==================== fifo_param
fifo_param, sequential cells coloured by netlist name:
Scale: 2 px per um. Other sequential cells in the stronger grey, the rest of the logic in the fainter grey.
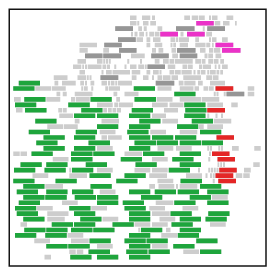
fifo_param, routing congestion:
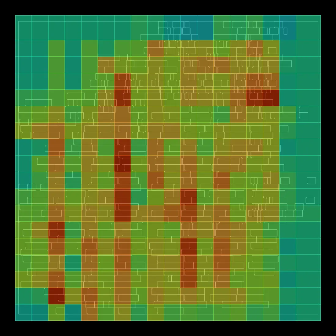
fifo_param, clock wires, drivers and flops:
Scale: 3 px per um.
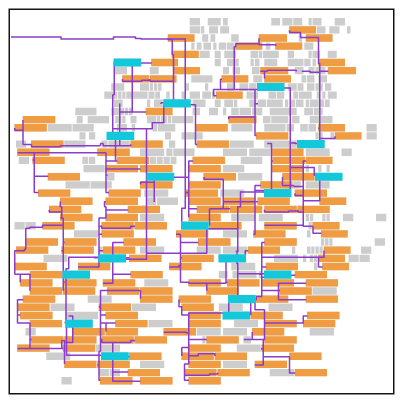
<file path="src/rtl/fifo_param.sv">
`default_nettype none
// +----------------------------------------------------------------------------+
// | Module   : fifo_param                                                      |
// | Brief    : Parametrised synchronous FIFO with fill count, watermarks,      |
// |            sticky overflow/underflow flags and synchronous flush.          |
// | Revision : 1.0                                                             |
// +----------------------------------------------------------------------------+
module fifo_param #(
  parameter int WIDTH     = 8,
  parameter int DEPTH     = 16,
  parameter int AF_THRESH = DEPTH - 2,
  parameter int AE_THRESH = 2,
  localparam int CW       = $clog2(DEPTH) + 1
) (
  input  logic             clk,
  input  logic             rst_n,
  input  logic             flush,
  input  logic [WIDTH-1:0] data_in,
  input  logic             write_en,
  input  logic             read_en,
  input  logic             clear_err,
  output logic [WIDTH-1:0] data_out,
  output logic             read_valid,
  output logic             empty,
  output logic             full,
  output logic             almost_empty,
  output logic             almost_full,
  output logic [CW-1:0]    count,
  output logic             overflow,
  output logic             underflow
);

  localparam int AW = $clog2(DEPTH);
  localparam logic [CW-1:0] C_DEPTH = CW'(DEPTH);
  localparam logic [CW-1:0] C_AF    = CW'(AF_THRESH);
  localparam logic [CW-1:0] C_AE    = CW'(AE_THRESH);

  logic [WIDTH-1:0] mem [DEPTH];
  logic [AW-1:0]    wr_ptr;
  logic [AW-1:0]    rd_ptr;
  logic [CW-1:0]    count_next;
  logic             wr_acc;
  logic             rd_acc;

  // Acceptance uses the registered flags; flush suppresses both ports.
  assign wr_acc = write_en && !full  && !flush;
  assign rd_acc = read_en  && !empty && !flush;

  always_comb begin
    count_next = count;
    if (flush) begin
      count_next = '0;
    end else begin
      unique case ({wr_acc, rd_acc})
        2'b10:   count_next = count + CW'(1);
        2'b01:   count_next = count - CW'(1);
        default: count_next = count;
      endcase
    end
  end

  // Storage is deliberately left out of reset.
  always_ff @(posedge clk) begin
    if (wr_acc) begin
      mem[wr_ptr] <= data_in;
    end
  end

  always_ff @(posedge clk or negedge rst_n) begin
    if (!rst_n) begin
      wr_ptr       <= '0;
      rd_ptr       <= '0;
      count        <= '0;
      data_out     <= '0;
      read_valid   <= 1'b0;
      empty        <= 1'b1;
      full         <= 1'b0;
      almost_empty <= 1'b1;
      almost_full  <= 1'b0;
      overflow     <= 1'b0;
      underflow    <= 1'b0;
    end else begin
      if (flush) begin
        wr_ptr <= '0;
        rd_ptr <= '0;
      end else begin
        if (wr_acc) wr_ptr <= wr_ptr + AW'(1);
        if (rd_acc) rd_ptr <= rd_ptr + AW'(1);
      end
      if (rd_acc) data_out <= mem[rd_ptr];
      read_valid   <= rd_acc;
      count        <= count_next;
      empty        <= (count_next == '0);
      full         <= (count_next == C_DEPTH);
      almost_empty <= (count_next <= C_AE);
      almost_full  <= (count_next >= C_AF);
      // A new error event in the same cycle as clear_err keeps the flag set.
      overflow  <= (write_en && full  && !flush) || (overflow  && !clear_err);
      underflow <= (read_en  && empty && !flush) || (underflow && !clear_err);
    end
  end

endmodule
`default_nettype wire

</file>
<file path="config.mk">
export PLATFORM = sky130hd
export DESIGN_NAME = fifo_param
export DESIGN_NICKNAME = d
export VERILOG_FILES = /design/src/rtl/fifo_param.sv
export SDC_FILE = /design/constraint.sdc
export NUM_CORES = 1
export LEC_CHECK = 0
export CAP_MARGIN = 0
export CORE_MARGIN = 1
export CORE_UTILIZATION = 40
export DETAILED_ROUTE_END_ITERATION = 8
export RECOVER_POWER = 25
export SETUP_SLACK_MARGIN = 0.4
export SLEW_MARGIN = 0
export SYNTH_ARGS = -nofsm -noshare
export SYNTH_HDL_FRONTEND = slang
export SYNTH_SLANG_ARGS = --single-unit
</file>
<file path="constraint.sdc">
create_clock -name clk -period 2.61 [get_ports clk]
set_clock_uncertainty 0.05 [all_clocks]
set_input_delay 0.6525 -clock clk [delete_from_list [all_inputs] [get_ports clk]]
set_output_delay 0.6525 -clock clk [all_outputs]
set_load 0.02 [all_outputs]
</file>
==> report_table.html <==
<!-- implementation run metrics -->
<table>
<tr><th>Metric</th><th>Value</th></tr>
<tr><th colspan="2">Logic synthesis</th></tr>
<tr><td>YS warnings</td><td>0</td></tr>
<tr><td>Number of unique standard cell types used by synthesis</td><td>around 43</td></tr>
<tr><td>Area share of the leading cell type in the synthesized netlist</td><td>60.9%</td></tr>
<tr><td>Cell types occupying the most area after synthesis</td><td>edfxtp_1 (61%), mux4_2 (14%), dfrtp_1 (10%)</td></tr>
<tr><th colspan="2">Layout</th></tr>
<tr><td>Storage element area</td><td>roughly 4500 um2</td></tr>
<tr><td>Non-clock inverter instance count of the final layout</td><td>10</td></tr>
<tr><td>Non-filler instance count after layout</td><td>approximately 650</td></tr>
<tr><th colspan="2">Worst setup path</th></tr>
<tr><td>Capture point of the critical path</td><td>almost_full</td></tr>
<tr><td>Critical-path top delay cell</td><td>or3b_4</td></tr>
<tr><td>Worst setup path class</td><td>reg -&gt; reg</td></tr>
<tr><td>CP Buf/Inv Count</td><td>1</td></tr>
<tr><td>Critical path launch point type</td><td>register</td></tr>
<tr><th colspan="2">Min path</th></tr>
<tr><td>Classification of the worst-slack hold path</td><td>reg -&gt; reg</td></tr>
<tr><th colspan="2">Floorplan</th></tr>
<tr><td>Die height</td><td>128 um</td></tr>
<tr><td>Core Box Area</td><td>15300 um2</td></tr>
<tr><th colspan="2">Timing</th></tr>
<tr><td>Minimum clock period</td><td>around 2600 ps</td></tr>
<tr><th colspan="2">Power</th></tr>
<tr><td>Overall power</td><td>about 6 mW</td></tr>
<tr><td>Switch Pwr</td><td>between 1 and 1.5 mW</td></tr>
<tr><td>Combinational cell fraction of total power</td><td>between 10% and 20%</td></tr>
<tr><td>Sequential cell power</td><td>2.86 mW</td></tr>
<tr><th colspan="2">Flow run</th></tr>
<tr><td>Log Warnings</td><td>32</td></tr>
<tr><th colspan="2">Placed design</th></tr>
<tr><td>HPWL after DPL</td><td>approximately 8000 um</td></tr>
<tr><th colspan="2">Run status</th></tr>
<tr><td>Outcome</td><td>completed</td></tr>
<tr><th colspan="2">Global route</th></tr>
<tr><td>Pin count of the biggest net entering global routing</td><td>36</td></tr>
<tr><td>First-pass GRT wire length</td><td>~19000 um</td></tr>
<tr><td>Met3 usage in global routing</td><td>4.01%</td></tr>
<tr><th colspan="2">Detailed routing</th></tr>
<tr><td>Post-DR vias/cell</td><td>4.98</td></tr>
</table>
## Picture notes: 'sequential cells coloured by netlist name' of fifo_param
Magenta stands for count, flops 5, where upper right. Red stands for data_out, flops 8, where middle right. Green stands for mem, flops 128.

## Picture notes: 'routing congestion' of fifo_param
global-route usage over all layers: 16.2%
average wire per cell in the routed design: 18.0 um
Top Usage Layer GRT: met2
Final Util: 52.2%

## Picture notes: 'clock wires, drivers and flops' of fifo_param
Cyan stands for clock-net drivers, count 17. Orange stands for flip-flops, count 156. Purple stands for clock wires, length 1780 um.
There are 18 routed clock nets. Position of the flops: widely spread.
part of the total power dissipated in the clock network: 39.5%
Power Clock: 2.38 mW
Late-Pin Clk Latency: 420 ps


==================== ecc_apb_engine
ecc_apb_engine, sequential cells coloured by netlist name:
Scale: 1 px per um. Other sequential cells in the stronger grey, the rest of the logic in the fainter grey.
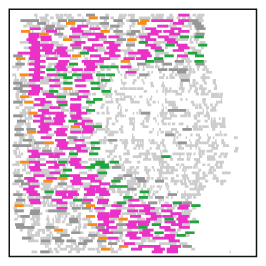
ecc_apb_engine, routing congestion:
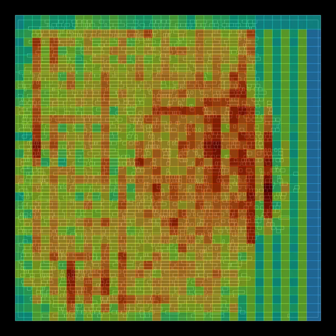
===== src/rtl/ecc_apb_engine.sv =====
// Purpose: APB-attached SECDED engine. Queued encode/decode/full-channel jobs run
//          through a 2-state execute FSM.
// Latency: START access cycle T, result and operation_done in cycle T+3. One job per 2 cycles.
// Backpressure: none on APB (PREADY=1). A START into a full FIFO is dropped and sets STATUS.OVF.
// Ports: APB slave (PSEL/PENABLE/PWRITE/PADDR/PWDATA/PRDATA/PREADY). Result stream
//        (data_out, err_num, operation_done). Level interrupt irq.
module ecc_apb_engine #(
  parameter int AMBA_WORD       = 32,
  parameter int AMBA_ADDR_WIDTH = 20,
  parameter int DATA_WIDTH      = 32,
  parameter int FIFO_DEPTH      = 4
) (
  input  logic                       clk,
  input  logic                       rst,
  input  logic                       PSEL,
  input  logic                       PENABLE,
  input  logic                       PWRITE,
  input  logic [AMBA_ADDR_WIDTH-1:0] PADDR,
  input  logic [AMBA_WORD-1:0]       PWDATA,
  output logic [AMBA_WORD-1:0]       PRDATA,
  output logic                       PREADY,
  output logic [DATA_WIDTH-1:0]      data_out,
  output logic [1:0]                 err_num,
  output logic                       operation_done,
  output logic                       irq
);

  localparam int PTR_W = $clog2(FIFO_DEPTH);

  typedef struct packed {
    logic [1:0]  op;
    logic [1:0]  width;
    logic [31:0] data;
    logic [31:0] noise;
  } job_t;

  typedef enum logic {IDLE = 1'b0, CALC = 1'b1} state_t;

  // XOR of the indices of all set bits in positions 1..31.
  function automatic logic [4:0] syndrome(input logic [31:0] v);
    logic [4:0] s;
    s = '0;
    for (int i = 1; i < 32; i++)
      if (v[i[4:0]]) s = s ^ i[4:0];
    return s;
  endfunction

  function automatic logic [31:0] width_mask(input logic [1:0] w);
    case (w)
      2'd0:    return 32'h0000_00FF;
      2'd1:    return 32'h0000_FFFF;
      default: return 32'hFFFF_FFFF;
    endcase
  endfunction

  // Data bits land on non-power positions in ascending order, so the narrower
  // codewords are simply a masked prefix of the 32-bit layout.
  function automatic logic [31:0] ecc_encode(input logic [31:0] mask, input logic [31:0] d);
    logic [31:0] cw;
    logic [4:0]  k;
    logic [4:0]  s;
    cw = '0;
    k  = '0;
    for (int i = 3; i < 32; i++)
      if ((i & (i - 1)) != 0) begin
        cw[i[4:0]] = d[k];
        k = k + 5'd1;
      end
    cw = cw & mask;
    // With parity slots still zero, the syndrome is exactly the parity vector.
    s = syndrome(cw);
    cw[1]  = s[0];
    cw[2]  = s[1];
    cw[4]  = s[2];
    cw[8]  = s[3];
    cw[16] = s[4];
    cw = cw & mask;
    cw[0] = ^cw;
    return cw;
  endfunction

  // Returns {err_num, data[25:0]}; input must already be masked to the codeword width.
  function automatic logic [27:0] ecc_decode(input logic [31:0] rx);
    logic [31:0] r;
    logic [4:0]  s;
    logic        p;
    logic [1:0]  err;
    logic [25:0] dat;
    logic [4:0]  k;
    r = rx;
    s = syndrome(r);
    p = ^r;
    if (p) r[s] = ~r[s];
    err = p ? 2'd1 : ((s != 5'd0) ? 2'd2 : 2'd0);
    dat = '0;
    k   = '0;
    for (int i = 3; i < 32; i++)
      if ((i & (i - 1)) != 0) begin
        dat[k] = r[i[4:0]];
        k = k + 5'd1;
      end
    return {err, dat};
  endfunction

  // ---------------- APB decode / registers ----------------
  logic        wr_acc, rd_setup, start_req, cfg_bad, push_vld, pop_vld;
  logic [4:0]  addr;
  logic [1:0]  ctrl_op, cw_width;
  logic        irq_en, done, ovf, cfgerr, busy;
  logic [31:0] data_in, noise, result_q;
  logic [AMBA_WORD-1:0] rd_mux;
  state_t      state, state_nxt;

  logic [PTR_W:0] wr_ptr, rd_ptr, fifo_cnt;
  logic           fifo_full, fifo_empty;
  job_t           fifo_mem [FIFO_DEPTH];
  job_t           job_q;

  logic unused_addr_bits;
  assign unused_addr_bits = ^PADDR[AMBA_ADDR_WIDTH-1:5];

  assign addr      = PADDR[4:0];
  assign wr_acc    = PSEL & PENABLE & PWRITE;
  assign rd_setup  = PSEL & ~PENABLE & ~PWRITE;
  assign start_req = wr_acc && (addr == 5'h00) && PWDATA[2];
  assign cfg_bad   = (PWDATA[1:0] == 2'b11) || (cw_width == 2'b11);
  // Fullness is judged before any same-cycle pop.
  assign push_vld  = start_req & ~cfg_bad & ~fifo_full;

  assign fifo_cnt   = wr_ptr - rd_ptr;
  assign fifo_empty = (wr_ptr == rd_ptr);
  assign fifo_full  = (fifo_cnt == (PTR_W+1)'(FIFO_DEPTH));
  assign busy       = (state != IDLE) | ~fifo_empty;
  assign PREADY     = 1'b1;
  assign irq        = done & irq_en;

  always_ff @(posedge clk or negedge rst) begin
    if (!rst) begin
      ctrl_op  <= '0;
      irq_en   <= 1'b0;
      cw_width <= '0;
      data_in  <= '0;
      noise    <= '0;
      done     <= 1'b0;
      ovf      <= 1'b0;
      cfgerr   <= 1'b0;
    end else begin
      if (wr_acc) begin
        case (addr)
          5'h00: begin ctrl_op <= PWDATA[1:0]; irq_en <= PWDATA[3]; end
          5'h04: data_in  <= PWDATA[31:0];
          5'h08: cw_width <= PWDATA[1:0];
          5'h0C: noise    <= PWDATA[31:0];
          default: ;
        endcase
      end
      // W1C clear first, hardware set ORed on top so a collision keeps the flag.
      done   <= (done   & ~(wr_acc && addr == 5'h10 && PWDATA[1])) | (state == CALC);
      ovf    <= (ovf    & ~(wr_acc && addr == 5'h10 && PWDATA[2])) | (start_req & ~cfg_bad & fifo_full);
      cfgerr <= (cfgerr & ~(wr_acc && addr == 5'h10 && PWDATA[3])) | (start_req & cfg_bad);
    end
  end

  always_comb begin
    rd_mux = '0;
    case (addr)
      5'h00: rd_mux = AMBA_WORD'({irq_en, 1'b0, ctrl_op});
      5'h04: rd_mux = AMBA_WORD'(data_in);
      5'h08: rd_mux = AMBA_WORD'(cw_width);
      5'h0C: rd_mux = AMBA_WORD'(noise);
      5'h10: rd_mux = AMBA_WORD'({8'(fifo_cnt), 4'b0, cfgerr, ovf, done, busy});
      5'h14: rd_mux = AMBA_WORD'(result_q);
      default: rd_mux = '0;
    endcase
  end

  always_ff @(posedge clk or negedge rst) begin
    if (!rst)          PRDATA <= '0;
    else if (rd_setup) PRDATA <= rd_mux;
  end

  // ---------------- job FIFO ----------------
  always_ff @(posedge clk) begin
    if (push_vld)
      fifo_mem[wr_ptr[PTR_W-1:0]] <= '{op: PWDATA[1:0], width: cw_width, data: data_in, noise: noise};
  end

  always_ff @(posedge clk or negedge rst) begin
    if (!rst) begin
      wr_ptr <= '0;
      rd_ptr <= '0;
      job_q  <= '0;
    end else begin
      if (push_vld) wr_ptr <= wr_ptr + 1'b1;
      if (pop_vld) begin
        rd_ptr <= rd_ptr + 1'b1;
        job_q  <= fifo_mem[rd_ptr[PTR_W-1:0]];
      end
    end
  end

  // ---------------- execute FSM ----------------
  always_ff @(posedge clk or negedge rst) begin
    if (!rst) state <= IDLE;
    else      state <= state_nxt;
  end

  always_comb begin
    state_nxt = state;
    case (state)
      IDLE: if (!fifo_empty) state_nxt = CALC;
      CALC: state_nxt = IDLE;
      default: state_nxt = IDLE;
    endcase
  end

  always_comb begin
    pop_vld = (state == IDLE) && !fifo_empty;
  end

  // ---------------- compute / result ----------------
  logic [31:0] calc_mask, calc_enc, calc_res;
  logic [27:0] calc_dec;
  logic [1:0]  calc_err;

  always_comb begin
    calc_mask = width_mask(job_q.width);
    calc_enc  = ecc_encode(calc_mask, job_q.data);
    calc_dec  = '0;
    calc_res  = calc_enc;
    calc_err  = 2'd0;
    case (job_q.op)
      2'b01: begin
        calc_dec = ecc_decode(job_q.data & calc_mask);
        calc_res = {6'b0, calc_dec[25:0]};
        calc_err = calc_dec[27:26];
      end
      2'b10: begin
        calc_dec = ecc_decode(calc_enc ^ (job_q.noise & calc_mask));
        calc_res = {6'b0, calc_dec[25:0]};
        calc_err = calc_dec[27:26];
      end
      default: ;
    endcase
  end

  always_ff @(posedge clk or negedge rst) begin
    if (!rst) begin
      data_out       <= '0;
      err_num        <= '0;
      result_q       <= '0;
      operation_done <= 1'b0;
    end else begin
      operation_done <= (state == CALC);
      if (state == CALC) begin
        data_out <= DATA_WIDTH'(calc_res);
        err_num  <= calc_err;
        result_q <= {calc_err, 4'b0, calc_res[25:0]};
      end
    end
  end

endmodule


===== config.mk =====
export PLATFORM = sky130hd
export DESIGN_NAME = ecc_apb_engine
export DESIGN_NICKNAME = d
export VERILOG_FILES = /design/src/rtl/ecc_apb_engine.sv
export SDC_FILE = /design/constraint.sdc
export NUM_CORES = 1
export LEC_CHECK = 0
export ABC_AREA = 0
export CELL_PAD_IN_SITES_DETAIL_PLACEMENT = 0
export CELL_PAD_IN_SITES_GLOBAL_PLACEMENT = 1
export CORE_MARGIN = 2
export CORE_UTILIZATION = 40
export DETAILED_ROUTE_END_ITERATION = 7
export PLACE_DENSITY = 0.69
export SLEW_MARGIN = 0
export SYNTH_ARGS = -nofsm -noshare
export SYNTH_HDL_FRONTEND = slang
export SYNTH_SLANG_ARGS = --single-unit

===== constraint.sdc =====
create_clock -name clk -period 5.5 [get_ports clk]
set_input_delay 0.825 -clock clk [delete_from_list [all_inputs] [get_ports clk]]
set_output_delay 0.825 -clock clk [all_outputs]
set_load 0.1 [all_outputs]

==> report_table.html <==
<!-- implementation run metrics -->
<table>
<tr><th>Metric</th><th>Value</th></tr>
<tr><th colspan="2">Worst setup path</th></tr>
<tr><td>Logic depth of the worst register-to-register path</td><td>16</td></tr>
<tr><td>Endpoint of the worst-slack reg-to-reg timing path</td><td>data_out[21]</td></tr>
<tr><td>Critical Path, Cell by Cell</td><td>xor2_2, xnor2_2, nand2b_2, xnor3_1, xor2_1, buf_4, mux2i_1, xnor2_1, xnor2_1, xor2_2, mux2i_1, buf_4, a2111oi_0, buf_4, a311oi_1, a21oi_1</td></tr>
<tr><th colspan="2">Run status</th></tr>
<tr><td>Outcome</td><td>completed</td></tr>
<tr><th colspan="2">Logic synthesis</th></tr>
<tr><td>Area leader, netlist</td><td>edfxtp_1</td></tr>
<tr><th colspan="2">Floorplan</th></tr>
<tr><td>I/O pin total</td><td>approximately 130</td></tr>
<tr><td>Tap cell count</td><td>765</td></tr>
<tr><th colspan="2">Global route</th></tr>
<tr><td>Vias in the first global route</td><td>15533</td></tr>
<tr><th colspan="2">Clocking</th></tr>
<tr><td>Inserted Clock Buffers</td><td>48</td></tr>
<tr><td>Root cell of the clock tree</td><td>clkbuf_16</td></tr>
<tr><td>CTS tree</td><td>built</td></tr>
<tr><td>CTS hold repair buffers</td><td>0</td></tr>
<tr><th colspan="2">Layout</th></tr>
<tr><td>Non-filler instance count after layout</td><td>approximately 2600</td></tr>
<tr><th colspan="2">Flow run</th></tr>
<tr><td>Log Warnings</td><td>approximately 46</td></tr>
</table>
## Picture notes: 'sequential cells coloured by netlist name' of ecc_apb_engine
Magenta stands for fifo_mem, flops 272. Orange stands for data_in, flops 32. Green stands for job_q, flops 68.
Another 114 sequential cells are not coloured.
sequential share of cell area: 49.7%
storage element area: 13500 um2

## Picture notes: 'routing congestion' of ecc_apb_engine
Top Usage Layer GRT: met2
met3 usage in global routing: 5.63%
average wire per cell in the routed design: 26.7 um
GR Util met2: 36.6%
global-route usage over all layers: 23.5%


==================== regfile_write_arbiter
$ cat config.mk
export PLATFORM = sky130hd
export DESIGN_NAME = regfile_write_arbiter
export DESIGN_NICKNAME = d
export VERILOG_FILES = /design/src/rtl/regfile_write_arbiter.sv
export SDC_FILE = /design/constraint.sdc
export NUM_CORES = 1
export LEC_CHECK = 0
export CAP_MARGIN = 20
export CORE_MARGIN = 4
export CORE_UTILIZATION = 28
export DETAILED_ROUTE_END_ITERATION = 8
export GPL_TIMING_DRIVEN = 1
export SLEW_MARGIN = 20
export SYNTH_ARGS = -nofsm -noshare
export SYNTH_HDL_FRONTEND = slang
export SYNTH_SLANG_ARGS = --single-unit
$ cat constraint.sdc
create_clock -name clock_in -period 1.9 [get_ports clock_in]
set_clock_uncertainty 0.2 [all_clocks]
set_input_delay 0.38 -clock clock_in [delete_from_list [all_inputs] [get_ports clock_in]]
set_output_delay 0.38 -clock clock_in [all_outputs]
set_load 0.02 [all_outputs]
$ cat src/rtl/regfile_write_arbiter.sv
// Two-requester write-port arbiter for the 32x32 register file: one holding slot per
// requester, round-robin drain into registered write outputs, plus read-after-write flags.
module regfile_write_arbiter #(
  parameter int DATA_W = 32,
  parameter int ADDR_W = 5
) (
  input  logic              clock_in,
  input  logic              reset,
  input  logic              req0_valid,
  output logic              req0_ready,
  input  logic [ADDR_W-1:0] req0_addr,
  input  logic [DATA_W-1:0] req0_data,
  input  logic              req1_valid,
  output logic              req1_ready,
  input  logic [ADDR_W-1:0] req1_addr,
  input  logic [DATA_W-1:0] req1_data,
  output logic              regWrite,
  output logic [ADDR_W-1:0] writeReg,
  output logic [DATA_W-1:0] writeData,
  input  logic [ADDR_W-1:0] readReg1,
  input  logic [ADDR_W-1:0] readReg2,
  output logic              hazard1,
  output logic              hazard2
);

  logic [1:0]        reqValid;
  logic [1:0]        reqReady;
  logic [1:0]        slotFull;
  logic [1:0]        grant;
  logic              grantIdx;
  logic              lastGrant;
  logic [1:0]        hazard;
  logic [ADDR_W-1:0] reqAddr  [2];
  logic [DATA_W-1:0] reqData  [2];
  logic [ADDR_W-1:0] slotAddr [2];
  logic [DATA_W-1:0] slotData [2];
  logic [ADDR_W-1:0] readAddr [2];

  assign reqValid    = {req1_valid, req0_valid};
  assign reqAddr[0]  = req0_addr;
  assign reqAddr[1]  = req1_addr;
  assign reqData[0]  = req0_data;
  assign reqData[1]  = req1_data;
  assign readAddr[0] = readReg1;
  assign readAddr[1] = readReg2;
  assign req0_ready  = reqReady[0];
  assign req1_ready  = reqReady[1];
  assign hazard1     = hazard[0];
  assign hazard2     = hazard[1];

  // On a tie the slot that did not win last time goes next; otherwise any full slot wins.
  always_comb begin
    grant = slotFull;
    if (slotFull == 2'b11) begin
      grant = lastGrant ? 2'b01 : 2'b10;
    end
  end

  assign grantIdx = grant[1];

  genvar gi;
  generate
    for (gi = 0; gi < 2; gi++) begin : gSlot
      logic              fullReg;
      logic [ADDR_W-1:0] addrReg;
      logic [DATA_W-1:0] dataReg;

      // Ready in the grant cycle lets a lone requester stream one write per cycle.
      assign reqReady[gi] = ~fullReg | grant[gi];
      assign slotFull[gi] = fullReg;
      assign slotAddr[gi] = addrReg;
      assign slotData[gi] = dataReg;

      always_ff @(posedge clock_in or negedge reset) begin
        if (!reset) begin
          fullReg <= 1'b0;
          addrReg <= '0;
          dataReg <= '0;
        end else if (reqValid[gi] && reqReady[gi]) begin
          fullReg <= 1'b1;
          addrReg <= reqAddr[gi];
          dataReg <= reqData[gi];
        end else if (grant[gi]) begin
          fullReg <= 1'b0;
        end
      end
    end

    for (gi = 0; gi < 2; gi++) begin : gHazard
      assign hazard[gi] = (readAddr[gi] != '0) &&
                          ((slotFull[0] && (slotAddr[0] == readAddr[gi])) ||
                           (slotFull[1] && (slotAddr[1] == readAddr[gi])) ||
                           (regWrite && (writeReg == readAddr[gi])));
    end
  endgenerate

  // Writes to $0 still consume the grant but never raise regWrite.
  always_ff @(posedge clock_in or negedge reset) begin
    if (!reset) begin
      regWrite  <= 1'b0;
      writeReg  <= '0;
      writeData <= '0;
      lastGrant <= 1'b1;
    end else if (|grant) begin
      regWrite  <= (slotAddr[grantIdx] != '0);
      writeReg  <= slotAddr[grantIdx];
      writeData <= slotData[grantIdx];
      lastGrant <= grantIdx;
    end else begin
      regWrite  <= 1'b0;
    end
  end

endmodule

regfile_write_arbiter, routing congestion:
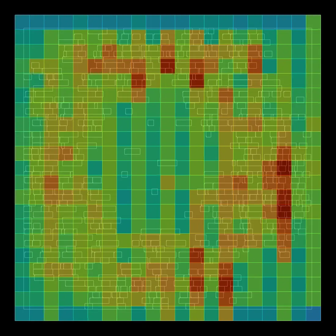
Top Usage Layer GRT: met2
met3 usage in global routing: 4.08%

==> report_table.html <==
<!-- implementation run metrics -->
<table>
<tr><th>Metric</th><th>Value</th></tr>
<tr><th colspan="2">Worst setup path</th></tr>
<tr><td>Endpoint arrival time on the critical path</td><td>roughly 1800 ps</td></tr>
<tr><td>Maximum fanout along the worst path</td><td>4</td></tr>
<tr><td>Source of the worst register-to-register timing path</td><td>gSlot[0].addrReg[1]</td></tr>
<tr><td>Logic depth of the worst register-to-register path</td><td>5</td></tr>
<tr><th colspan="2">Timing</th></tr>
<tr><td>Peak Freq</td><td>between 0.4 and 0.5 GHz</td></tr>
<tr><td>Worst-margin pin slew</td><td>~500 ps</td></tr>
<tr><td>Endpoints failing setup</td><td>2</td></tr>
<tr><td>Setup WS post-layout</td><td>-478 ps</td></tr>
<tr><td>Setup TNS Final</td><td>-866 ps</td></tr>
<tr><th colspan="2">Run status</th></tr>
<tr><td>Outcome</td><td>finished with violations</td></tr>
<tr><td>Violations in the final reports</td><td>setup timing</td></tr>
<tr><th colspan="2">Logic synthesis</th></tr>
<tr><td>Mux frac, synth</td><td>between 20 and 25%</td></tr>
<tr><td>Area leader, netlist</td><td>dfrtp_1</td></tr>
<tr><td>Number of cell instances after yosys synthesis</td><td>a little under 400</td></tr>
<tr><th colspan="2">Power</th></tr>
<tr><td>Peak supply drop</td><td>roughly 0.00057 V</td></tr>
<tr><td>Power consumed by combinational cells</td><td>around 4.1 mW</td></tr>
<tr><td>Overall power</td><td>roughly 11 mW</td></tr>
<tr><td>Switching part of the total power</td><td>34.0%</td></tr>
<tr><td>Sequential group share of total power</td><td>36.0%</td></tr>
<tr><th colspan="2">Global route</th></tr>
<tr><td>Global-route usage over all layers</td><td>roughly 14%</td></tr>
<tr><td>Vias in the first global route</td><td>4347</td></tr>
<tr><th colspan="2">Detailed routing</th></tr>
<tr><td>Remaining routing DRC violations</td><td>0</td></tr>
<tr><td>Average wire per cell in the routed design</td><td>~18 um</td></tr>
<tr><th colspan="2">Placed design</th></tr>
<tr><td>Worst setup slack before clock tree synthesis</td><td>-1010 ps</td></tr>
<tr><td>HPWL after DPL</td><td>between 10000 and 15000 um</td></tr>
<tr><th colspan="2">Floorplan</th></tr>
<tr><td>Die span in x</td><td>about 140 um</td></tr>
<tr><td>Die height</td><td>145 um</td></tr>
<tr><td>Tap cell count</td><td>~230</td></tr>
<tr><th colspan="2">Layout</th></tr>
<tr><td>Nets@finish</td><td>about 640</td></tr>
<tr><td>Fillcell total</td><td>between 1500 and 2000</td></tr>
<tr><td>Proportion of cell area occupied by multi-input gates</td><td>29.9%</td></tr>
<tr><td>Commonest cells after routing, fill and taps aside</td><td>dfrtp_1 (109), clkdlybuf4s50_1 (78), mux2_2 (71)</td></tr>
<tr><td>Sequential share of cell area</td><td>between 30% and 40%</td></tr>
<tr><td>Final sequential cell count</td><td>about 120</td></tr>
<tr><th colspan="2">Clocking</th></tr>
<tr><td>CTS hold repair buffers</td><td>1</td></tr>
<tr><td>Late-Pin Clk Latency</td><td>~400 ps</td></tr>
<tr><td>Inserted Clock Buffers</td><td>17</td></tr>
<tr><th colspan="2">Flow run</th></tr>
<tr><td>Log Warnings</td><td>28</td></tr>
</table>

==================== gcd_stein
===== src/rtl/gcd_stein.sv =====
// Binary (Stein) GCD engine: accepts an operand pair on a ld pulse, runs one
// shift/subtract step per cycle and returns gcd(a, b) on q with a one-cycle rdy.
module gcd_stein #(
   parameter int W = 8,
   parameter int K = $clog2(W) + 1
) (
   input  logic         clk,
   input  logic         reset,
   input  logic [W-1:0] a,
   input  logic [W-1:0] b,
   input  logic         ld,
   output logic [W-1:0] q,
   output logic         rdy,
   output logic         busy
);

   typedef enum logic [1:0] {
      S_IDLE = 2'd0,
      S_RUN  = 2'd1,
      S_DONE = 2'd2
   } state_t;

   state_t         state_q, state_d;
   logic [W-1:0]   ra_q, ra_d;
   logic [W-1:0]   rb_q, rb_d;
   logic [K-1:0]   k_q, k_d;
   logic [W-1:0]   res_q, res_d;

   logic           ra_even, rb_even;
   logic           ra_ge_rb;

   assign ra_even  = ~ra_q[0];
   assign rb_even  = ~rb_q[0];
   assign ra_ge_rb = (ra_q >= rb_q);

   // NOTE: sequential state uses non-blocking assignments so every register
   // samples the pre-edge values computed by the combinational block.
   always_ff @(posedge clk) begin
      if (reset) begin
         state_q <= S_IDLE;
         ra_q    <= '0;
         rb_q    <= '0;
         k_q     <= '0;
         res_q   <= '0;
      end else begin
         state_q <= state_d;
         ra_q    <= ra_d;
         rb_q    <= rb_d;
         k_q     <= k_d;
         res_q   <= res_d;
      end
   end

   always_comb begin
      // NOTE: every output of this block gets a default first, so no path
      // through the case statement can leave a latch behind.
      state_d = state_q;
      ra_d    = ra_q;
      rb_d    = rb_q;
      k_d     = k_q;
      res_d   = res_q;

      unique case (state_q)
         S_IDLE, S_DONE: begin
            if (ld) begin
               ra_d    = a;
               rb_d    = b;
               k_d     = '0;
               state_d = S_RUN;
            end else begin
               state_d = S_IDLE;
            end
         end

         S_RUN: begin
            if (ra_q == '0) begin
               res_d   = rb_q << k_q;
               state_d = S_DONE;
            end else if (rb_q == '0) begin
               res_d   = ra_q << k_q;
               state_d = S_DONE;
            end else if (ra_even && rb_even) begin
               ra_d = ra_q >> 1;
               rb_d = rb_q >> 1;
               k_d  = k_q + K'(1);
            end else if (ra_even) begin
               ra_d = ra_q >> 1;
            end else if (rb_even) begin
               rb_d = rb_q >> 1;
            end else if (ra_ge_rb) begin
               // Both odd: the compare guarantees the difference cannot wrap.
               ra_d = ra_q - rb_q;
            end else begin
               rb_d = rb_q - ra_q;
            end
         end

         default: begin
            state_d = S_IDLE;
         end
      endcase
   end

   assign q    = res_q;
   assign rdy  = (state_q == S_DONE);
   assign busy = (state_q == S_RUN);

endmodule


===== config.mk =====
export PLATFORM = sky130hd
export DESIGN_NAME = gcd_stein
export DESIGN_NICKNAME = d
export VERILOG_FILES = /design/src/rtl/gcd_stein.sv
export SDC_FILE = /design/constraint.sdc
export NUM_CORES = 1
export LEC_CHECK = 0
export ABC_AREA = 1
export CAP_MARGIN = 20
export CORE_UTILIZATION = 62
export CTS_BUF_LIST = sky130_fd_sc_hd__clkbuf_16
export CTS_CLUSTER_DIAMETER = 50
export DETAILED_ROUTE_END_ITERATION = 10
export PLACE_DENSITY = 0.86
export SLEW_MARGIN = 30
export SYNTH_ARGS = -nofsm -noshare
export SYNTH_HDL_FRONTEND = slang
export SYNTH_SLANG_ARGS = --single-unit

===== constraint.sdc =====
create_clock -name clk -period 6.1 [get_ports clk]
set_clock_uncertainty 0.05 [all_clocks]
set_input_delay 1.22 -clock clk [delete_from_list [all_inputs] [get_ports clk]]
set_output_delay 1.22 -clock clk [all_outputs]
set_load 0.01 [all_outputs]

==> report_table.html <==
<!-- implementation run metrics -->
<table>
<tr><th>Metric</th><th>Value</th></tr>
<tr><th colspan="2">Run status</th></tr>
<tr><td>Outcome</td><td>completed</td></tr>
<tr><th colspan="2">Detailed routing</th></tr>
<tr><td>Total met2 wirelength after detailed routing</td><td>approximately 3400 um</td></tr>
<tr><td>Remaining routing DRC violations</td><td>0</td></tr>
<tr><td>Average wire per cell in the routed design</td><td>14.8 um</td></tr>
<tr><th colspan="2">Logic synthesis</th></tr>
<tr><td>Area leader, netlist</td><td>dfxtp_1</td></tr>
<tr><th colspan="2">Clocking</th></tr>
<tr><td>Clock transition at the register clock pins on the worst setup and hold paths after CTS</td><td>50 ps</td></tr>
<tr><th colspan="2">Worst setup path</th></tr>
<tr><td>Family of cells with the greatest summed delay on the critical path</td><td>buffers and inverters</td></tr>
<tr><td>Crit path DRT</td><td>a little under 5000 ps</td></tr>
<tr><td>Critical path launch point type</td><td>register</td></tr>
<tr><th colspan="2">Floorplan</th></tr>
<tr><td>Core Box Area</td><td>approximately 4100 um2</td></tr>
<tr><th colspan="2">Power</th></tr>
<tr><td>Power Clock</td><td>0.236 mW</td></tr>
<tr><th colspan="2">Placed design</th></tr>
<tr><td>Count of port buffers added during placement</td><td>28</td></tr>
<tr><td>Last weighted congestion value of the routability-driven placer</td><td>around 0.95</td></tr>
<tr><th colspan="2">Timing</th></tr>
<tr><td>Endpoints failing setup</td><td>0</td></tr>
<tr><th colspan="2">Global route</th></tr>
<tr><td>Met1 usage in global routing</td><td>between 40% and 50%</td></tr>
</table>
gcd_stein, the metal 3 layer:
Scale: 4 px per um.
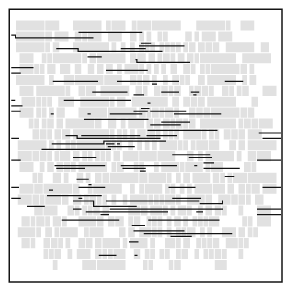
The layer holds 9.4% of the routed length. The layer carries 703 um of wire.
wire length after detailed routing: 7470 um
via count of the routed design: 2921
met3 usage in global routing: 9.83%

gcd_stein, sequential cells coloured by netlist name:
Scale: 4 px per um. Other sequential cells in the stronger grey, the rest of the logic in the fainter grey.
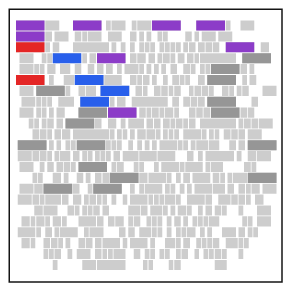
Blue stands for k_q, flops 4. Red stands for state_q, flops 2. Purple stands for q, flops 8.
sequential share of cell area: 19.5%
sequential cell power: 0.288 mW


==================== rd_writeback_scoreboard
rd_writeback_scoreboard, routed metal, one colour a layer:
Scale: 3 px per um.
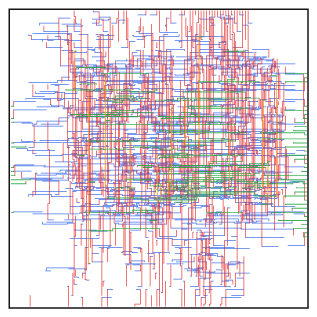
File: src/rtl/rd_writeback_scoreboard.sv
// rd_writeback_scoreboard: tracks pending register writes and decodes writeback into a one-hot write-enable
module rd_writeback_scoreboard #(
    parameter int ADDR_W = 5,
    parameter int NREGS  = 32
) (
    input  logic              clk,
    input  logic              reset,
    input  logic              issue_valid,
    input  logic [ADDR_W-1:0] issue_rd,
    output logic              issue_ready,
    input  logic [ADDR_W-1:0] rs1,
    input  logic [ADDR_W-1:0] rs2,
    output logic              rs1_busy,
    output logic              rs2_busy,
    output logic              stall,
    input  logic              wb_valid,
    input  logic [ADDR_W-1:0] wb_rd,
    output logic [NREGS-1:0]  wb_we_onehot,
    output logic [NREGS-1:0]  busy_vec,
    output logic [ADDR_W:0]   pending_count,
    output logic              wb_err
);
    logic             set_en, clr_en, set_new, clr_real;
    logic [NREGS-1:0] busy_nxt;

    assign issue_ready = (issue_rd == '0) | ~busy_vec[issue_rd] | (wb_valid & (wb_rd == issue_rd));
    assign set_en      = issue_valid & issue_ready & (issue_rd != '0);
    assign clr_en      = wb_valid & (wb_rd != '0);
    assign set_new     = set_en & ~busy_vec[issue_rd];
    assign clr_real    = clr_en & busy_vec[wb_rd] & ~(set_en & (issue_rd == wb_rd));
    assign rs1_busy    = (rs1 != '0) & busy_vec[rs1] & ~(wb_valid & (wb_rd == rs1));
    assign rs2_busy    = (rs2 != '0) & busy_vec[rs2] & ~(wb_valid & (wb_rd == rs2));
    assign stall       = rs1_busy | rs2_busy | (issue_valid & ~issue_ready);

    // next scoreboard: clear at writeback, then a same-register issue overrides it; x0 never tracked
    always_comb begin
        busy_nxt = busy_vec;
        if (clr_en) busy_nxt[wb_rd] = 1'b0;
        if (set_en) busy_nxt[issue_rd] = 1'b1;
        busy_nxt[0] = 1'b0;
    end

    // state update: scoreboard, count, registered write-enable decode and sticky error
    always_ff @(posedge clk or posedge reset) begin
        if (reset) begin
            busy_vec      <= '0;
            pending_count <= '0;
            wb_we_onehot  <= '0;
            wb_err        <= 1'b0;
        end else begin
            busy_vec      <= busy_nxt;
            pending_count <= pending_count + (ADDR_W+1)'(set_new) - (ADDR_W+1)'(clr_real);
            wb_we_onehot  <= clr_en ? (NREGS'(1) << wb_rd) : '0;
            wb_err        <= wb_err | (clr_en & ~busy_vec[wb_rd]);
        end
    end
endmodule

File: config.mk
export PLATFORM = sky130hd
export DESIGN_NAME = rd_writeback_scoreboard
export DESIGN_NICKNAME = d
export VERILOG_FILES = /design/src/rtl/rd_writeback_scoreboard.sv
export SDC_FILE = /design/constraint.sdc
export NUM_CORES = 1
export LEC_CHECK = 0
export CORE_UTILIZATION = 45
export CTS_CLUSTER_SIZE = 20
export DETAILED_ROUTE_END_ITERATION = 6
export GPL_ROUTABILITY_DRIVEN = 0
export PLACE_DENSITY = 0.78
export SYNTH_ARGS = -nofsm -noshare
export SYNTH_HDL_FRONTEND = slang
export SYNTH_SLANG_ARGS = --single-unit
File: constraint.sdc
create_clock -name clk -period 8.45 [get_ports clk]
set_input_delay 1.2675 -clock clk [delete_from_list [all_inputs] [get_ports clk]]
set_output_delay 1.2675 -clock clk [all_outputs]
set_load 0.01 [all_outputs]
==> report_table.html <==
<!-- implementation run metrics -->
<table>
<tr><th>Metric</th><th>Value</th></tr>
<tr><th colspan="2">Logic synthesis</th></tr>
<tr><td>Number of unique standard cell types used by synthesis</td><td>55</td></tr>
<tr><td>Parity-gate share of the synthesized area counting xor and xnor cells</td><td>under 10%</td></tr>
<tr><th colspan="2">Floorplan</th></tr>
<tr><td>Tap cell count</td><td>between 100 and 150</td></tr>
<tr><td>Die height</td><td>just under 100 um</td></tr>
<tr><th colspan="2">Power</th></tr>
<tr><td>Pwr dens</td><td>231 nW/um2</td></tr>
<tr><td>Switch Pwr</td><td>between 0.4 and 0.5 mW</td></tr>
<tr><th colspan="2">Global route</th></tr>
<tr><td>GR Util met2</td><td>about two fifths</td></tr>
<tr><th colspan="2">Run status</th></tr>
<tr><td>Outcome</td><td>finished with violations</td></tr>
<tr><td>Violations in the final reports</td><td>DRC</td></tr>
<tr><th colspan="2">Detailed routing</th></tr>
<tr><td>Via count of the routed design</td><td>3621</td></tr>
<tr><td>Average wire per cell in the routed design</td><td>around 21 um</td></tr>
<tr><td>Wire length on met3</td><td>about 1300 um</td></tr>
<tr><td>Remaining routing DRC violations</td><td>1</td></tr>
<tr><th colspan="2">Worst setup path</th></tr>
<tr><td>Crit path DRT</td><td>between 7000 and 8000 ps</td></tr>
<tr><td>Endpoint arrival time on the critical path</td><td>~4500 ps</td></tr>
<tr><td>Critical path launch point type</td><td>input pin</td></tr>
<tr><td>Critical path endpoint category</td><td>output port</td></tr>
<tr><th colspan="2">Clocking</th></tr>
<tr><td>H-tree depth</td><td>3</td></tr>
<tr><th colspan="2">Timing</th></tr>
<tr><td>Worst-margin pin slew</td><td>approximately 1100 ps</td></tr>
<tr><td>Peak Freq</td><td>between 0.15 and 0.2 GHz</td></tr>
<tr><th colspan="2">Layout</th></tr>
<tr><td>Register with the most flip-flops</td><td>wb_we_onehot</td></tr>
</table>
About 'routed metal, one colour a layer' of rd_writeback_scoreboard:
Blue stands for M1, wire length 4940 um. Orange stands for M4, wire length 332 um. Red stands for M2, wire length 5690 um. Green stands for M3, wire length 1280 um.


==================== tantra_spike_decoder_flat
tantra_spike_decoder_flat, routing congestion:
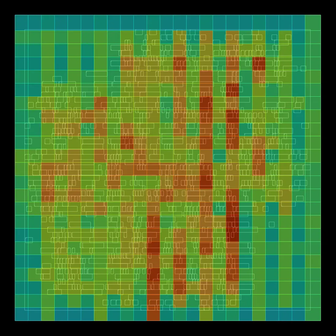
tantra_spike_decoder_flat, routed metal, one colour a layer:
Scale: 1.5 px per um.
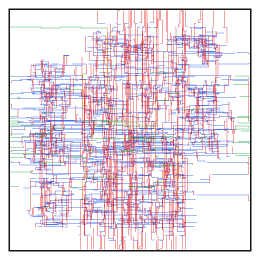
tantra_spike_decoder_flat, clock wires, drivers and flops:
Scale: 2 px per um.
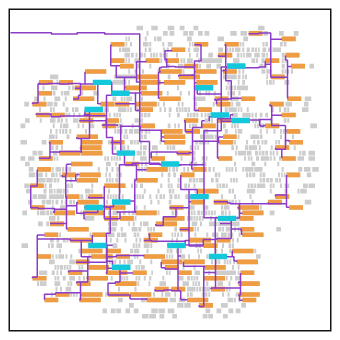
## config.mk

```make
export PLATFORM = sky130hd
export DESIGN_NAME = tantra_spike_decoder_flat
export DESIGN_NICKNAME = d
export VERILOG_FILES = /design/src/rtl/tantra_spike_decoder_if.sv /design/src/rtl/tantra_spike_decoder.sv /design/src/flat_wrapper.sv
export SDC_FILE = /design/constraint.sdc
export NUM_CORES = 1
export LEC_CHECK = 0
export ABC_AREA = 1
export CORE_MARGIN = 5
export CORE_UTILIZATION = 35
export DETAILED_ROUTE_END_ITERATION = 6
export PLACE_DENSITY_LB_ADDON = 0.2
export SLEW_MARGIN = 20
export SYNTH_ARGS = -nofsm -noshare
export SYNTH_HDL_FRONTEND = slang
export SYNTH_SLANG_ARGS = --single-unit
```

## constraint.sdc

```tcl
create_clock -name clk -period 4.2 [get_ports clk]
set_clock_uncertainty 0.15 [all_clocks]
set_input_delay 1.26 -clock clk [delete_from_list [all_inputs] [get_ports clk]]
set_output_delay 1.26 -clock clk [all_outputs]
set_load 0.1 [all_outputs]
```

## src/rtl/tantra_spike_decoder_if.sv

```systemverilog
// Decision output bundle of the spike decoder: valid/ready handshake plus result payload.
// The decoder drives through the master modport; the actuator/host side uses slave.
interface tantra_spike_decoder_if #(
  parameter int NUM_CH    = 8,
  parameter int CNT_WIDTH = 8
);
  localparam int IDX_W = (NUM_CH > 1) ? $clog2(NUM_CH) : 1;

  logic                        out_valid;
  logic                        out_ready;
  logic [IDX_W-1:0]            out_class;
  logic [CNT_WIDTH-1:0]        out_count;
  logic                        out_confident;
  logic                        out_saturated;
  logic [NUM_CH*CNT_WIDTH-1:0] out_counts;
  logic [7:0]                  drop_count;

  modport master (
    output out_valid, out_class, out_count, out_confident,
           out_saturated, out_counts, drop_count,
    input  out_ready
  );

  modport slave (
    input  out_valid, out_class, out_count, out_confident,
           out_saturated, out_counts, drop_count,
    output out_ready
  );
endinterface

```

## src/rtl/tantra_spike_decoder.sv

```systemverilog
// Windowed per-channel spike counter with snapshot and sequential argmax.
// Live counting keeps running while a finished window is scanned or held.
module tantra_spike_decoder #(
  parameter int NUM_CH     = 8,
  parameter int WINDOW_LEN = 64,
  parameter int CNT_WIDTH  = 8,
  parameter int MIN_SPIKES = 1
) (
  input  logic              clk,
  input  logic              rst,
  input  logic              enable,
  input  logic [NUM_CH-1:0] spikes_in,
  tantra_spike_decoder_if.master dec
);
  localparam int IDX_W = (NUM_CH > 1) ? $clog2(NUM_CH) : 1;
  localparam int WIN_W = (WINDOW_LEN > 1) ? $clog2(WINDOW_LEN) : 1;
  localparam logic [CNT_WIDTH-1:0] CNT_MAX  = '1;
  localparam logic [CNT_WIDTH-1:0] CNT_ONE  = CNT_WIDTH'(1);
  localparam logic [CNT_WIDTH-1:0] MIN_CNT  = CNT_WIDTH'(MIN_SPIKES);
  localparam logic [WIN_W-1:0]     WIN_LAST = WIN_W'(WINDOW_LEN - 1);
  localparam logic [WIN_W-1:0]     WIN_ONE  = WIN_W'(1);
  localparam logic [IDX_W-1:0]     IDX_LAST = IDX_W'(NUM_CH - 1);
  localparam logic [IDX_W-1:0]     IDX_ONE  = IDX_W'(1);

  typedef enum logic [1:0] {S_IDLE, S_SCAN, S_HOLD} state_t;

  function automatic logic [CNT_WIDTH-1:0] sat_inc(input logic [CNT_WIDTH-1:0] v,
                                                   input logic inc);
    return (inc && (v != CNT_MAX)) ? v + CNT_ONE : v;
  endfunction

  function automatic logic [7:0] sat_inc8(input logic [7:0] v);
    return (v != 8'hFF) ? v + 8'd1 : v;
  endfunction

  state_t               state, state_nxt;
  logic [WIN_W-1:0]     win_cnt_p0;
  logic [CNT_WIDTH-1:0] live_p0  [NUM_CH];
  logic [CNT_WIDTH-1:0] live_nxt [NUM_CH];
  logic                 sat_p0, sat_nxt;
  logic [CNT_WIDTH-1:0] snap_p1  [NUM_CH];
  logic                 snap_sat_p1;
  logic [IDX_W-1:0]     scan_idx_p2;
  logic [IDX_W-1:0]     best_idx_p2, nb_idx;
  logic [CNT_WIDTH-1:0] best_cnt_p2, nb_cnt, cand_cnt;
  logic                 conf_p2;
  logic [7:0]           drop_cnt;
  logic [NUM_CH*CNT_WIDTH-1:0] counts_flat;
  logic                 win_end, accept;

  // Stage 0: live window accumulation
  always_comb begin
    sat_nxt = sat_p0;
    for (int c = 0; c < NUM_CH; c++) begin
      live_nxt[c] = sat_inc(live_p0[c], spikes_in[c]);
      if (spikes_in[c] && (live_p0[c] == CNT_MAX)) sat_nxt = 1'b1;
    end
  end

  assign win_end = enable && (win_cnt_p0 == WIN_LAST);
  assign accept  = win_end && ((state == S_IDLE) || ((state == S_HOLD) && dec.out_ready));

  always_ff @(posedge clk) begin
    if (rst || !enable || win_end) begin
      win_cnt_p0 <= '0;
      sat_p0     <= 1'b0;
      for (int c = 0; c < NUM_CH; c++) live_p0[c] <= '0;
    end else begin
      win_cnt_p0 <= win_cnt_p0 + WIN_ONE;
      sat_p0     <= sat_nxt;
      for (int c = 0; c < NUM_CH; c++) live_p0[c] <= live_nxt[c];
    end
  end

  // Stage 1: snapshot on acceptance, drop accounting otherwise
  always_ff @(posedge clk) begin
    if (rst) begin
      snap_sat_p1 <= 1'b0;
      drop_cnt    <= '0;
      for (int c = 0; c < NUM_CH; c++) snap_p1[c] <= '0;
    end else if (accept) begin
      snap_sat_p1 <= sat_nxt;
      for (int c = 0; c < NUM_CH; c++) snap_p1[c] <= live_nxt[c];
    end else if (win_end) begin
      drop_cnt <= sat_inc8(drop_cnt);
    end
  end

  // Stage 2: sequential argmax, one channel per cycle
  always_ff @(posedge clk) begin
    if (rst) state <= S_IDLE;
    else     state <= state_nxt;
  end

  always_comb begin
    state_nxt = state;
    case (state)
      S_IDLE: if (accept) state_nxt = S_SCAN;
      S_SCAN: if (scan_idx_p2 == IDX_LAST) state_nxt = S_HOLD;
      S_HOLD: if (dec.out_ready) state_nxt = accept ? S_SCAN : S_IDLE;
      default: state_nxt = S_IDLE;
    endcase
  end

  always_comb begin
    cand_cnt = snap_p1[scan_idx_p2];
    nb_cnt   = best_cnt_p2;
    nb_idx   = best_idx_p2;
    if (scan_idx_p2 == '0) begin
      nb_cnt = cand_cnt;
      nb_idx = '0;
    end else if (cand_cnt > best_cnt_p2) begin
      nb_cnt = cand_cnt;
      nb_idx = scan_idx_p2;
    end
  end

  always_ff @(posedge clk) begin
    if (rst) begin
      scan_idx_p2 <= '0;
      best_cnt_p2 <= '0;
      best_idx_p2 <= '0;
      conf_p2     <= 1'b0;
    end else begin
      if (accept)                scan_idx_p2 <= '0;
      else if (state == S_SCAN)  scan_idx_p2 <= scan_idx_p2 + IDX_ONE;
      if (state == S_SCAN) begin
        best_cnt_p2 <= nb_cnt;
        best_idx_p2 <= nb_idx;
        if (scan_idx_p2 == IDX_LAST) conf_p2 <= (nb_cnt >= MIN_CNT);
      end
    end
  end

  always_comb begin
    counts_flat = '0;
    for (int c = 0; c < NUM_CH; c++) counts_flat[c*CNT_WIDTH +: CNT_WIDTH] = snap_p1[c];
  end

  assign dec.out_valid     = (state == S_HOLD);
  assign dec.out_class     = best_idx_p2;
  assign dec.out_count     = best_cnt_p2;
  assign dec.out_confident = conf_p2;
  assign dec.out_saturated = snap_sat_p1;
  assign dec.out_counts    = counts_flat;
  assign dec.drop_count    = drop_cnt;
endmodule

```

## src/flat_wrapper.sv

```systemverilog
// flat-port wrapper written by rule: the top's interface ports become plain ports
module tantra_spike_decoder_flat 
#(
  parameter int NUM_CH     = 8,
  parameter int WINDOW_LEN = 64,
  parameter int CNT_WIDTH  = 8,
  parameter int MIN_SPIKES = 1
)
  (clk, rst, enable, spikes_in, dec_out_valid, dec_out_class, dec_out_count, dec_out_confident, dec_out_saturated, dec_out_counts, dec_drop_count, dec_out_ready);
  tantra_spike_decoder_if #(.NUM_CH(NUM_CH), .CNT_WIDTH(CNT_WIDTH)) dec_i ();
  input  logic clk;
  input  logic rst;
  input  logic enable;
  input  logic [NUM_CH-1:0] spikes_in;
  output wire logic [$bits(dec_i.out_valid)-1:0] dec_out_valid;
  output wire logic [$bits(dec_i.out_class)-1:0] dec_out_class;
  output wire logic [$bits(dec_i.out_count)-1:0] dec_out_count;
  output wire logic [$bits(dec_i.out_confident)-1:0] dec_out_confident;
  output wire logic [$bits(dec_i.out_saturated)-1:0] dec_out_saturated;
  output wire logic [$bits(dec_i.out_counts)-1:0] dec_out_counts;
  output wire logic [$bits(dec_i.drop_count)-1:0] dec_drop_count;
  input wire logic [$bits(dec_i.out_ready)-1:0] dec_out_ready;
  assign dec_out_valid = dec_i.out_valid;
  assign dec_out_class = dec_i.out_class;
  assign dec_out_count = dec_i.out_count;
  assign dec_out_confident = dec_i.out_confident;
  assign dec_out_saturated = dec_i.out_saturated;
  assign dec_out_counts = dec_i.out_counts;
  assign dec_drop_count = dec_i.drop_count;
  assign dec_i.out_ready = dec_out_ready;
  tantra_spike_decoder #(.NUM_CH(NUM_CH), .WINDOW_LEN(WINDOW_LEN), .CNT_WIDTH(CNT_WIDTH), .MIN_SPIKES(MIN_SPIKES)) u_core (.clk(clk), .rst(rst), .enable(enable), .spikes_in(spikes_in), .dec(dec_i));
endmodule
```

==> report_table.html <==
<!-- implementation run metrics -->
<table>
<tr><th>Metric</th><th>Value</th></tr>
<tr><th colspan="2">Run status</th></tr>
<tr><td>Outcome</td><td>completed</td></tr>
<tr><th colspan="2">Timing</th></tr>
<tr><td>Final hold violation count</td><td>0</td></tr>
<tr><td>Endpoints failing setup</td><td>0</td></tr>
<tr><td>Worst-margin pin slew</td><td>982 ps</td></tr>
<tr><td>Peak Freq</td><td>between 0.2 and 0.3 GHz</td></tr>
<tr><td>Setup WS post-layout</td><td>about 800 ps</td></tr>
<tr><td>Setup TNS Final</td><td>0 ps</td></tr>
<tr><th colspan="2">Floorplan</th></tr>
<tr><td>I/O pin total</td><td>around 100</td></tr>
<tr><td>Die height</td><td>between 150 and 200 um</td></tr>
<tr><th colspan="2">Clocking</th></tr>
<tr><td>Clock Sinks</td><td>164</td></tr>
<tr><td>Clock transition at the register clock pins on the worst setup and hold paths after CTS</td><td>70 ps</td></tr>
<tr><td>Maximum buffer depth of the clock tree</td><td>2</td></tr>
<tr><td>Post-cts repair resize count</td><td>0</td></tr>
<tr><th colspan="2">Detailed routing</th></tr>
<tr><td>Remaining routing DRC violations</td><td>0</td></tr>
<tr><td>Wire length after detailed routing</td><td>between 15000 and 20000 um</td></tr>
<tr><td>Post-route ant nets</td><td>0</td></tr>
<tr><td>Detailed Route Iter0 Violations</td><td>between 200 and 250</td></tr>
<tr><td>Wire length on met3</td><td>between 700 and 800 um</td></tr>
<tr><th colspan="2">Worst setup path</th></tr>
<tr><td>Critical path launch point type</td><td>register</td></tr>
<tr><td>Worst setup path class</td><td>reg -&gt; out</td></tr>
<tr><td>Setup slack, reg-to-reg</td><td>between 1000 and 1500 ps</td></tr>
<tr><td>Crit path DRT</td><td>approximately 2800 ps</td></tr>
<tr><td>Source of the critical timing path</td><td>u_core.dec.drop_count[7]</td></tr>
<tr><td>Critical Path, Cell by Cell</td><td>clkdlybuf4s50_1</td></tr>
<tr><th colspan="2">Logic synthesis</th></tr>
<tr><td>Area leader, netlist</td><td>dfxtp_1</td></tr>
<tr><td>Most instantiated library cell after synthesis</td><td>nand2_1</td></tr>
<tr><td>Parity-gate share of the synthesized area counting xor and xnor cells</td><td>roughly 6.3%</td></tr>
<tr><td>Number of cell instances after yosys synthesis</td><td>980</td></tr>
<tr><td>Dominant combinational cell family by area after synthesis</td><td>simple AND/OR/NAND/NOR gates</td></tr>
<tr><td>Post-synthesis share of cell area spent on full adders, half adders and majority gates</td><td>approximately 3.3%</td></tr>
<tr><th colspan="2">Global route</th></tr>
<tr><td>Met3 usage in global routing</td><td>3.17%</td></tr>
<tr><td>Final global-route overflow total</td><td>0</td></tr>
<tr><th colspan="2">Layout</th></tr>
<tr><td>Sequential share of cell area</td><td>40.9%</td></tr>
<tr><td>Data buffer area share</td><td>a little under a tenth</td></tr>
<tr><td>Antenna Diode Count</td><td>0</td></tr>
<tr><td>Final non-filler cell area</td><td>9600 um2</td></tr>
<tr><td>Nets@finish</td><td>about 1100</td></tr>
<tr><th colspan="2">Power</th></tr>
<tr><td>Power consumed by combinational cells</td><td>between 0.3 and 0.4 mW</td></tr>
<tr><td>Sequential cell power</td><td>roughly 1.7 mW</td></tr>
<tr><td>Internal power component</td><td>about 2.8 mW</td></tr>
<tr><th colspan="2">Min path</th></tr>
<tr><td>Min-Delay Startpoint</td><td>u_core.win_cnt_p0[0]</td></tr>
<tr><td>Depth of the worst hold-timing path</td><td>1</td></tr>
<tr><th colspan="2">Flow run</th></tr>
<tr><td>Max Cap Viol</td><td>0</td></tr>
<tr><th colspan="2">Placed design</th></tr>
<tr><td>Count of port buffers added during placement</td><td>approximately 97</td></tr>
</table>
About 'routing congestion' of tantra_spike_decoder_flat:
Top Usage Layer GRT: met2
Final Util: 43.7%
GR Util met2: 24.9%
average wire per cell in the routed design: 14.4 um
global-route usage over all layers: 15.3%

About 'routed metal, one colour a layer' of tantra_spike_decoder_flat:
Green stands for M3, wire length 738 um. Orange stands for M4, wire length 222 um. Blue stands for M1, wire length 9450 um. Red stands for M2, wire length 9300 um.

About 'clock wires, drivers and flops' of tantra_spike_decoder_flat:
Orange stands for flip-flops, count 164. Purple stands for clock wires, length 2180 um. Cyan stands for clock-net drivers, count 17.
There are 18 routed clock nets. Position of the flops: widely spread.
Power Clock: 1.69 mW
Late-Pin Clk Latency: 430 ps
part of the total power dissipated in the clock network: 44.8%


==================== opseq_ctrl
opseq_ctrl, sequential cells coloured by netlist name:
Scale: 4 px per um. Other sequential cells in the stronger grey, the rest of the logic in the fainter grey.
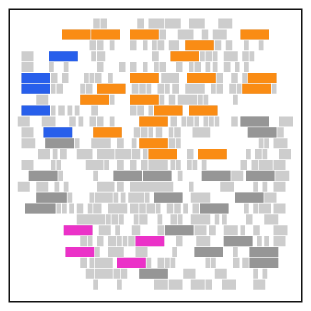
--- src/rtl/opseq_pkg.sv ---
// Shared types and defaults for the op-unit sequencer (opseq_ctrl, opseq_bank).
package opseq_pkg;

  typedef enum logic [1:0] {
    IDLE  = 2'd0,
    DRIVE = 2'd1,
    DONE  = 2'd2
  } state_t;

  localparam logic [1:0] SEL_0 = 2'b00;
  localparam logic [1:0] SEL_1 = 2'b01;
  localparam logic [1:0] SEL_2 = 2'b10;
  localparam logic [1:0] SEL_3 = 2'b11;

  localparam int DEF_W    = 5;
  localparam int DEF_HOLD = 2;

  // Hold counter is sized for the full legal 1..15 range.
  localparam int CNT_W = 4;

endpackage

--- src/rtl/opseq_bank.sv ---
// 4xW result register file: synchronous write/clear, combinational read.
module opseq_bank
  import opseq_pkg::*;
#(
  parameter int W = DEF_W
) (
  input  logic         clk,
  input  logic         clr,
  input  logic         we,
  input  logic [1:0]   wa,
  input  logic [W-1:0] wd,
  input  logic [1:0]   ra,
  output logic [W-1:0] rd
);

  logic [3:0][W-1:0] mem;

  always_ff @(posedge clk) begin
    if (clr) begin
      mem <= '0;
    end else begin
      for (int i = 0; i < 4; i++) begin
        if (we && (wa == 2'(i))) mem[i] <= wd;
      end
    end
  end

  assign rd = mem[ra];

endmodule

--- src/rtl/opseq_ctrl.sv ---
// Sequencer driving the 2-bit-select op unit through 00..11 and capturing Y per select.
// Optional XOR checksum output chk is enabled by defining OPSEQ_XOR_CHK_EN.
module opseq_ctrl
  import opseq_pkg::*;
#(
  parameter int W           = DEF_W,
  parameter int HOLD_CYCLES = DEF_HOLD
) (
  input  logic         clk,
  input  logic         rst,
  input  logic         start,
  input  logic [W-1:0] a_in,
  input  logic [W-1:0] b_in,
  output logic [1:0]   op_s,
  output logic [W-1:0] op_a,
  output logic [W-1:0] op_b,
  input  logic [W-1:0] op_y,
  output logic         busy,
  output logic         res_valid,
  output logic [1:0]   res_sel,
  output logic [W-1:0] res_data,
  input  logic [1:0]   rd_sel,
  output logic [W-1:0] rd_data,
`ifdef OPSEQ_XOR_CHK_EN
  output logic         done,
  output logic [W-1:0] chk
`else
  output logic         done
`endif
);

  localparam logic [CNT_W-1:0] HOLD_M1 = CNT_W'(HOLD_CYCLES - 1);

  state_t           state;
  logic [CNT_W-1:0] cnt;
  logic             cap;

  // Capture happens on the last cycle a select is held.
  assign cap = (state == DRIVE) && (cnt == '0);

  opseq_bank #(.W(W)) u_bank (
    .clk (clk),
    .clr (rst),
    .we  (cap),
    .wa  (op_s),
    .wd  (op_y),
    .ra  (rd_sel),
    .rd  (rd_data)
  );

  always_ff @(posedge clk) begin
    if (rst) begin
      state     <= IDLE;
      cnt       <= '0;
      op_s      <= SEL_0;
      op_a      <= '0;
      op_b      <= '0;
      busy      <= 1'b0;
      res_valid <= 1'b0;
      res_sel   <= SEL_0;
      res_data  <= '0;
      done      <= 1'b0;
`ifdef OPSEQ_XOR_CHK_EN
      chk       <= '0;
`endif
    end else begin
      res_valid <= 1'b0;
      done      <= 1'b0;
      case (state)
        IDLE: begin
          if (start) begin
            op_a  <= a_in;
            op_b  <= b_in;
            op_s  <= SEL_0;
            cnt   <= HOLD_M1;
            busy  <= 1'b1;
            state <= DRIVE;
`ifdef OPSEQ_XOR_CHK_EN
            chk   <= '0;
`endif
          end
        end
        DRIVE: begin
          if (cnt != '0) begin
            cnt <= cnt - CNT_W'(1);
          end else begin
            res_valid <= 1'b1;
            res_sel   <= op_s;
            res_data  <= op_y;
`ifdef OPSEQ_XOR_CHK_EN
            chk       <= chk ^ op_y;
`endif
            // Last select exits via DONE so op_s never wraps here.
            if (op_s == SEL_3) begin
              done  <= 1'b1;
              state <= DONE;
            end else begin
              op_s <= op_s + 2'd1;
              cnt  <= HOLD_M1;
            end
          end
        end
        DONE: begin
          busy  <= 1'b0;
          state <= IDLE;
        end
        default: state <= IDLE;
      endcase
    end
  end

endmodule

--- config.mk ---
export PLATFORM = sky130hd
export DESIGN_NAME = opseq_ctrl
export DESIGN_NICKNAME = d
export VERILOG_FILES = /design/src/rtl/opseq_pkg.sv /design/src/rtl/opseq_bank.sv /design/src/rtl/opseq_ctrl.sv
export SDC_FILE = /design/constraint.sdc
export NUM_CORES = 1
export LEC_CHECK = 0
export ABC_AREA = 1
export CAP_MARGIN = 20
export CORE_MARGIN = 1.5
export CORE_UTILIZATION = 41
export CTS_BUF_LIST = sky130_fd_sc_hd__clkbuf_8
export DETAILED_ROUTE_END_ITERATION = 10
export GPL_TIMING_DRIVEN = 0
export PLACE_DENSITY_LB_ADDON = 0.15
export SKIP_LAST_GASP = 1
export SLEW_MARGIN = 25
export SYNTH_ARGS = -nofsm -noshare
export SYNTH_HDL_FRONTEND = slang
export SYNTH_SLANG_ARGS = --single-unit
--- constraint.sdc ---
create_clock -name clk -period 1.45 [get_ports clk]
set_input_delay 0.145 -clock clk [delete_from_list [all_inputs] [get_ports clk]]
set_output_delay 0.145 -clock clk [all_outputs]
set_load 0.05 [all_outputs]
==> report_table.html <==
<!-- implementation run metrics -->
<table>
<tr><th>Metric</th><th>Value</th></tr>
<tr><th colspan="2">Run status</th></tr>
<tr><td>Outcome</td><td>finished with violations</td></tr>
<tr><td>Violations in the final reports</td><td>setup timing</td></tr>
<tr><th colspan="2">Detailed routing</th></tr>
<tr><td>Remaining routing DRC violations</td><td>0</td></tr>
<tr><td>Post-route ant nets</td><td>0</td></tr>
<tr><td>Average wire per cell in the routed design</td><td>12.5 um</td></tr>
<tr><td>Total met2 wirelength after detailed routing</td><td>roughly 2100 um</td></tr>
<tr><th colspan="2">Power</th></tr>
<tr><td>Peak supply drop</td><td>0.000581 V</td></tr>
<tr><td>Combinational cell fraction of total power</td><td>between 20% and 30%</td></tr>
<tr><td>Internal power component</td><td>roughly 2.2 mW</td></tr>
<tr><td>Leak pwr</td><td>between 1 and 1.5 nW</td></tr>
<tr><th colspan="2">Logic synthesis</th></tr>
<tr><td>Ranking of synthesized cells by instance count</td><td>dfxtp_1 (48), nand2_1 (46), nor2_1 (43)</td></tr>
<tr><td>Most instantiated library cell after synthesis</td><td>dfxtp_1</td></tr>
<tr><td>Post-synthesis share of cell area spent on full adders, half adders and majority gates</td><td>3.76%</td></tr>
<tr><td>Cell types occupying the most area after synthesis</td><td>dfxtp_1 (48%), nand2_1 (8.7%), nor2_1 (8.1%)</td></tr>
<tr><td>Proportion of synthesized flip-flops having asynchronous set or reset</td><td>0%</td></tr>
<tr><td>Area leader, netlist</td><td>dfxtp_1</td></tr>
<tr><th colspan="2">Layout</th></tr>
<tr><td>Fillcell total</td><td>between 400 and 500</td></tr>
<tr><td>Commonest cells after routing, fill and taps aside</td><td>dfxtp_1 (46), nand2_1 (45), nor2_1 (43)</td></tr>
<tr><td>Antenna Diode Count</td><td>0</td></tr>
<tr><td>Final sequential cell count</td><td>between 40 and 50</td></tr>
<tr><td>Data buffer area share</td><td>~18%</td></tr>
<tr><td>Sequential share of cell area</td><td>36.4%</td></tr>
<tr><td>Non-filler instance count after layout</td><td>between 300 and 400</td></tr>
<tr><td>Register with the most flip-flops</td><td>u_bank.mem</td></tr>
<tr><td>Nets@finish</td><td>344</td></tr>
<tr><th colspan="2">Placed design</th></tr>
<tr><td>Worst setup slack before clock tree synthesis</td><td>-999 ps</td></tr>
<tr><td>HPWL after DPL</td><td>between 3000 and 4000 um</td></tr>
<tr><th colspan="2">Worst setup path</th></tr>
<tr><td>Critical path launch point type</td><td>input pin</td></tr>
<tr><td>Capture point of the critical path</td><td>rd_data[0]</td></tr>
<tr><td>Endpoint arrival time on the critical path</td><td>1310 ps</td></tr>
<tr><td>CP Buf/Inv Count</td><td>3</td></tr>
<tr><td>Critical path endpoint category</td><td>output port</td></tr>
<tr><th colspan="2">Timing</th></tr>
<tr><td>Endpoints failing setup</td><td>1</td></tr>
<tr><td>Setup WS post-layout</td><td>-4.45 ps</td></tr>
<tr><td>Setup repair after global routing missed its margin</td><td>true</td></tr>
<tr><th colspan="2">Min path</th></tr>
<tr><td>Depth of the worst hold-timing path</td><td>2</td></tr>
<tr><td>Classification of the worst-slack hold path</td><td>reg -&gt; reg</td></tr>
<tr><th colspan="2">Floorplan</th></tr>
<tr><td>I/O pin total</td><td>47</td></tr>
<tr><td>Core Box Area</td><td>about 4700 um2</td></tr>
<tr><td>Tap cell count</td><td>54</td></tr>
<tr><th colspan="2">Clocking</th></tr>
<tr><td>Late-Pin Clk Latency</td><td>approximately 300 ps</td></tr>
<tr><th colspan="2">Global route</th></tr>
<tr><td>Global-route usage over all layers</td><td>roughly a fifth</td></tr>
</table>
Notes on 'sequential cells coloured by netlist name' of opseq_ctrl above:
Blue stands for res_data, flops 5, where upper left. Orange stands for u_bank.mem, flops 20. Magenta stands for cnt, flops 4.


==================== seq_detect_ctrl_flat
seq_detect_ctrl_flat, clock wires, drivers and flops:
Scale: 4 px per um.
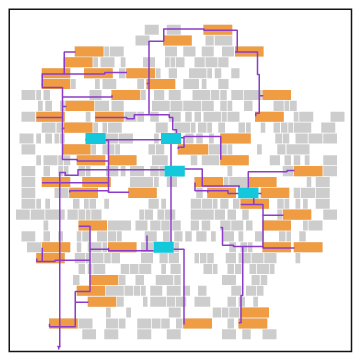
seq_detect_ctrl_flat, routed metal, one colour a layer:
Scale: 3 px per um.
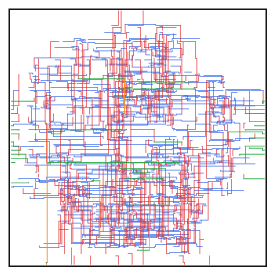
--- config.mk ---
export PLATFORM = sky130hd
export DESIGN_NAME = seq_detect_ctrl_flat
export DESIGN_NICKNAME = d
export VERILOG_FILES = /design/src/rtl/seq_det_pkg.sv /design/src/rtl/seq_det_if.sv /design/src/rtl/seq_det_window.sv /design/src/rtl/seq_detect_ctrl.sv /design/src/flat_wrapper.sv
export SDC_FILE = /design/constraint.sdc
export NUM_CORES = 1
export LEC_CHECK = 0
export CAP_MARGIN = 15
export CORE_UTILIZATION = 40
export CTS_BUF_LIST = sky130_fd_sc_hd__clkbuf_4 sky130_fd_sc_hd__clkbuf_8
export DETAILED_ROUTE_END_ITERATION = 10
export PLACE_DENSITY = 0.66
export SLEW_MARGIN = 5
export SYNTH_ARGS = -nofsm -noshare
export SYNTH_HDL_FRONTEND = slang
export SYNTH_HIERARCHICAL = 1
export SYNTH_SLANG_ARGS = --single-unit
--- constraint.sdc ---
create_clock -name clk -period 4.1 [get_ports clk]
set_input_delay 1.23 -clock clk [delete_from_list [all_inputs] [get_ports clk]]
set_output_delay 1.23 -clock clk [all_outputs]
set_load 0.005 [all_outputs]
--- src/rtl/seq_det_pkg.sv ---
// Shared definitions for the programmable serial pattern detector:
// default sizes, FSM state encoding and the config-length legality check.
package seq_det_pkg;

  localparam int MAX_LEN_DEF = 8;
  localparam int CNT_W_DEF   = 8;
  localparam int LEN_W       = $clog2(MAX_LEN_DEF + 1);

  typedef enum logic [1:0] {
    ST_IDLE = 2'd0,
    ST_RUN  = 2'd1,
    ST_DONE = 2'd2
  } state_e;

  // A pattern length is usable only when it selects 1..max_len bits
  function automatic logic cfg_len_legal(input int unsigned len, input int unsigned max_len);
    return (len != 32'd0) && (len <= max_len);
  endfunction

endpackage

--- src/rtl/seq_det_if.sv ---
// Configuration ready/valid port of the pattern detector; master offers a
// config, slave accepts it and reports an illegal length.
interface seq_det_if
  import seq_det_pkg::*;
#(
  parameter int MAX_LEN = MAX_LEN_DEF,
  parameter int CNT_W   = CNT_W_DEF
) ();

  localparam int LEN_BITS = $clog2(MAX_LEN + 1);

  logic                cfg_valid;
  logic                cfg_ready;
  logic [MAX_LEN-1:0]  cfg_pattern;
  logic [LEN_BITS-1:0] cfg_len;
  logic                cfg_overlap;
  logic [CNT_W-1:0]    cfg_target;
  logic                cfg_err;

  modport master (
    output cfg_valid, cfg_pattern, cfg_len, cfg_overlap, cfg_target,
    input  cfg_ready, cfg_err
  );

  modport slave (
    input  cfg_valid, cfg_pattern, cfg_len, cfg_overlap, cfg_target,
    output cfg_ready, cfg_err
  );

endinterface

--- src/rtl/seq_det_window.sv ---
// Serial history window: shifts qualified bits in, counts fresh bits up to the
// pattern length and flags a hit on the updated window.
module seq_det_window
  import seq_det_pkg::*;
#(
  parameter  int MAX_LEN  = MAX_LEN_DEF,
  localparam int LEN_BITS = $clog2(MAX_LEN + 1)
) (
  input  logic                clk,
  input  logic                rst,
  input  logic                clr,
  input  logic                en,
  input  logic                x,
  input  logic                overlap,
  input  logic [MAX_LEN-1:0]  pattern,
  input  logic [LEN_BITS-1:0] len,
  output logic                hit
);

  // Only MAX_LEN-1 old bits are kept; the incoming bit completes the window
  logic [MAX_LEN-2:0]  history_r;
  logic [MAX_LEN-1:0]  history_next_s;
  logic [MAX_LEN-1:0]  mask_s;
  logic [LEN_BITS-1:0] bit_cnt_r;
  logic [LEN_BITS-1:0] bit_cnt_next_s;

  // Next window contents, saturating bit count and length mask
  always_comb begin
    history_next_s = {history_r, x};
    mask_s         = {MAX_LEN{1'b0}};
    if (bit_cnt_r < len) begin
      bit_cnt_next_s = bit_cnt_r + LEN_BITS'(1);
    end else begin
      bit_cnt_next_s = bit_cnt_r;
    end
    for (int i = 0; i < MAX_LEN; i++) begin
      mask_s[i] = (LEN_BITS'(i) < len);
    end
  end

  assign hit = en && (bit_cnt_next_s >= len) &&
               (((history_next_s ^ pattern) & mask_s) == {MAX_LEN{1'b0}});

  // History and fresh-bit counter; non-overlap mode restarts the count on a hit
  always_ff @(posedge clk) begin
    if (rst) begin
      history_r <= {(MAX_LEN-1){1'b0}};
      bit_cnt_r <= {LEN_BITS{1'b0}};
    end else if (clr) begin
      history_r <= {(MAX_LEN-1){1'b0}};
      bit_cnt_r <= {LEN_BITS{1'b0}};
    end else if (en) begin
      history_r <= history_next_s[MAX_LEN-2:0];
      if (hit && !overlap) begin
        bit_cnt_r <= {LEN_BITS{1'b0}};
      end else begin
        bit_cnt_r <= bit_cnt_next_s;
      end
    end else begin
      history_r <= history_r;
      bit_cnt_r <= bit_cnt_r;
    end
  end

endmodule

--- src/rtl/seq_detect_ctrl.sv ---
// Programmable serial pattern-detector controller: config handshake, IDLE/RUN/DONE
// control, saturating match counter and registered Moore outputs.
module seq_detect_ctrl
  import seq_det_pkg::*;
#(
  parameter  int MAX_LEN  = MAX_LEN_DEF,
  parameter  int CNT_W    = CNT_W_DEF,
  localparam int LEN_BITS = $clog2(MAX_LEN + 1)
) (
  input  logic             clk,
  input  logic             rst,
  seq_det_if.slave         cfg,
  input  logic             start,
  input  logic             abort,
  input  logic             x,
  input  logic             x_valid,
  output logic             y,
  output logic             busy,
  output logic             done,
  output logic [CNT_W-1:0] match_count
);

  state_e              state_r;
  state_e              state_next_s;
  logic                cfg_loaded_r;
  logic [MAX_LEN-1:0]  pattern_r;
  logic [LEN_BITS-1:0] len_r;
  logic                overlap_r;
  logic [CNT_W-1:0]    target_r;

  logic                cfg_fire_s;
  logic                cfg_legal_s;
  logic                cfg_take_s;
  logic                loaded_eff_s;
  logic                win_clr_s;
  logic                win_en_s;
  logic                hit_s;
  logic                y_next_s;
  logic [CNT_W-1:0]    count_next_s;

  logic                cfg_ready_r;
  logic                cfg_err_r;
  logic                y_r;
  logic                busy_r;
  logic                done_r;
  logic [CNT_W-1:0]    count_r;

  assign cfg_fire_s   = cfg.cfg_valid && cfg_ready_r;
  assign cfg_legal_s  = cfg_len_legal(32'(cfg.cfg_len), 32'(MAX_LEN));
  assign cfg_take_s   = cfg_fire_s && cfg_legal_s;
  // A config accepted on the same edge as start counts as loaded
  assign loaded_eff_s = cfg_loaded_r || cfg_take_s;

  seq_det_window #(.MAX_LEN(MAX_LEN)) u_window (
    .clk     (clk),
    .rst     (rst),
    .clr     (win_clr_s),
    .en      (win_en_s),
    .x       (x),
    .overlap (overlap_r),
    .pattern (pattern_r),
    .len     (len_r),
    .hit     (hit_s)
  );

  // Next state, window control, match pulse and counter update
  always_comb begin
    state_next_s = state_r;
    win_clr_s    = 1'b0;
    win_en_s     = 1'b0;
    y_next_s     = 1'b0;
    count_next_s = count_r;
    case (state_r)
      ST_IDLE, ST_DONE: begin
        if (abort) begin
          state_next_s = ST_IDLE;
        end else if (start && loaded_eff_s) begin
          state_next_s = ST_RUN;
          win_clr_s    = 1'b1;
          count_next_s = {CNT_W{1'b0}};
        end else begin
          state_next_s = state_r;
        end
      end
      ST_RUN: begin
        if (abort) begin
          state_next_s = ST_IDLE;
        end else begin
          win_en_s = x_valid;
          if (hit_s) begin
            y_next_s = 1'b1;
            if (count_r == {CNT_W{1'b1}}) begin
              count_next_s = count_r;
            end else begin
              count_next_s = count_r + CNT_W'(1);
            end
            if ((target_r != {CNT_W{1'b0}}) && (count_next_s == target_r)) begin
              state_next_s = ST_DONE;
            end else begin
              state_next_s = ST_RUN;
            end
          end else begin
            state_next_s = ST_RUN;
          end
        end
      end
      default: begin
        state_next_s = ST_IDLE;
      end
    endcase
  end

  // State register
  always_ff @(posedge clk) begin
    if (rst) begin
      state_r <= ST_IDLE;
    end else begin
      state_r <= state_next_s;
    end
  end

  // Stored configuration; illegal lengths leave it untouched
  always_ff @(posedge clk) begin
    if (rst) begin
      cfg_loaded_r <= 1'b0;
      pattern_r    <= {MAX_LEN{1'b0}};
      len_r        <= {LEN_BITS{1'b0}};
      overlap_r    <= 1'b0;
      target_r     <= {CNT_W{1'b0}};
    end else if (cfg_take_s) begin
      cfg_loaded_r <= 1'b1;
      pattern_r    <= cfg.cfg_pattern;
      len_r        <= cfg.cfg_len;
      overlap_r    <= cfg.cfg_overlap;
      target_r     <= cfg.cfg_target;
    end else begin
      cfg_loaded_r <= cfg_loaded_r;
      pattern_r    <= pattern_r;
      len_r        <= len_r;
      overlap_r    <= overlap_r;
      target_r     <= target_r;
    end
  end

  // Output registers, decoded from the next state so they align with it
  always_ff @(posedge clk) begin
    if (rst) begin
      cfg_ready_r <= 1'b1;
      cfg_err_r   <= 1'b0;
      y_r         <= 1'b0;
      busy_r      <= 1'b0;
      done_r      <= 1'b0;
      count_r     <= {CNT_W{1'b0}};
    end else begin
      cfg_ready_r <= (state_next_s != ST_RUN);
      cfg_err_r   <= cfg_fire_s && !cfg_legal_s;
      y_r         <= y_next_s;
      busy_r      <= (state_next_s == ST_RUN);
      done_r      <= (state_next_s == ST_DONE);
      count_r     <= count_next_s;
    end
  end

  assign cfg.cfg_ready = cfg_ready_r;
  assign cfg.cfg_err   = cfg_err_r;
  assign y             = y_r;
  assign busy          = busy_r;
  assign done          = done_r;
  assign match_count   = count_r;

endmodule

--- src/flat_wrapper.sv ---
// flat-port wrapper written by rule: the top's interface ports become plain ports
module seq_detect_ctrl_flat import seq_det_pkg::*;
#(
  parameter  int MAX_LEN  = MAX_LEN_DEF,
  parameter  int CNT_W    = CNT_W_DEF,
  localparam int LEN_BITS = $clog2(MAX_LEN + 1)
)
  (clk, rst, start, abort, x, x_valid, y, busy, done, match_count, cfg_cfg_valid, cfg_cfg_pattern, cfg_cfg_len, cfg_cfg_overlap, cfg_cfg_target, cfg_cfg_ready, cfg_cfg_err);
  seq_det_if #(.MAX_LEN(MAX_LEN), .CNT_W(CNT_W)) cfg_i ();
  input  logic clk;
  input  logic rst;
  input  logic start;
  input  logic abort;
  input  logic x;
  input  logic x_valid;
  output logic y;
  output logic busy;
  output logic done;
  output logic [CNT_W-1:0] match_count;
  input wire logic [$bits(cfg_i.cfg_valid)-1:0] cfg_cfg_valid;
  input wire logic [$bits(cfg_i.cfg_pattern)-1:0] cfg_cfg_pattern;
  input wire logic [$bits(cfg_i.cfg_len)-1:0] cfg_cfg_len;
  input wire logic [$bits(cfg_i.cfg_overlap)-1:0] cfg_cfg_overlap;
  input wire logic [$bits(cfg_i.cfg_target)-1:0] cfg_cfg_target;
  output wire logic [$bits(cfg_i.cfg_ready)-1:0] cfg_cfg_ready;
  output wire logic [$bits(cfg_i.cfg_err)-1:0] cfg_cfg_err;
  assign cfg_i.cfg_valid = cfg_cfg_valid;
  assign cfg_i.cfg_pattern = cfg_cfg_pattern;
  assign cfg_i.cfg_len = cfg_cfg_len;
  assign cfg_i.cfg_overlap = cfg_cfg_overlap;
  assign cfg_i.cfg_target = cfg_cfg_target;
  assign cfg_cfg_ready = cfg_i.cfg_ready;
  assign cfg_cfg_err = cfg_i.cfg_err;
  seq_detect_ctrl #(.MAX_LEN(MAX_LEN), .CNT_W(CNT_W)) u_core (.clk(clk), .rst(rst), .cfg(cfg_i), .start(start), .abort(abort), .x(x), .x_valid(x_valid), .y(y), .busy(busy), .done(done), .match_count(match_count));
endmodule
==> report_table.html <==
<!-- implementation run metrics -->
<table>
<tr><th>Metric</th><th>Value</th></tr>
<tr><th colspan="2">Global route</th></tr>
<tr><td>Antenna violations before repair</td><td>0</td></tr>
<tr><th colspan="2">Timing</th></tr>
<tr><td>Number of pins exceeding their max-slew limit in the final report</td><td>0</td></tr>
<tr><td>Worst-margin pin slew</td><td>roughly 650 ps</td></tr>
<tr><td>Setup TNS Final</td><td>0 ps</td></tr>
<tr><td>Max transition margin</td><td>between 50% and 60%</td></tr>
<tr><th colspan="2">Floorplan</th></tr>
<tr><td>Rows</td><td>29</td></tr>
<tr><td>I/O pin total</td><td>around 40</td></tr>
<tr><td>Core Box Area</td><td>roughly 6500 um2</td></tr>
<tr><td>Tap cell count</td><td>just under 80</td></tr>
<tr><th colspan="2">Clocking</th></tr>
<tr><td>Late-Pin Clk Latency</td><td>300 ps</td></tr>
<tr><td>Inserted Clock Buffers</td><td>5</td></tr>
<tr><th colspan="2">Worst setup path</th></tr>
<tr><td>Worst setup path class</td><td>reg -&gt; reg</td></tr>
<tr><td>Source of the worst register-to-register timing path</td><td>u_core/len_r[2]</td></tr>
<tr><td>Critical Path, Cell by Cell</td><td>inv_1, ha_1, a21oi_1, o21ai_1, a21oi_2, mux2_2, ha_1, a2111oi_0, or4_4, nor2_1, nand2_1, or2_1, nor2_2, a41oi_1, a311oi_1</td></tr>
<tr><th colspan="2">Power</th></tr>
<tr><td>Sequential group share of total power</td><td>53.2%</td></tr>
<tr><td>Peak supply drop</td><td>a little under 0.0002 V</td></tr>
<tr><td>Leak pwr</td><td>~1.1 nW</td></tr>
<tr><td>Switch Pwr</td><td>0.259 mW</td></tr>
<tr><td>Combinational cell fraction of total power</td><td>between 10% and 20%</td></tr>
<tr><td>Pwr dens</td><td>between 200 and 300 nW/um2</td></tr>
<tr><th colspan="2">Detailed routing</th></tr>
<tr><td>Routed length on met1</td><td>3520 um</td></tr>
<tr><td>Wire length after detailed routing</td><td>between 6000 and 7000 um</td></tr>
<tr><th colspan="2">Layout</th></tr>
<tr><td>Non-filler instance count after layout</td><td>between 400 and 500</td></tr>
<tr><td>Synth-to-Final Area Change</td><td>19.4%</td></tr>
<tr><td>Portion of the layout cell area used by clock cells</td><td>~2.8%</td></tr>
<tr><th colspan="2">Placed design</th></tr>
<tr><td>Last weighted congestion value of the routability-driven placer</td><td>around 0.9</td></tr>
<tr><td>HPWL after DPL</td><td>around 5000 um</td></tr>
<tr><td>Number of placed instances, taps included</td><td>442</td></tr>
<tr><th colspan="2">Logic synthesis</th></tr>
<tr><td>Avg Synthesized Cell Area</td><td>8.14 um2</td></tr>
<tr><td>Mux frac, synth</td><td>a little under 3%</td></tr>
<tr><td>Parity-gate share of the synthesized area counting xor and xnor cells</td><td>6.92%</td></tr>
<tr><td>Register bit count reported by yosys</td><td>48</td></tr>
<tr><th colspan="2">Run status</th></tr>
<tr><td>Outcome</td><td>completed</td></tr>
<tr><th colspan="2">Min path</th></tr>
<tr><td>Classification of the worst-slack hold path</td><td>reg -&gt; reg</td></tr>
</table>
## Picture notes: 'clock wires, drivers and flops' of seq_detect_ctrl_flat
Purple stands for clock wires, length 616 um. Orange stands for flip-flops, count 48. Cyan stands for clock-net drivers, count 5.
There are 6 routed clock nets. Position of the flops: widely spread.
final worst clock skew: 5.11 ps
Power Clock: 0.301 mW

## Picture notes: 'routed metal, one colour a layer' of seq_detect_ctrl_flat
Blue stands for M1, wire length 3520 um. Orange stands for M4, wire length 99.3 um. Green stands for M3, wire length 389 um. Red stands for M2, wire length 2940 um.


==================== ifu_pc_fetch
ifu_pc_fetch, routed metal, one colour a layer:
Scale: 3 px per um.
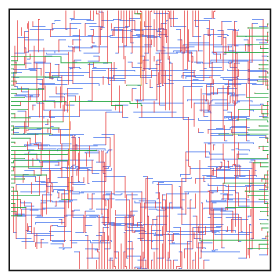
ifu_pc_fetch, the metal 3 layer:
Scale: 3 px per um.
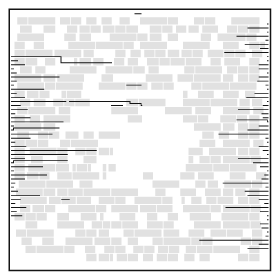
--- src/rtl/mips_pkg.sv ---
// Shared MIPS datapath definitions: fetch FSM state encoding and reset/NOP constants.
package mips_pkg;

  typedef enum logic [2:0] {
    IDLE  = 3'd0,
    REQ   = 3'd1,
    WAIT  = 3'd2,
    VALID = 3'd3,
    HALT  = 3'd4
  } ifu_state_t;

  localparam logic [31:0] RESET_PC_DEFAULT = 32'h0000_3000;
  localparam logic [31:0] INST_NOP         = 32'h0000_0000;

endpackage

--- src/rtl/pc_reg.sv ---
// Architectural PC register: async active-low reset to RESET_VAL, loads d when load is high.
module pc_reg #(
  parameter int               W         = 32,
  parameter logic [W-1:0]     RESET_VAL = '0
) (
  input  logic         clk,
  input  logic         rst_n,
  input  logic         load,
  input  logic [W-1:0] d,
  output logic [W-1:0] q
);

  always_ff @(posedge clk or negedge rst_n) begin
    if (!rst_n) begin
      q <= RESET_VAL;
    end else if (load) begin
      q <= d;
    end
  end

endmodule

--- src/rtl/ifu_pc_fetch.sv ---
// Fetch stage: owns the PC, fetches over req/gnt/rvalid and holds the instruction for decode.
// Optional macro IFU_MISALIGN_CHK_EN adds a sticky misalign_o flag and a HALT state.
module ifu_pc_fetch
  import mips_pkg::*;
#(
  parameter int                ADDR_W   = 32,
  parameter logic [ADDR_W-1:0] RESET_PC = RESET_PC_DEFAULT
) (
  input  logic              clk,
  input  logic              rst_n,
  input  logic [ADDR_W-1:0] npc_i,
  output logic [ADDR_W-1:0] pc_o,
  output logic              imem_req_o,
  output logic [ADDR_W-1:0] imem_addr_o,
  input  logic              imem_gnt_i,
  input  logic              imem_rvalid_i,
  input  logic [31:0]       imem_rdata_i,
  output logic [31:0]       inst_o,
  output logic              inst_valid_o,
  input  logic              inst_ready_i,
`ifdef IFU_MISALIGN_CHK_EN
  output logic              misalign_o,
`endif
  output ifu_state_t        state_o
);

  // Handshakes: the request is held with a stable address until imem_gnt_i is seen
  // in REQ; imem_rvalid_i counts only in WAIT; inst_o transfers on the cycle where
  // inst_valid_o && inst_ready_i, and stays frozen while inst_ready_i is low.

  ifu_state_t        state_q, state_d;
  logic              pc_load;
  logic              inst_load;
  logic [ADDR_W-1:0] pc_q;
  logic [31:0]       inst_q;
`ifdef IFU_MISALIGN_CHK_EN
  logic              misalign_set;
  logic              misalign_q;
`endif

  pc_reg #(
    .W         (ADDR_W),
    .RESET_VAL (RESET_PC)
  ) u_pc_reg (
    .clk   (clk),
    .rst_n (rst_n),
    .load  (pc_load),
    .d     (npc_i),
    .q     (pc_q)
  );

  always_ff @(posedge clk or negedge rst_n) begin
    if (!rst_n) begin
      state_q <= IDLE;
    end else begin
      state_q <= state_d;
    end
  end

  always_comb begin
    state_d   = state_q;
    pc_load   = 1'b0;
    inst_load = 1'b0;
`ifdef IFU_MISALIGN_CHK_EN
    misalign_set = 1'b0;
`endif
    case (state_q)
      IDLE: state_d = REQ;
      // A same-cycle rvalid is ignored here; the memory never answers with zero latency.
      REQ: begin
        if (imem_gnt_i) state_d = WAIT;
      end
      WAIT: begin
        if (imem_rvalid_i) begin
          inst_load = 1'b1;
          state_d   = VALID;
        end
      end
      VALID: begin
        if (inst_ready_i) begin
          pc_load = 1'b1;
          state_d = REQ;
`ifdef IFU_MISALIGN_CHK_EN
          if (npc_i[1:0] != 2'b00) begin
            misalign_set = 1'b1;
            state_d      = HALT;
          end
`endif
        end
      end
`ifdef IFU_MISALIGN_CHK_EN
      HALT: state_d = HALT;
`endif
      default: state_d = IDLE;
    endcase
  end

  always_ff @(posedge clk or negedge rst_n) begin
    if (!rst_n) begin
      inst_q <= INST_NOP;
    end else if (inst_load) begin
      inst_q <= imem_rdata_i;
    end
  end

`ifdef IFU_MISALIGN_CHK_EN
  always_ff @(posedge clk or negedge rst_n) begin
    if (!rst_n) begin
      misalign_q <= 1'b0;
    end else if (misalign_set) begin
      misalign_q <= 1'b1;
    end
  end

  assign misalign_o = misalign_q;
`endif

  assign pc_o         = pc_q;
  assign imem_addr_o  = pc_q;
  assign imem_req_o   = (state_q == REQ);
  assign inst_o       = inst_q;
  assign inst_valid_o = (state_q == VALID);
  assign state_o      = state_q;

endmodule
--- config.mk ---
export PLATFORM = sky130hd
export DESIGN_NAME = ifu_pc_fetch
export DESIGN_NICKNAME = d
export VERILOG_FILES = /design/src/rtl/mips_pkg.sv /design/src/rtl/pc_reg.sv /design/src/rtl/ifu_pc_fetch.sv
export SDC_FILE = /design/constraint.sdc
export NUM_CORES = 1
export LEC_CHECK = 0
export ABC_CLOCK_PERIOD_IN_PS = 3200
export CAP_MARGIN = 25
export CORE_UTILIZATION = 41
export CTS_CLUSTER_DIAMETER = 150
export DETAILED_ROUTE_END_ITERATION = 7
export PLACE_DENSITY = 0.87
export SETUP_SLACK_MARGIN = 0.05
export SYNTH_ARGS = -nofsm -noshare
export SYNTH_HDL_FRONTEND = slang
export SYNTH_HIERARCHICAL = 1
export SYNTH_SLANG_ARGS = --single-unit
--- constraint.sdc ---
create_clock -name clk -period 3.2 [get_ports clk]
set_input_delay 0.64 -clock clk [delete_from_list [all_inputs] [get_ports clk]]
set_output_delay 0.64 -clock clk [all_outputs]
set_load 0.01 [all_outputs]
==> report_table.html <==
<!-- implementation run metrics -->
<table>
<tr><th>Metric</th><th>Value</th></tr>
<tr><th colspan="2">Run status</th></tr>
<tr><td>Outcome</td><td>completed</td></tr>
<tr><th colspan="2">Global route</th></tr>
<tr><td>Pin count of the biggest net entering global routing</td><td>35</td></tr>
<tr><td>Global-route usage over all layers</td><td>17.8%</td></tr>
<tr><td>Met1 usage in global routing</td><td>21.4%</td></tr>
<tr><td>First-pass GRT wire length</td><td>roughly 10000 um</td></tr>
<tr><th colspan="2">Logic synthesis</th></tr>
<tr><td>Seq share, synth</td><td>56.4%</td></tr>
<tr><td>Simple share</td><td>less than 1%</td></tr>
<tr><td>Number of unique standard cell types used by synthesis</td><td>15</td></tr>
<tr><td>Avg Synthesized Cell Area</td><td>roughly 16 um2</td></tr>
<tr><td>Area share of the leading cell type in the synthesized netlist</td><td>between 50% and 60%</td></tr>
<tr><td>Register bit count reported by yosys</td><td>around 66</td></tr>
<tr><td>Post-synthesis share of cell area spent on full adders, half adders and majority gates</td><td>around 1.7%</td></tr>
<tr><td>Gate count after technology mapping</td><td>roughly 190</td></tr>
<tr><td>YS warnings</td><td>6</td></tr>
<tr><td>Number of cell instances after yosys synthesis</td><td>185</td></tr>
<tr><th colspan="2">Layout</th></tr>
<tr><td>Clk_buf instances</td><td>13</td></tr>
<tr><td>Most frequent standard cell in the layout excluding fill and tap cells</td><td>clkdlybuf4s50_1</td></tr>
<tr><td>Final Util</td><td>67.2%</td></tr>
<tr><td>Portion of the layout cell area used by clock cells</td><td>under 10%</td></tr>
<tr><td>Nets@finish</td><td>about 400</td></tr>
<tr><td>Storage element area</td><td>roughly 1700 um2</td></tr>
<tr><td>Layout cell share with drive strength beyond 1</td><td>between 20 and 30%</td></tr>
<tr><td>Commonest cells after routing, fill and taps aside</td><td>clkdlybuf4s50_1 (167), dfrtp_1 (64), mux2_2 (34)</td></tr>
<tr><td>Data buffer area share</td><td>37.3%</td></tr>
<tr><th colspan="2">Worst setup path</th></tr>
<tr><td>Endpoint of the worst-slack reg-to-reg timing path</td><td>u_pc_reg/q[31]</td></tr>
<tr><td>Source of the worst register-to-register timing path</td><td>state_o[0]</td></tr>
<tr><td>Critical Path, Cell by Cell</td><td>inv_1, ha_1, clkdlybuf4s50_1</td></tr>
<tr><td>Family of cells with the greatest summed delay on the critical path</td><td>buffers and inverters</td></tr>
<tr><td>CP Buf/Inv Count</td><td>2</td></tr>
<tr><td>Crit path DRT</td><td>2560 ps</td></tr>
<tr><th colspan="2">Timing</th></tr>
<tr><td>Final worst clock skew</td><td>6.65 ps</td></tr>
<tr><td>Endpoints failing setup</td><td>0</td></tr>
<tr><th colspan="2">Placed design</th></tr>
<tr><td>Worst setup slack before clock tree synthesis</td><td>903 ps</td></tr>
<tr><td>Last weighted congestion value of the routability-driven placer</td><td>roughly 0.73</td></tr>
<tr><td>Standard cell area after detailed placement</td><td>4450 um2</td></tr>
<tr><th colspan="2">Floorplan</th></tr>
<tr><td>Pre-Place Util</td><td>42.7%</td></tr>
<tr><td>Tap cell count</td><td>around 96</td></tr>
<tr><th colspan="2">Power</th></tr>
<tr><td>Pwr dens</td><td>just over 1000 nW/um2</td></tr>
<tr><td>Peak supply drop</td><td>just under 0.0005 V</td></tr>
<tr><td>Sequential cell power</td><td>~1.6 mW</td></tr>
<tr><th colspan="2">Detailed routing</th></tr>
<tr><td>Top Layer Used</td><td>met4</td></tr>
<tr><td>Wire length on met3</td><td>around 570 um</td></tr>
<tr><th colspan="2">Clocking</th></tr>
<tr><td>H-tree depth</td><td>3</td></tr>
<tr><td>CTS tree</td><td>built</td></tr>
</table>
About 'routed metal, one colour a layer' of ifu_pc_fetch:
Red stands for M2, wire length 3140 um. Orange stands for M4, wire length 56.4 um. Green stands for M3, wire length 573 um. Blue stands for M1, wire length 2530 um.

About 'the metal 3 layer' of ifu_pc_fetch:
The layer holds 9.1% of the routed length. The wires run mostly horizontal. The longest straight run is 28.3 um.
via count of the routed design: 1926
met3 usage in global routing: 6.38%
wire length after detailed routing: 6300 um


==================== da_lut_builder
[src/rtl/da_lut_builder.sv]
// Distributed-arithmetic LUT builder: loads ORDER coefficients, then writes every
// partial-sum cell of each partition. Define DA_LUT_SAT_EN to saturate instead of wrap.
module da_lut_builder #(
    parameter int unsigned OPSIZE    = 12,
    parameter int unsigned ORDER     = 6,
    parameter int unsigned PARTITION = 2
) (
    input  logic                                               clk,
    input  logic                                               rst,
    input  logic                                               start,
    input  logic                                               coef_valid,
    input  logic [OPSIZE-1:0]                                  coef_data,
    output logic                                               coef_ready,
    output logic                                               wr_en,
    output logic [((PARTITION > 1) ? $clog2(PARTITION) : 1)-1:0] wr_part,
    output logic [ORDER/PARTITION-1:0]                         wr_addr,
    output logic [OPSIZE-1:0]                                  wr_data,
    output logic                                               busy,
    output logic                                               done
);

    localparam int unsigned K     = ORDER / PARTITION;
    localparam int unsigned CELLS = 1 << K;
    localparam int unsigned PW    = (PARTITION > 1) ? $clog2(PARTITION) : 1;
    localparam int unsigned CW    = (ORDER > 1) ? $clog2(ORDER) : 1;
    localparam int unsigned SW    = OPSIZE + K;

`ifdef DA_LUT_SAT_EN
    localparam logic signed [SW-1:0] SAT_MAX = SW'((1 << (OPSIZE - 1)) - 1);
    localparam logic signed [SW-1:0] SAT_MIN = ~SAT_MAX;
`endif

    typedef enum logic [1:0] {
        S_IDLE  = 2'd0,
        S_LOAD  = 2'd1,
        S_BUILD = 2'd2,
        S_DONE  = 2'd3
    } state_t;

    state_t                        state_q, state_d;
    logic [ORDER-1:0][OPSIZE-1:0]  coef_q, coef_d;
    logic [CW-1:0]                 ld_cnt_q, ld_cnt_d;
    logic [PW-1:0]                 p_q, p_d;
    logic [K-1:0]                  a_q, a_d;

    logic                          coef_ready_q, coef_ready_d;
    logic                          wr_en_q, wr_en_d;
    logic [PW-1:0]                 wr_part_q, wr_part_d;
    logic [K-1:0]                  wr_addr_q, wr_addr_d;
    logic [OPSIZE-1:0]             wr_data_q, wr_data_d;
    logic                          busy_q, busy_d;
    logic                          done_q, done_d;

    logic                          xfer;
    logic                          last_write;

    assign xfer       = coef_valid & coef_ready_q;
    assign last_write = (p_q == PW'(PARTITION - 1)) && (a_q == K'(CELLS - 1));

    // Sum of the coefficients of partition p selected by the set bits of a, then narrowed.
    function automatic logic [OPSIZE-1:0] cell_value(
        input logic [ORDER-1:0][OPSIZE-1:0] c,
        input logic [PW-1:0]                p,
        input logic [K-1:0]                 a
    );
        logic signed [SW-1:0] sum;
        sum = '0;
        for (int unsigned pp = 0; pp < PARTITION; pp++) begin
            for (int unsigned b = 0; b < K; b++) begin
                if ((p == PW'(pp)) && a[b]) begin
                    sum = sum + SW'($signed(c[pp*K+b]));
                end
            end
        end
`ifdef DA_LUT_SAT_EN
        if (sum > SAT_MAX) begin
            cell_value = SAT_MAX[OPSIZE-1:0];
        end else if (sum < SAT_MIN) begin
            cell_value = SAT_MIN[OPSIZE-1:0];
        end else begin
            cell_value = sum[OPSIZE-1:0];
        end
`else
        cell_value = sum[OPSIZE-1:0];
`endif
    endfunction

    // State register.
    always_ff @(posedge clk) begin
        if (rst) begin
            state_q <= S_IDLE;
        end else begin
            state_q <= state_d;
        end
    end

    // Next-state logic.
    always_comb begin
        state_d = state_q;
        unique case (state_q)
            S_IDLE:  if (start) state_d = S_LOAD;
            S_LOAD:  if (xfer && (ld_cnt_q == CW'(ORDER - 1))) state_d = S_BUILD;
            S_BUILD: if (last_write) state_d = S_DONE;
            S_DONE:  state_d = S_IDLE;
            default: state_d = S_IDLE;
        endcase
    end

    // Coefficient capture and cell counters; counters name the write presented next cycle.
    always_comb begin
        coef_d   = coef_q;
        ld_cnt_d = ld_cnt_q;
        p_d      = '0;
        a_d      = '0;
        if (state_q == S_IDLE) begin
            ld_cnt_d = '0;
        end
        if (xfer) begin
            for (int unsigned i = 0; i < ORDER; i++) begin
                if (ld_cnt_q == CW'(i)) begin
                    coef_d[i] = coef_data;
                end
            end
            ld_cnt_d = ld_cnt_q + CW'(1);
        end
        if ((state_q == S_BUILD) && (state_d == S_BUILD)) begin
            if (a_q == K'(CELLS - 1)) begin
                p_d = p_q + PW'(1);
            end else begin
                p_d = p_q;
                a_d = a_q + K'(1);
            end
        end
    end

    // Output logic, evaluated against the next state so outputs align with the state.
    always_comb begin
        coef_ready_d = (state_d == S_LOAD);
        busy_d       = (state_d == S_LOAD) || (state_d == S_BUILD);
        done_d       = (state_d == S_DONE);
        wr_en_d      = (state_d == S_BUILD);
        wr_part_d    = p_d;
        wr_addr_d    = a_d;
        wr_data_d    = '0;
        if (wr_en_d) begin
            wr_data_d = cell_value(coef_d, p_d, a_d);
        end
    end

    // Datapath and output registers.
    always_ff @(posedge clk) begin
        if (rst) begin
            coef_q       <= '0;
            ld_cnt_q     <= '0;
            p_q          <= '0;
            a_q          <= '0;
            coef_ready_q <= 1'b0;
            wr_en_q      <= 1'b0;
            wr_part_q    <= '0;
            wr_addr_q    <= '0;
            wr_data_q    <= '0;
            busy_q       <= 1'b0;
            done_q       <= 1'b0;
        end else begin
            coef_q       <= coef_d;
            ld_cnt_q     <= ld_cnt_d;
            p_q          <= p_d;
            a_q          <= a_d;
            coef_ready_q <= coef_ready_d;
            wr_en_q      <= wr_en_d;
            wr_part_q    <= wr_part_d;
            wr_addr_q    <= wr_addr_d;
            wr_data_q    <= wr_data_d;
            busy_q       <= busy_d;
            done_q       <= done_d;
        end
    end

    assign coef_ready = coef_ready_q;
    assign wr_en      = wr_en_q;
    assign wr_part    = wr_part_q;
    assign wr_addr    = wr_addr_q;
    assign wr_data    = wr_data_q;
    assign busy       = busy_q;
    assign done       = done_q;

endmodule

[config.mk]
export PLATFORM = sky130hd
export DESIGN_NAME = da_lut_builder
export DESIGN_NICKNAME = d
export VERILOG_FILES = /design/src/rtl/da_lut_builder.sv
export SDC_FILE = /design/constraint.sdc
export NUM_CORES = 1
export LEC_CHECK = 0
export ABC_AREA = 1
export CELL_PAD_IN_SITES_DETAIL_PLACEMENT = 1
export CELL_PAD_IN_SITES_GLOBAL_PLACEMENT = 2
export CORE_MARGIN = 5
export CORE_UTILIZATION = 28
export CTS_CLUSTER_DIAMETER = 40
export DETAILED_ROUTE_END_ITERATION = 8
export PLACE_DENSITY_LB_ADDON = 0.1
export REMOVE_ABC_BUFFERS = 1
export SLEW_MARGIN = 20
export SYNTH_ARGS = -nofsm -noshare
export SYNTH_HDL_FRONTEND = slang
export SYNTH_SLANG_ARGS = --single-unit
[constraint.sdc]
create_clock -name clk -period 8.4 [get_ports clk]
set_input_delay 1.68 -clock clk [delete_from_list [all_inputs] [get_ports clk]]
set_output_delay 1.68 -clock clk [all_outputs]
set_load 0.01 [all_outputs]
da_lut_builder, routed metal, one colour a layer:
Scale: 1.5 px per um.
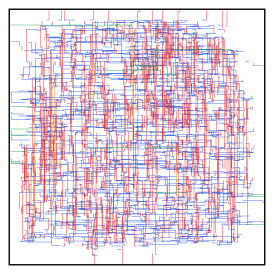
Orange stands for M4, wire length 476 um. Red stands for M2, wire length 12700 um. Green stands for M3, wire length 462 um. Blue stands for M1, wire length 12300 um.

==> report_table.html <==
<!-- implementation run metrics -->
<table>
<tr><th>Metric</th><th>Value</th></tr>
<tr><th colspan="2">Run status</th></tr>
<tr><td>Outcome</td><td>completed</td></tr>
<tr><th colspan="2">Logic synthesis</th></tr>
<tr><td>Area share of the leading cell type in the synthesized netlist</td><td>between 20 and 30%</td></tr>
<tr><td>Number of cell instances after yosys synthesis</td><td>between 1000 and 1500</td></tr>
<tr><th colspan="2">Layout</th></tr>
<tr><td>Fillcell total</td><td>around 3200</td></tr>
<tr><td>Portion of the layout cell area used by clock cells</td><td>under 10%</td></tr>
<tr><td>Data buffer area share</td><td>a little over a fifth</td></tr>
<tr><th colspan="2">Global route</th></tr>
<tr><td>GR Util met2</td><td>31.8%</td></tr>
<tr><td>Met1 usage in global routing</td><td>between 20% and 30%</td></tr>
<tr><td>Antenna violations before repair</td><td>0</td></tr>
<tr><td>Met3 usage in global routing</td><td>2.35%</td></tr>
<tr><th colspan="2">Power</th></tr>
<tr><td>Power consumed by combinational cells</td><td>around 0.066 mW</td></tr>
<tr><td>Peak supply drop</td><td>between 0.00008 and 0.00009 V</td></tr>
<tr><td>Part of the total power dissipated in the clock network</td><td>roughly 45%</td></tr>
<tr><th colspan="2">Worst setup path</th></tr>
<tr><td>Critical path depth</td><td>59</td></tr>
<tr><td>Critical path endpoint category</td><td>register</td></tr>
<tr><td>Cell repeated most along the worst path</td><td>buf_4</td></tr>
<tr><th colspan="2">Clocking</th></tr>
<tr><td>Late-Pin Clk Latency</td><td>roughly 360 ps</td></tr>
<tr><td>Post-CTS Repair Setup Buffers</td><td>roughly 59</td></tr>
<tr><th colspan="2">Detailed routing</th></tr>
<tr><td>Top Layer Used</td><td>met4</td></tr>
<tr><td>Detailed Route Iter0 Violations</td><td>235</td></tr>
<tr><th colspan="2">Timing</th></tr>
<tr><td>Setup TNS Final</td><td>0 ps</td></tr>
<tr><td>Setup repair after global routing missed its margin</td><td>true</td></tr>
<tr><td>Minimum clock period</td><td>~8300 ps</td></tr>
<tr><td>Final worst-path cycle share</td><td>98.3%</td></tr>
<tr><td>Final hold violation count</td><td>0</td></tr>
<tr><td>Number of pins exceeding their max-slew limit in the final report</td><td>0</td></tr>
<tr><td>Worst-margin pin slew</td><td>about 1000 ps</td></tr>
<tr><th colspan="2">Floorplan</th></tr>
<tr><td>Die span in x</td><td>between 150 and 200 um</td></tr>
<tr><th colspan="2">Flow run</th></tr>
<tr><td>Log Warnings</td><td>32</td></tr>
<tr><th colspan="2">Min path</th></tr>
<tr><td>Destination of the worst hold path</td><td>coef_q[12]</td></tr>
</table>
da_lut_builder, sequential cells coloured by netlist name:
Scale: 1.5 px per um. Other sequential cells in the stronger grey, the rest of the logic in the fainter grey.
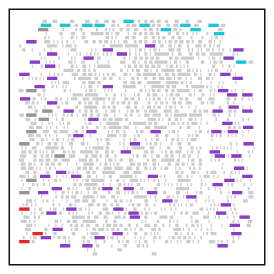
Red stands for ld_cnt_q, flops 3. Cyan stands for wr_data, flops 12. Purple stands for coef_q, flops 72, where widely spread.
Another 10 sequential cells are not coloured.


==================== song_loader_flat
song_loader_flat, clock wires, drivers and flops:
Scale: 4 px per um.
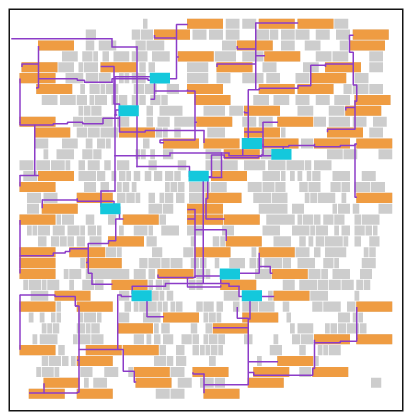
song_loader_flat, sequential cells coloured by netlist name:
Scale: 3 px per um. Other sequential cells in the stronger grey, the rest of the logic in the fainter grey.
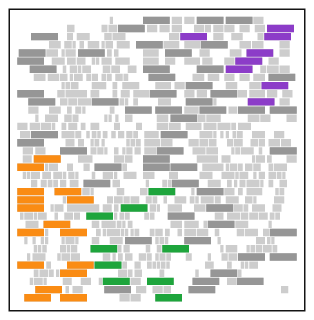
[src/rtl/song_loader_if.sv]
// Byte-stream input, RAM write port and frame status of the song loader.
// The loader sits on the slave side. The byte source and RAM owner sit on the master side.
interface song_loader_if;
    logic [7:0] din;
    logic       din_valid;
    logic       din_ready;
    logic       wr_ready;
    logic       wr_en;
    logic [1:0] wr_sel;
    logic [7:0] wr_addr;
    logic [7:0] wr_data;
    logic       frame_done;
    logic       frame_ok;
    logic [2:0] err_code;
    logic [7:0] song_length;

    modport slave (
        input  din, din_valid, wr_ready,
        output din_ready, wr_en, wr_sel, wr_addr, wr_data,
               frame_done, frame_ok, err_code, song_length
    );

    modport master (
        output din, din_valid, wr_ready,
        input  din_ready, wr_en, wr_sel, wr_addr, wr_data,
               frame_done, frame_ok, err_code, song_length
    );
endinterface

[src/rtl/song_loader.sv]
// Parses framed uploads (A5 | TYPE | ADDR | LEN | data | CSUM) and turns them into
// sequential writes into the bar, pattern and song-map tables of the song player.
module song_loader #(
    parameter int BAR_DEPTH      = 128,
    parameter int PAT_DEPTH      = 40,
    parameter int SONG_DEPTH     = 24,
    parameter int TIMEOUT_CYCLES = 65535
) (
    input  logic          main_clk,
    input  logic          rst_n,
    song_loader_if.slave  bus
);
    typedef enum logic [2:0] {S_HUNT, S_TYPE, S_ADDR, S_LEN, S_DATA, S_CSUM} state_t;

    state_t      state_q, state_d;
    logic        ready_en_q;
    logic [1:0]  type_q, type_d;
    logic [7:0]  addr_q, addr_d;
    logic [8:0]  rem_q, rem_d;
    logic [8:0]  idx_q, idx_d;
    logic [7:0]  sum_q, sum_d;
    logic [15:0] tmo_q, tmo_d;
    logic        wr_en_q, wr_en_d;
    logic [1:0]  wr_sel_q, wr_sel_d;
    logic [7:0]  wr_addr_q, wr_addr_d;
    logic [7:0]  wr_data_q, wr_data_d;
    logic        done_q, done_d;
    logic        ok_q, ok_d;
    logic [2:0]  err_q, err_d;
    logic [7:0]  song_len_q, song_len_d;

    logic        accept;
    logic [7:0]  sum_next;
    logic [8:0]  len_full;
    logic [8:0]  tgt_addr;
    logic [8:0]  depth;
    logic [2:0]  err_set;

    // Backpressure only while streaming data, so the RAM side can stall the source.
    assign bus.din_ready = ready_en_q & ((state_q != S_DATA) | bus.wr_ready);
    assign accept        = bus.din_valid & bus.din_ready;
    assign sum_next      = sum_q + bus.din;
    assign len_full      = (bus.din == 8'h00) ? 9'd256 : {1'b0, bus.din};
    assign tgt_addr      = {1'b0, addr_q} + idx_q;

    always_comb begin
        case (type_q)
            2'd1:    depth = 9'(BAR_DEPTH);
            2'd2:    depth = 9'(PAT_DEPTH);
            default: depth = 9'(SONG_DEPTH);
        endcase
    end

    always_comb begin
        state_d    = state_q;
        type_d     = type_q;
        addr_d     = addr_q;
        rem_d      = rem_q;
        idx_d      = idx_q;
        sum_d      = sum_q;
        tmo_d      = 16'd0;
        wr_en_d    = 1'b0;
        wr_sel_d   = wr_sel_q;
        wr_addr_d  = wr_addr_q;
        wr_data_d  = wr_data_q;
        done_d     = 1'b0;
        ok_d       = 1'b0;
        err_d      = err_q;
        song_len_d = song_len_q;
        err_set    = 3'd0;

        if (state_q != S_HUNT && !accept) begin
            if (tmo_q == 16'(TIMEOUT_CYCLES - 1)) begin
                state_d = S_HUNT;
                done_d  = 1'b1;
                err_set = 3'd4;
            end else begin
                tmo_d = tmo_q + 16'd1;
            end
        end

        if (accept) begin
            case (state_q)
                S_HUNT: begin
                    if (bus.din == 8'hA5) begin
                        state_d = S_TYPE;
                        err_d   = 3'd0;
                        sum_d   = 8'h00;
                    end
                end
                S_TYPE: begin
                    if (bus.din >= 8'h01 && bus.din <= 8'h03) begin
                        type_d  = bus.din[1:0];
                        sum_d   = sum_next;
                        state_d = S_ADDR;
                    end else begin
                        err_set = 3'd1;
                        done_d  = 1'b1;
                        state_d = S_HUNT;
                    end
                end
                S_ADDR: begin
                    addr_d  = bus.din;
                    sum_d   = sum_next;
                    state_d = S_LEN;
                end
                S_LEN: begin
                    rem_d   = len_full;
                    idx_d   = 9'd0;
                    sum_d   = sum_next;
                    state_d = S_DATA;
                end
                S_DATA: begin
                    sum_d = sum_next;
                    // Out-of-range bytes still count, but never wrap into low entries.
                    if (tgt_addr < depth) begin
                        wr_en_d   = 1'b1;
                        wr_sel_d  = type_q;
                        wr_addr_d = tgt_addr[7:0];
                        wr_data_d = bus.din;
                    end else begin
                        err_set = 3'd2;
                    end
                    idx_d = idx_q + 9'd1;
                    rem_d = rem_q - 9'd1;
                    if (rem_q == 9'd1) state_d = S_CSUM;
                end
                S_CSUM: begin
                    done_d  = 1'b1;
                    state_d = S_HUNT;
                    if (sum_next == 8'h00) begin
                        ok_d = (err_q == 3'd0);
                        if (err_q == 3'd0 && type_q == 2'd3)
                            song_len_d = (tgt_addr > 9'(SONG_DEPTH)) ? 8'(SONG_DEPTH) : tgt_addr[7:0];
                    end else begin
                        err_set = 3'd3;
                    end
                end
                default: state_d = S_HUNT;
            endcase
        end

        // The first error of a frame wins; only a fresh sync clears it.
        if (err_set != 3'd0 && err_q == 3'd0) err_d = err_set;
    end

    always_ff @(posedge main_clk or negedge rst_n) begin
        if (!rst_n) begin
            state_q    <= S_HUNT;
            ready_en_q <= 1'b0;
            type_q     <= 2'd0;
            addr_q     <= 8'h00;
            rem_q      <= 9'd0;
            idx_q      <= 9'd0;
            sum_q      <= 8'h00;
            tmo_q      <= 16'd0;
            wr_en_q    <= 1'b0;
            wr_sel_q   <= 2'd0;
            wr_addr_q  <= 8'h00;
            wr_data_q  <= 8'h00;
            done_q     <= 1'b0;
            ok_q       <= 1'b0;
            err_q      <= 3'd0;
            song_len_q <= 8'h00;
        end else begin
            state_q    <= state_d;
            ready_en_q <= 1'b1;
            type_q     <= type_d;
            addr_q     <= addr_d;
            rem_q      <= rem_d;
            idx_q      <= idx_d;
            sum_q      <= sum_d;
            tmo_q      <= tmo_d;
            wr_en_q    <= wr_en_d;
            wr_sel_q   <= wr_sel_d;
            wr_addr_q  <= wr_addr_d;
            wr_data_q  <= wr_data_d;
            done_q     <= done_d;
            ok_q       <= ok_d;
            err_q      <= err_d;
            song_len_q <= song_len_d;
        end
    end

    assign bus.wr_en       = wr_en_q;
    assign bus.wr_sel      = wr_sel_q;
    assign bus.wr_addr     = wr_addr_q;
    assign bus.wr_data     = wr_data_q;
    assign bus.frame_done  = done_q;
    assign bus.frame_ok    = ok_q;
    assign bus.err_code    = err_q;
    assign bus.song_length = song_len_q;
endmodule

[src/flat_wrapper.sv]
// flat-port wrapper written by rule: the top's interface ports become plain ports
module song_loader_flat 
#(
    parameter int BAR_DEPTH      = 128,
    parameter int PAT_DEPTH      = 40,
    parameter int SONG_DEPTH     = 24,
    parameter int TIMEOUT_CYCLES = 65535
)
  (main_clk, rst_n, bus_din, bus_din_valid, bus_wr_ready, bus_din_ready, bus_wr_en, bus_wr_sel, bus_wr_addr, bus_wr_data, bus_frame_done, bus_frame_ok, bus_err_code, bus_song_length);
  song_loader_if bus_i ();
  input  logic main_clk;
  input  logic rst_n;
  input wire logic [$bits(bus_i.din)-1:0] bus_din;
  input wire logic [$bits(bus_i.din_valid)-1:0] bus_din_valid;
  input wire logic [$bits(bus_i.wr_ready)-1:0] bus_wr_ready;
  output wire logic [$bits(bus_i.din_ready)-1:0] bus_din_ready;
  output wire logic [$bits(bus_i.wr_en)-1:0] bus_wr_en;
  output wire logic [$bits(bus_i.wr_sel)-1:0] bus_wr_sel;
  output wire logic [$bits(bus_i.wr_addr)-1:0] bus_wr_addr;
  output wire logic [$bits(bus_i.wr_data)-1:0] bus_wr_data;
  output wire logic [$bits(bus_i.frame_done)-1:0] bus_frame_done;
  output wire logic [$bits(bus_i.frame_ok)-1:0] bus_frame_ok;
  output wire logic [$bits(bus_i.err_code)-1:0] bus_err_code;
  output wire logic [$bits(bus_i.song_length)-1:0] bus_song_length;
  assign bus_i.din = bus_din;
  assign bus_i.din_valid = bus_din_valid;
  assign bus_i.wr_ready = bus_wr_ready;
  assign bus_din_ready = bus_i.din_ready;
  assign bus_wr_en = bus_i.wr_en;
  assign bus_wr_sel = bus_i.wr_sel;
  assign bus_wr_addr = bus_i.wr_addr;
  assign bus_wr_data = bus_i.wr_data;
  assign bus_frame_done = bus_i.frame_done;
  assign bus_frame_ok = bus_i.frame_ok;
  assign bus_err_code = bus_i.err_code;
  assign bus_song_length = bus_i.song_length;
  song_loader #(.BAR_DEPTH(BAR_DEPTH), .PAT_DEPTH(PAT_DEPTH), .SONG_DEPTH(SONG_DEPTH), .TIMEOUT_CYCLES(TIMEOUT_CYCLES)) u_core (.main_clk(main_clk), .rst_n(rst_n), .bus(bus_i));
endmodule
[config.mk]
export PLATFORM = sky130hd
export DESIGN_NAME = song_loader_flat
export DESIGN_NICKNAME = d
export VERILOG_FILES = /design/src/rtl/song_loader_if.sv /design/src/rtl/song_loader.sv /design/src/flat_wrapper.sv
export SDC_FILE = /design/constraint.sdc
export NUM_CORES = 1
export LEC_CHECK = 0
export CAP_MARGIN = 0
export CORE_AREA = 2 2 96 98
export CTS_BUF_LIST = sky130_fd_sc_hd__clkbuf_4 sky130_fd_sc_hd__clkbuf_8
export DETAILED_ROUTE_END_ITERATION = 8
export DIE_AREA = 0 0 98 100
export PLACE_DENSITY_LB_ADDON = 0.12
export SYNTH_ARGS = -nofsm -noshare
export SYNTH_HDL_FRONTEND = slang
export SYNTH_SLANG_ARGS = --single-unit
[constraint.sdc]
create_clock -name main_clk -period 4.6 [get_ports main_clk]
set_clock_uncertainty 0.2 [all_clocks]
set_input_delay 0.69 -clock main_clk [delete_from_list [all_inputs] [get_ports main_clk]]
set_output_delay 0.69 -clock main_clk [all_outputs]
set_load 0.05 [all_outputs]
==> report_table.html <==
<!-- implementation run metrics -->
<table>
<tr><th>Metric</th><th>Value</th></tr>
<tr><th colspan="2">Logic synthesis</th></tr>
<tr><td>And-or/or-and share of the synthesized area</td><td>around 12%</td></tr>
<tr><td>Ranking of synthesized cells by instance count</td><td>dfrtp_1 (88), nor2_1 (50), nand2_1 (33)</td></tr>
<tr><td>Mux frac, synth</td><td>10.1%</td></tr>
<tr><td>Dominant combinational cell family by area after synthesis</td><td>simple AND/OR/NAND/NOR gates</td></tr>
<tr><td>Yosys-reported design area after synthesis</td><td>between 5000 and 6000 um2</td></tr>
<tr><td>Post-synthesis share of cell area spent on full adders, half adders and majority gates</td><td>under 10%</td></tr>
<tr><th colspan="2">Timing</th></tr>
<tr><td>Number of pins exceeding their max-slew limit in the final report</td><td>0</td></tr>
<tr><td>Final hold violation count</td><td>0</td></tr>
<tr><td>Minimum clock period</td><td>3840 ps</td></tr>
<tr><td>Setup TNS Final</td><td>0 ps</td></tr>
<tr><th colspan="2">Global route</th></tr>
<tr><td>Final global-route overflow total</td><td>0</td></tr>
<tr><td>Antenna violations before repair</td><td>0</td></tr>
<tr><td>Vias in the first global route</td><td>3724</td></tr>
<tr><th colspan="2">Min path</th></tr>
<tr><td>Classification of the worst-slack hold path</td><td>reg -&gt; reg</td></tr>
<tr><th colspan="2">Layout</th></tr>
<tr><td>Layout cell share with drive strength beyond 1</td><td>between 10% and 20%</td></tr>
<tr><td>Portion of the layout cell area used by clock cells</td><td>approximately 3.4%</td></tr>
<tr><td>Register with the most flip-flops</td><td>u_core.tmo_q</td></tr>
<tr><td>Non-filler instance count after layout</td><td>approximately 650</td></tr>
<tr><td>Max reg flops</td><td>16</td></tr>
<tr><td>Storage element area</td><td>between 2000 and 2500 um2</td></tr>
<tr><td>Fillcell total</td><td>~700</td></tr>
<tr><th colspan="2">Floorplan</th></tr>
<tr><td>Tap cell count</td><td>between 100 and 150</td></tr>
<tr><td>Die span in x</td><td>98 um</td></tr>
<tr><th colspan="2">Detailed routing</th></tr>
<tr><td>Average wire per cell in the routed design</td><td>around 17 um</td></tr>
<tr><td>Wire length after detailed routing</td><td>around 11000 um</td></tr>
<tr><td>First drt pass iteration count</td><td>4</td></tr>
<tr><th colspan="2">Clocking</th></tr>
<tr><td>CTS tree</td><td>built</td></tr>
<tr><td>Late-Pin Clk Latency</td><td>360 ps</td></tr>
<tr><th colspan="2">Worst setup path</th></tr>
<tr><td>Capture point of the critical path</td><td>u_core.bus.song_length[4]</td></tr>
<tr><td>Critical path endpoint category</td><td>register</td></tr>
<tr><td>CP Buf/Inv Count</td><td>1</td></tr>
<tr><td>Source of the worst register-to-register timing path</td><td>u_core.idx_q[0]</td></tr>
<tr><td>Logic depth of the worst register-to-register path</td><td>12</td></tr>
<tr><th colspan="2">Power</th></tr>
<tr><td>Leak pwr</td><td>2.65 nW</td></tr>
<tr><td>Switch Pwr</td><td>roughly 0.35 mW</td></tr>
<tr><td>Power consumed by combinational cells</td><td>approximately 0.081 mW</td></tr>
<tr><th colspan="2">Run status</th></tr>
<tr><td>Outcome</td><td>completed</td></tr>
<tr><th colspan="2">Flow run</th></tr>
<tr><td>Log Warnings</td><td>30</td></tr>
</table>
## Picture notes: 'clock wires, drivers and flops' of song_loader_flat
Orange stands for flip-flops, count 88. Cyan stands for clock-net drivers, count 9. Purple stands for clock wires, length 1100 um.
There are 10 routed clock nets.

## Picture notes: 'sequential cells coloured by netlist name' of song_loader_flat
Green stands for u_core.rem_q, flops 9, where bottom centre. Purple stands for u_core.bus.song_length, flops 8, where upper right. Orange stands for u_core.tmo_q, flops 16.
sequential share of cell area: 38.0%
sequential cell power: 0.778 mW



## Gallery

Routed metal, one colour a layer.
image #1
Scale: 1 px per um.
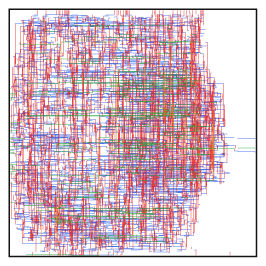
image #2
Scale: 2 px per um.
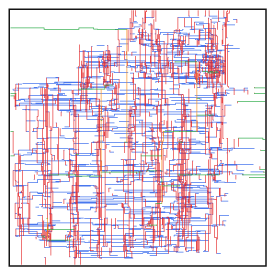
image #3
Scale: 4 px per um.
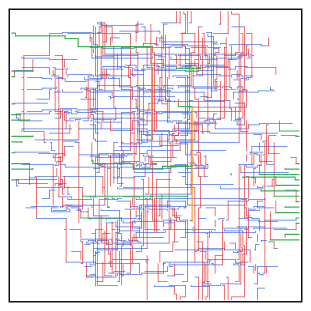
image #4
Scale: 4 px per um.
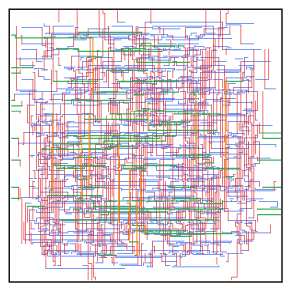
image #5
Scale: 3 px per um.
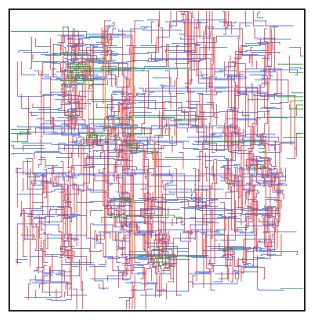
image #6
Scale: 2 px per um.
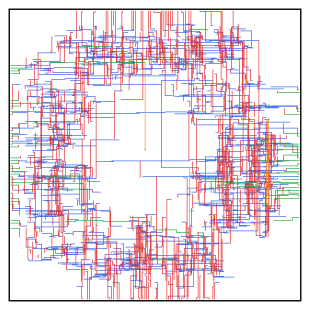
| from | picture |
|---|---|
| gcd_stein | image #4 |
| song_loader_flat | image #5 |
| ecc_apb_engine | image #1 |
| fifo_param | image #2 |
| opseq_ctrl | image #3 |
| regfile_write_arbiter | image #6 |

Key to image #6:
Green stands for M3, wire length 688 um. Orange stands for M4, wire length 205 um. Blue stands for M1, wire length 6410 um. Red stands for M2, wire length 7250 um.


==> gallery <==
Routing congestion.
panel A
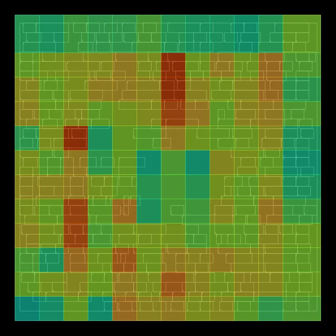
panel B
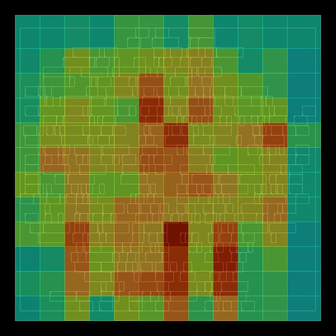
panel C
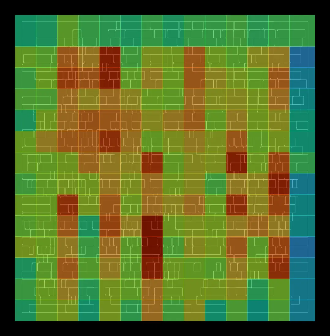
panel D
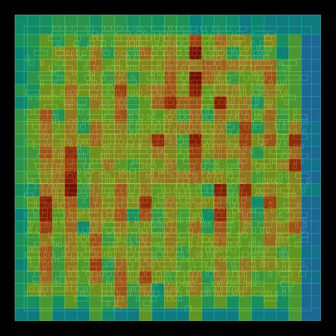
panel E
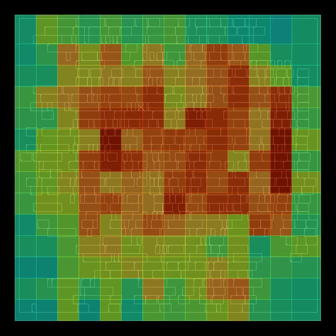
panel F
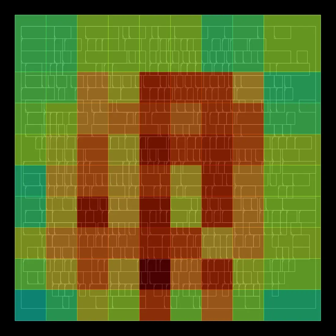
Of these, highest track usage: panel F
Of these, most wire per cell: panel E
panel C: song_loader_flat
panel A: ifu_pc_fetch
panel E: rd_writeback_scoreboard
panel D: da_lut_builder
panel B: seq_detect_ctrl_flat
panel F: gcd_stein

Power is estimated from default activity; no workload was simulated.
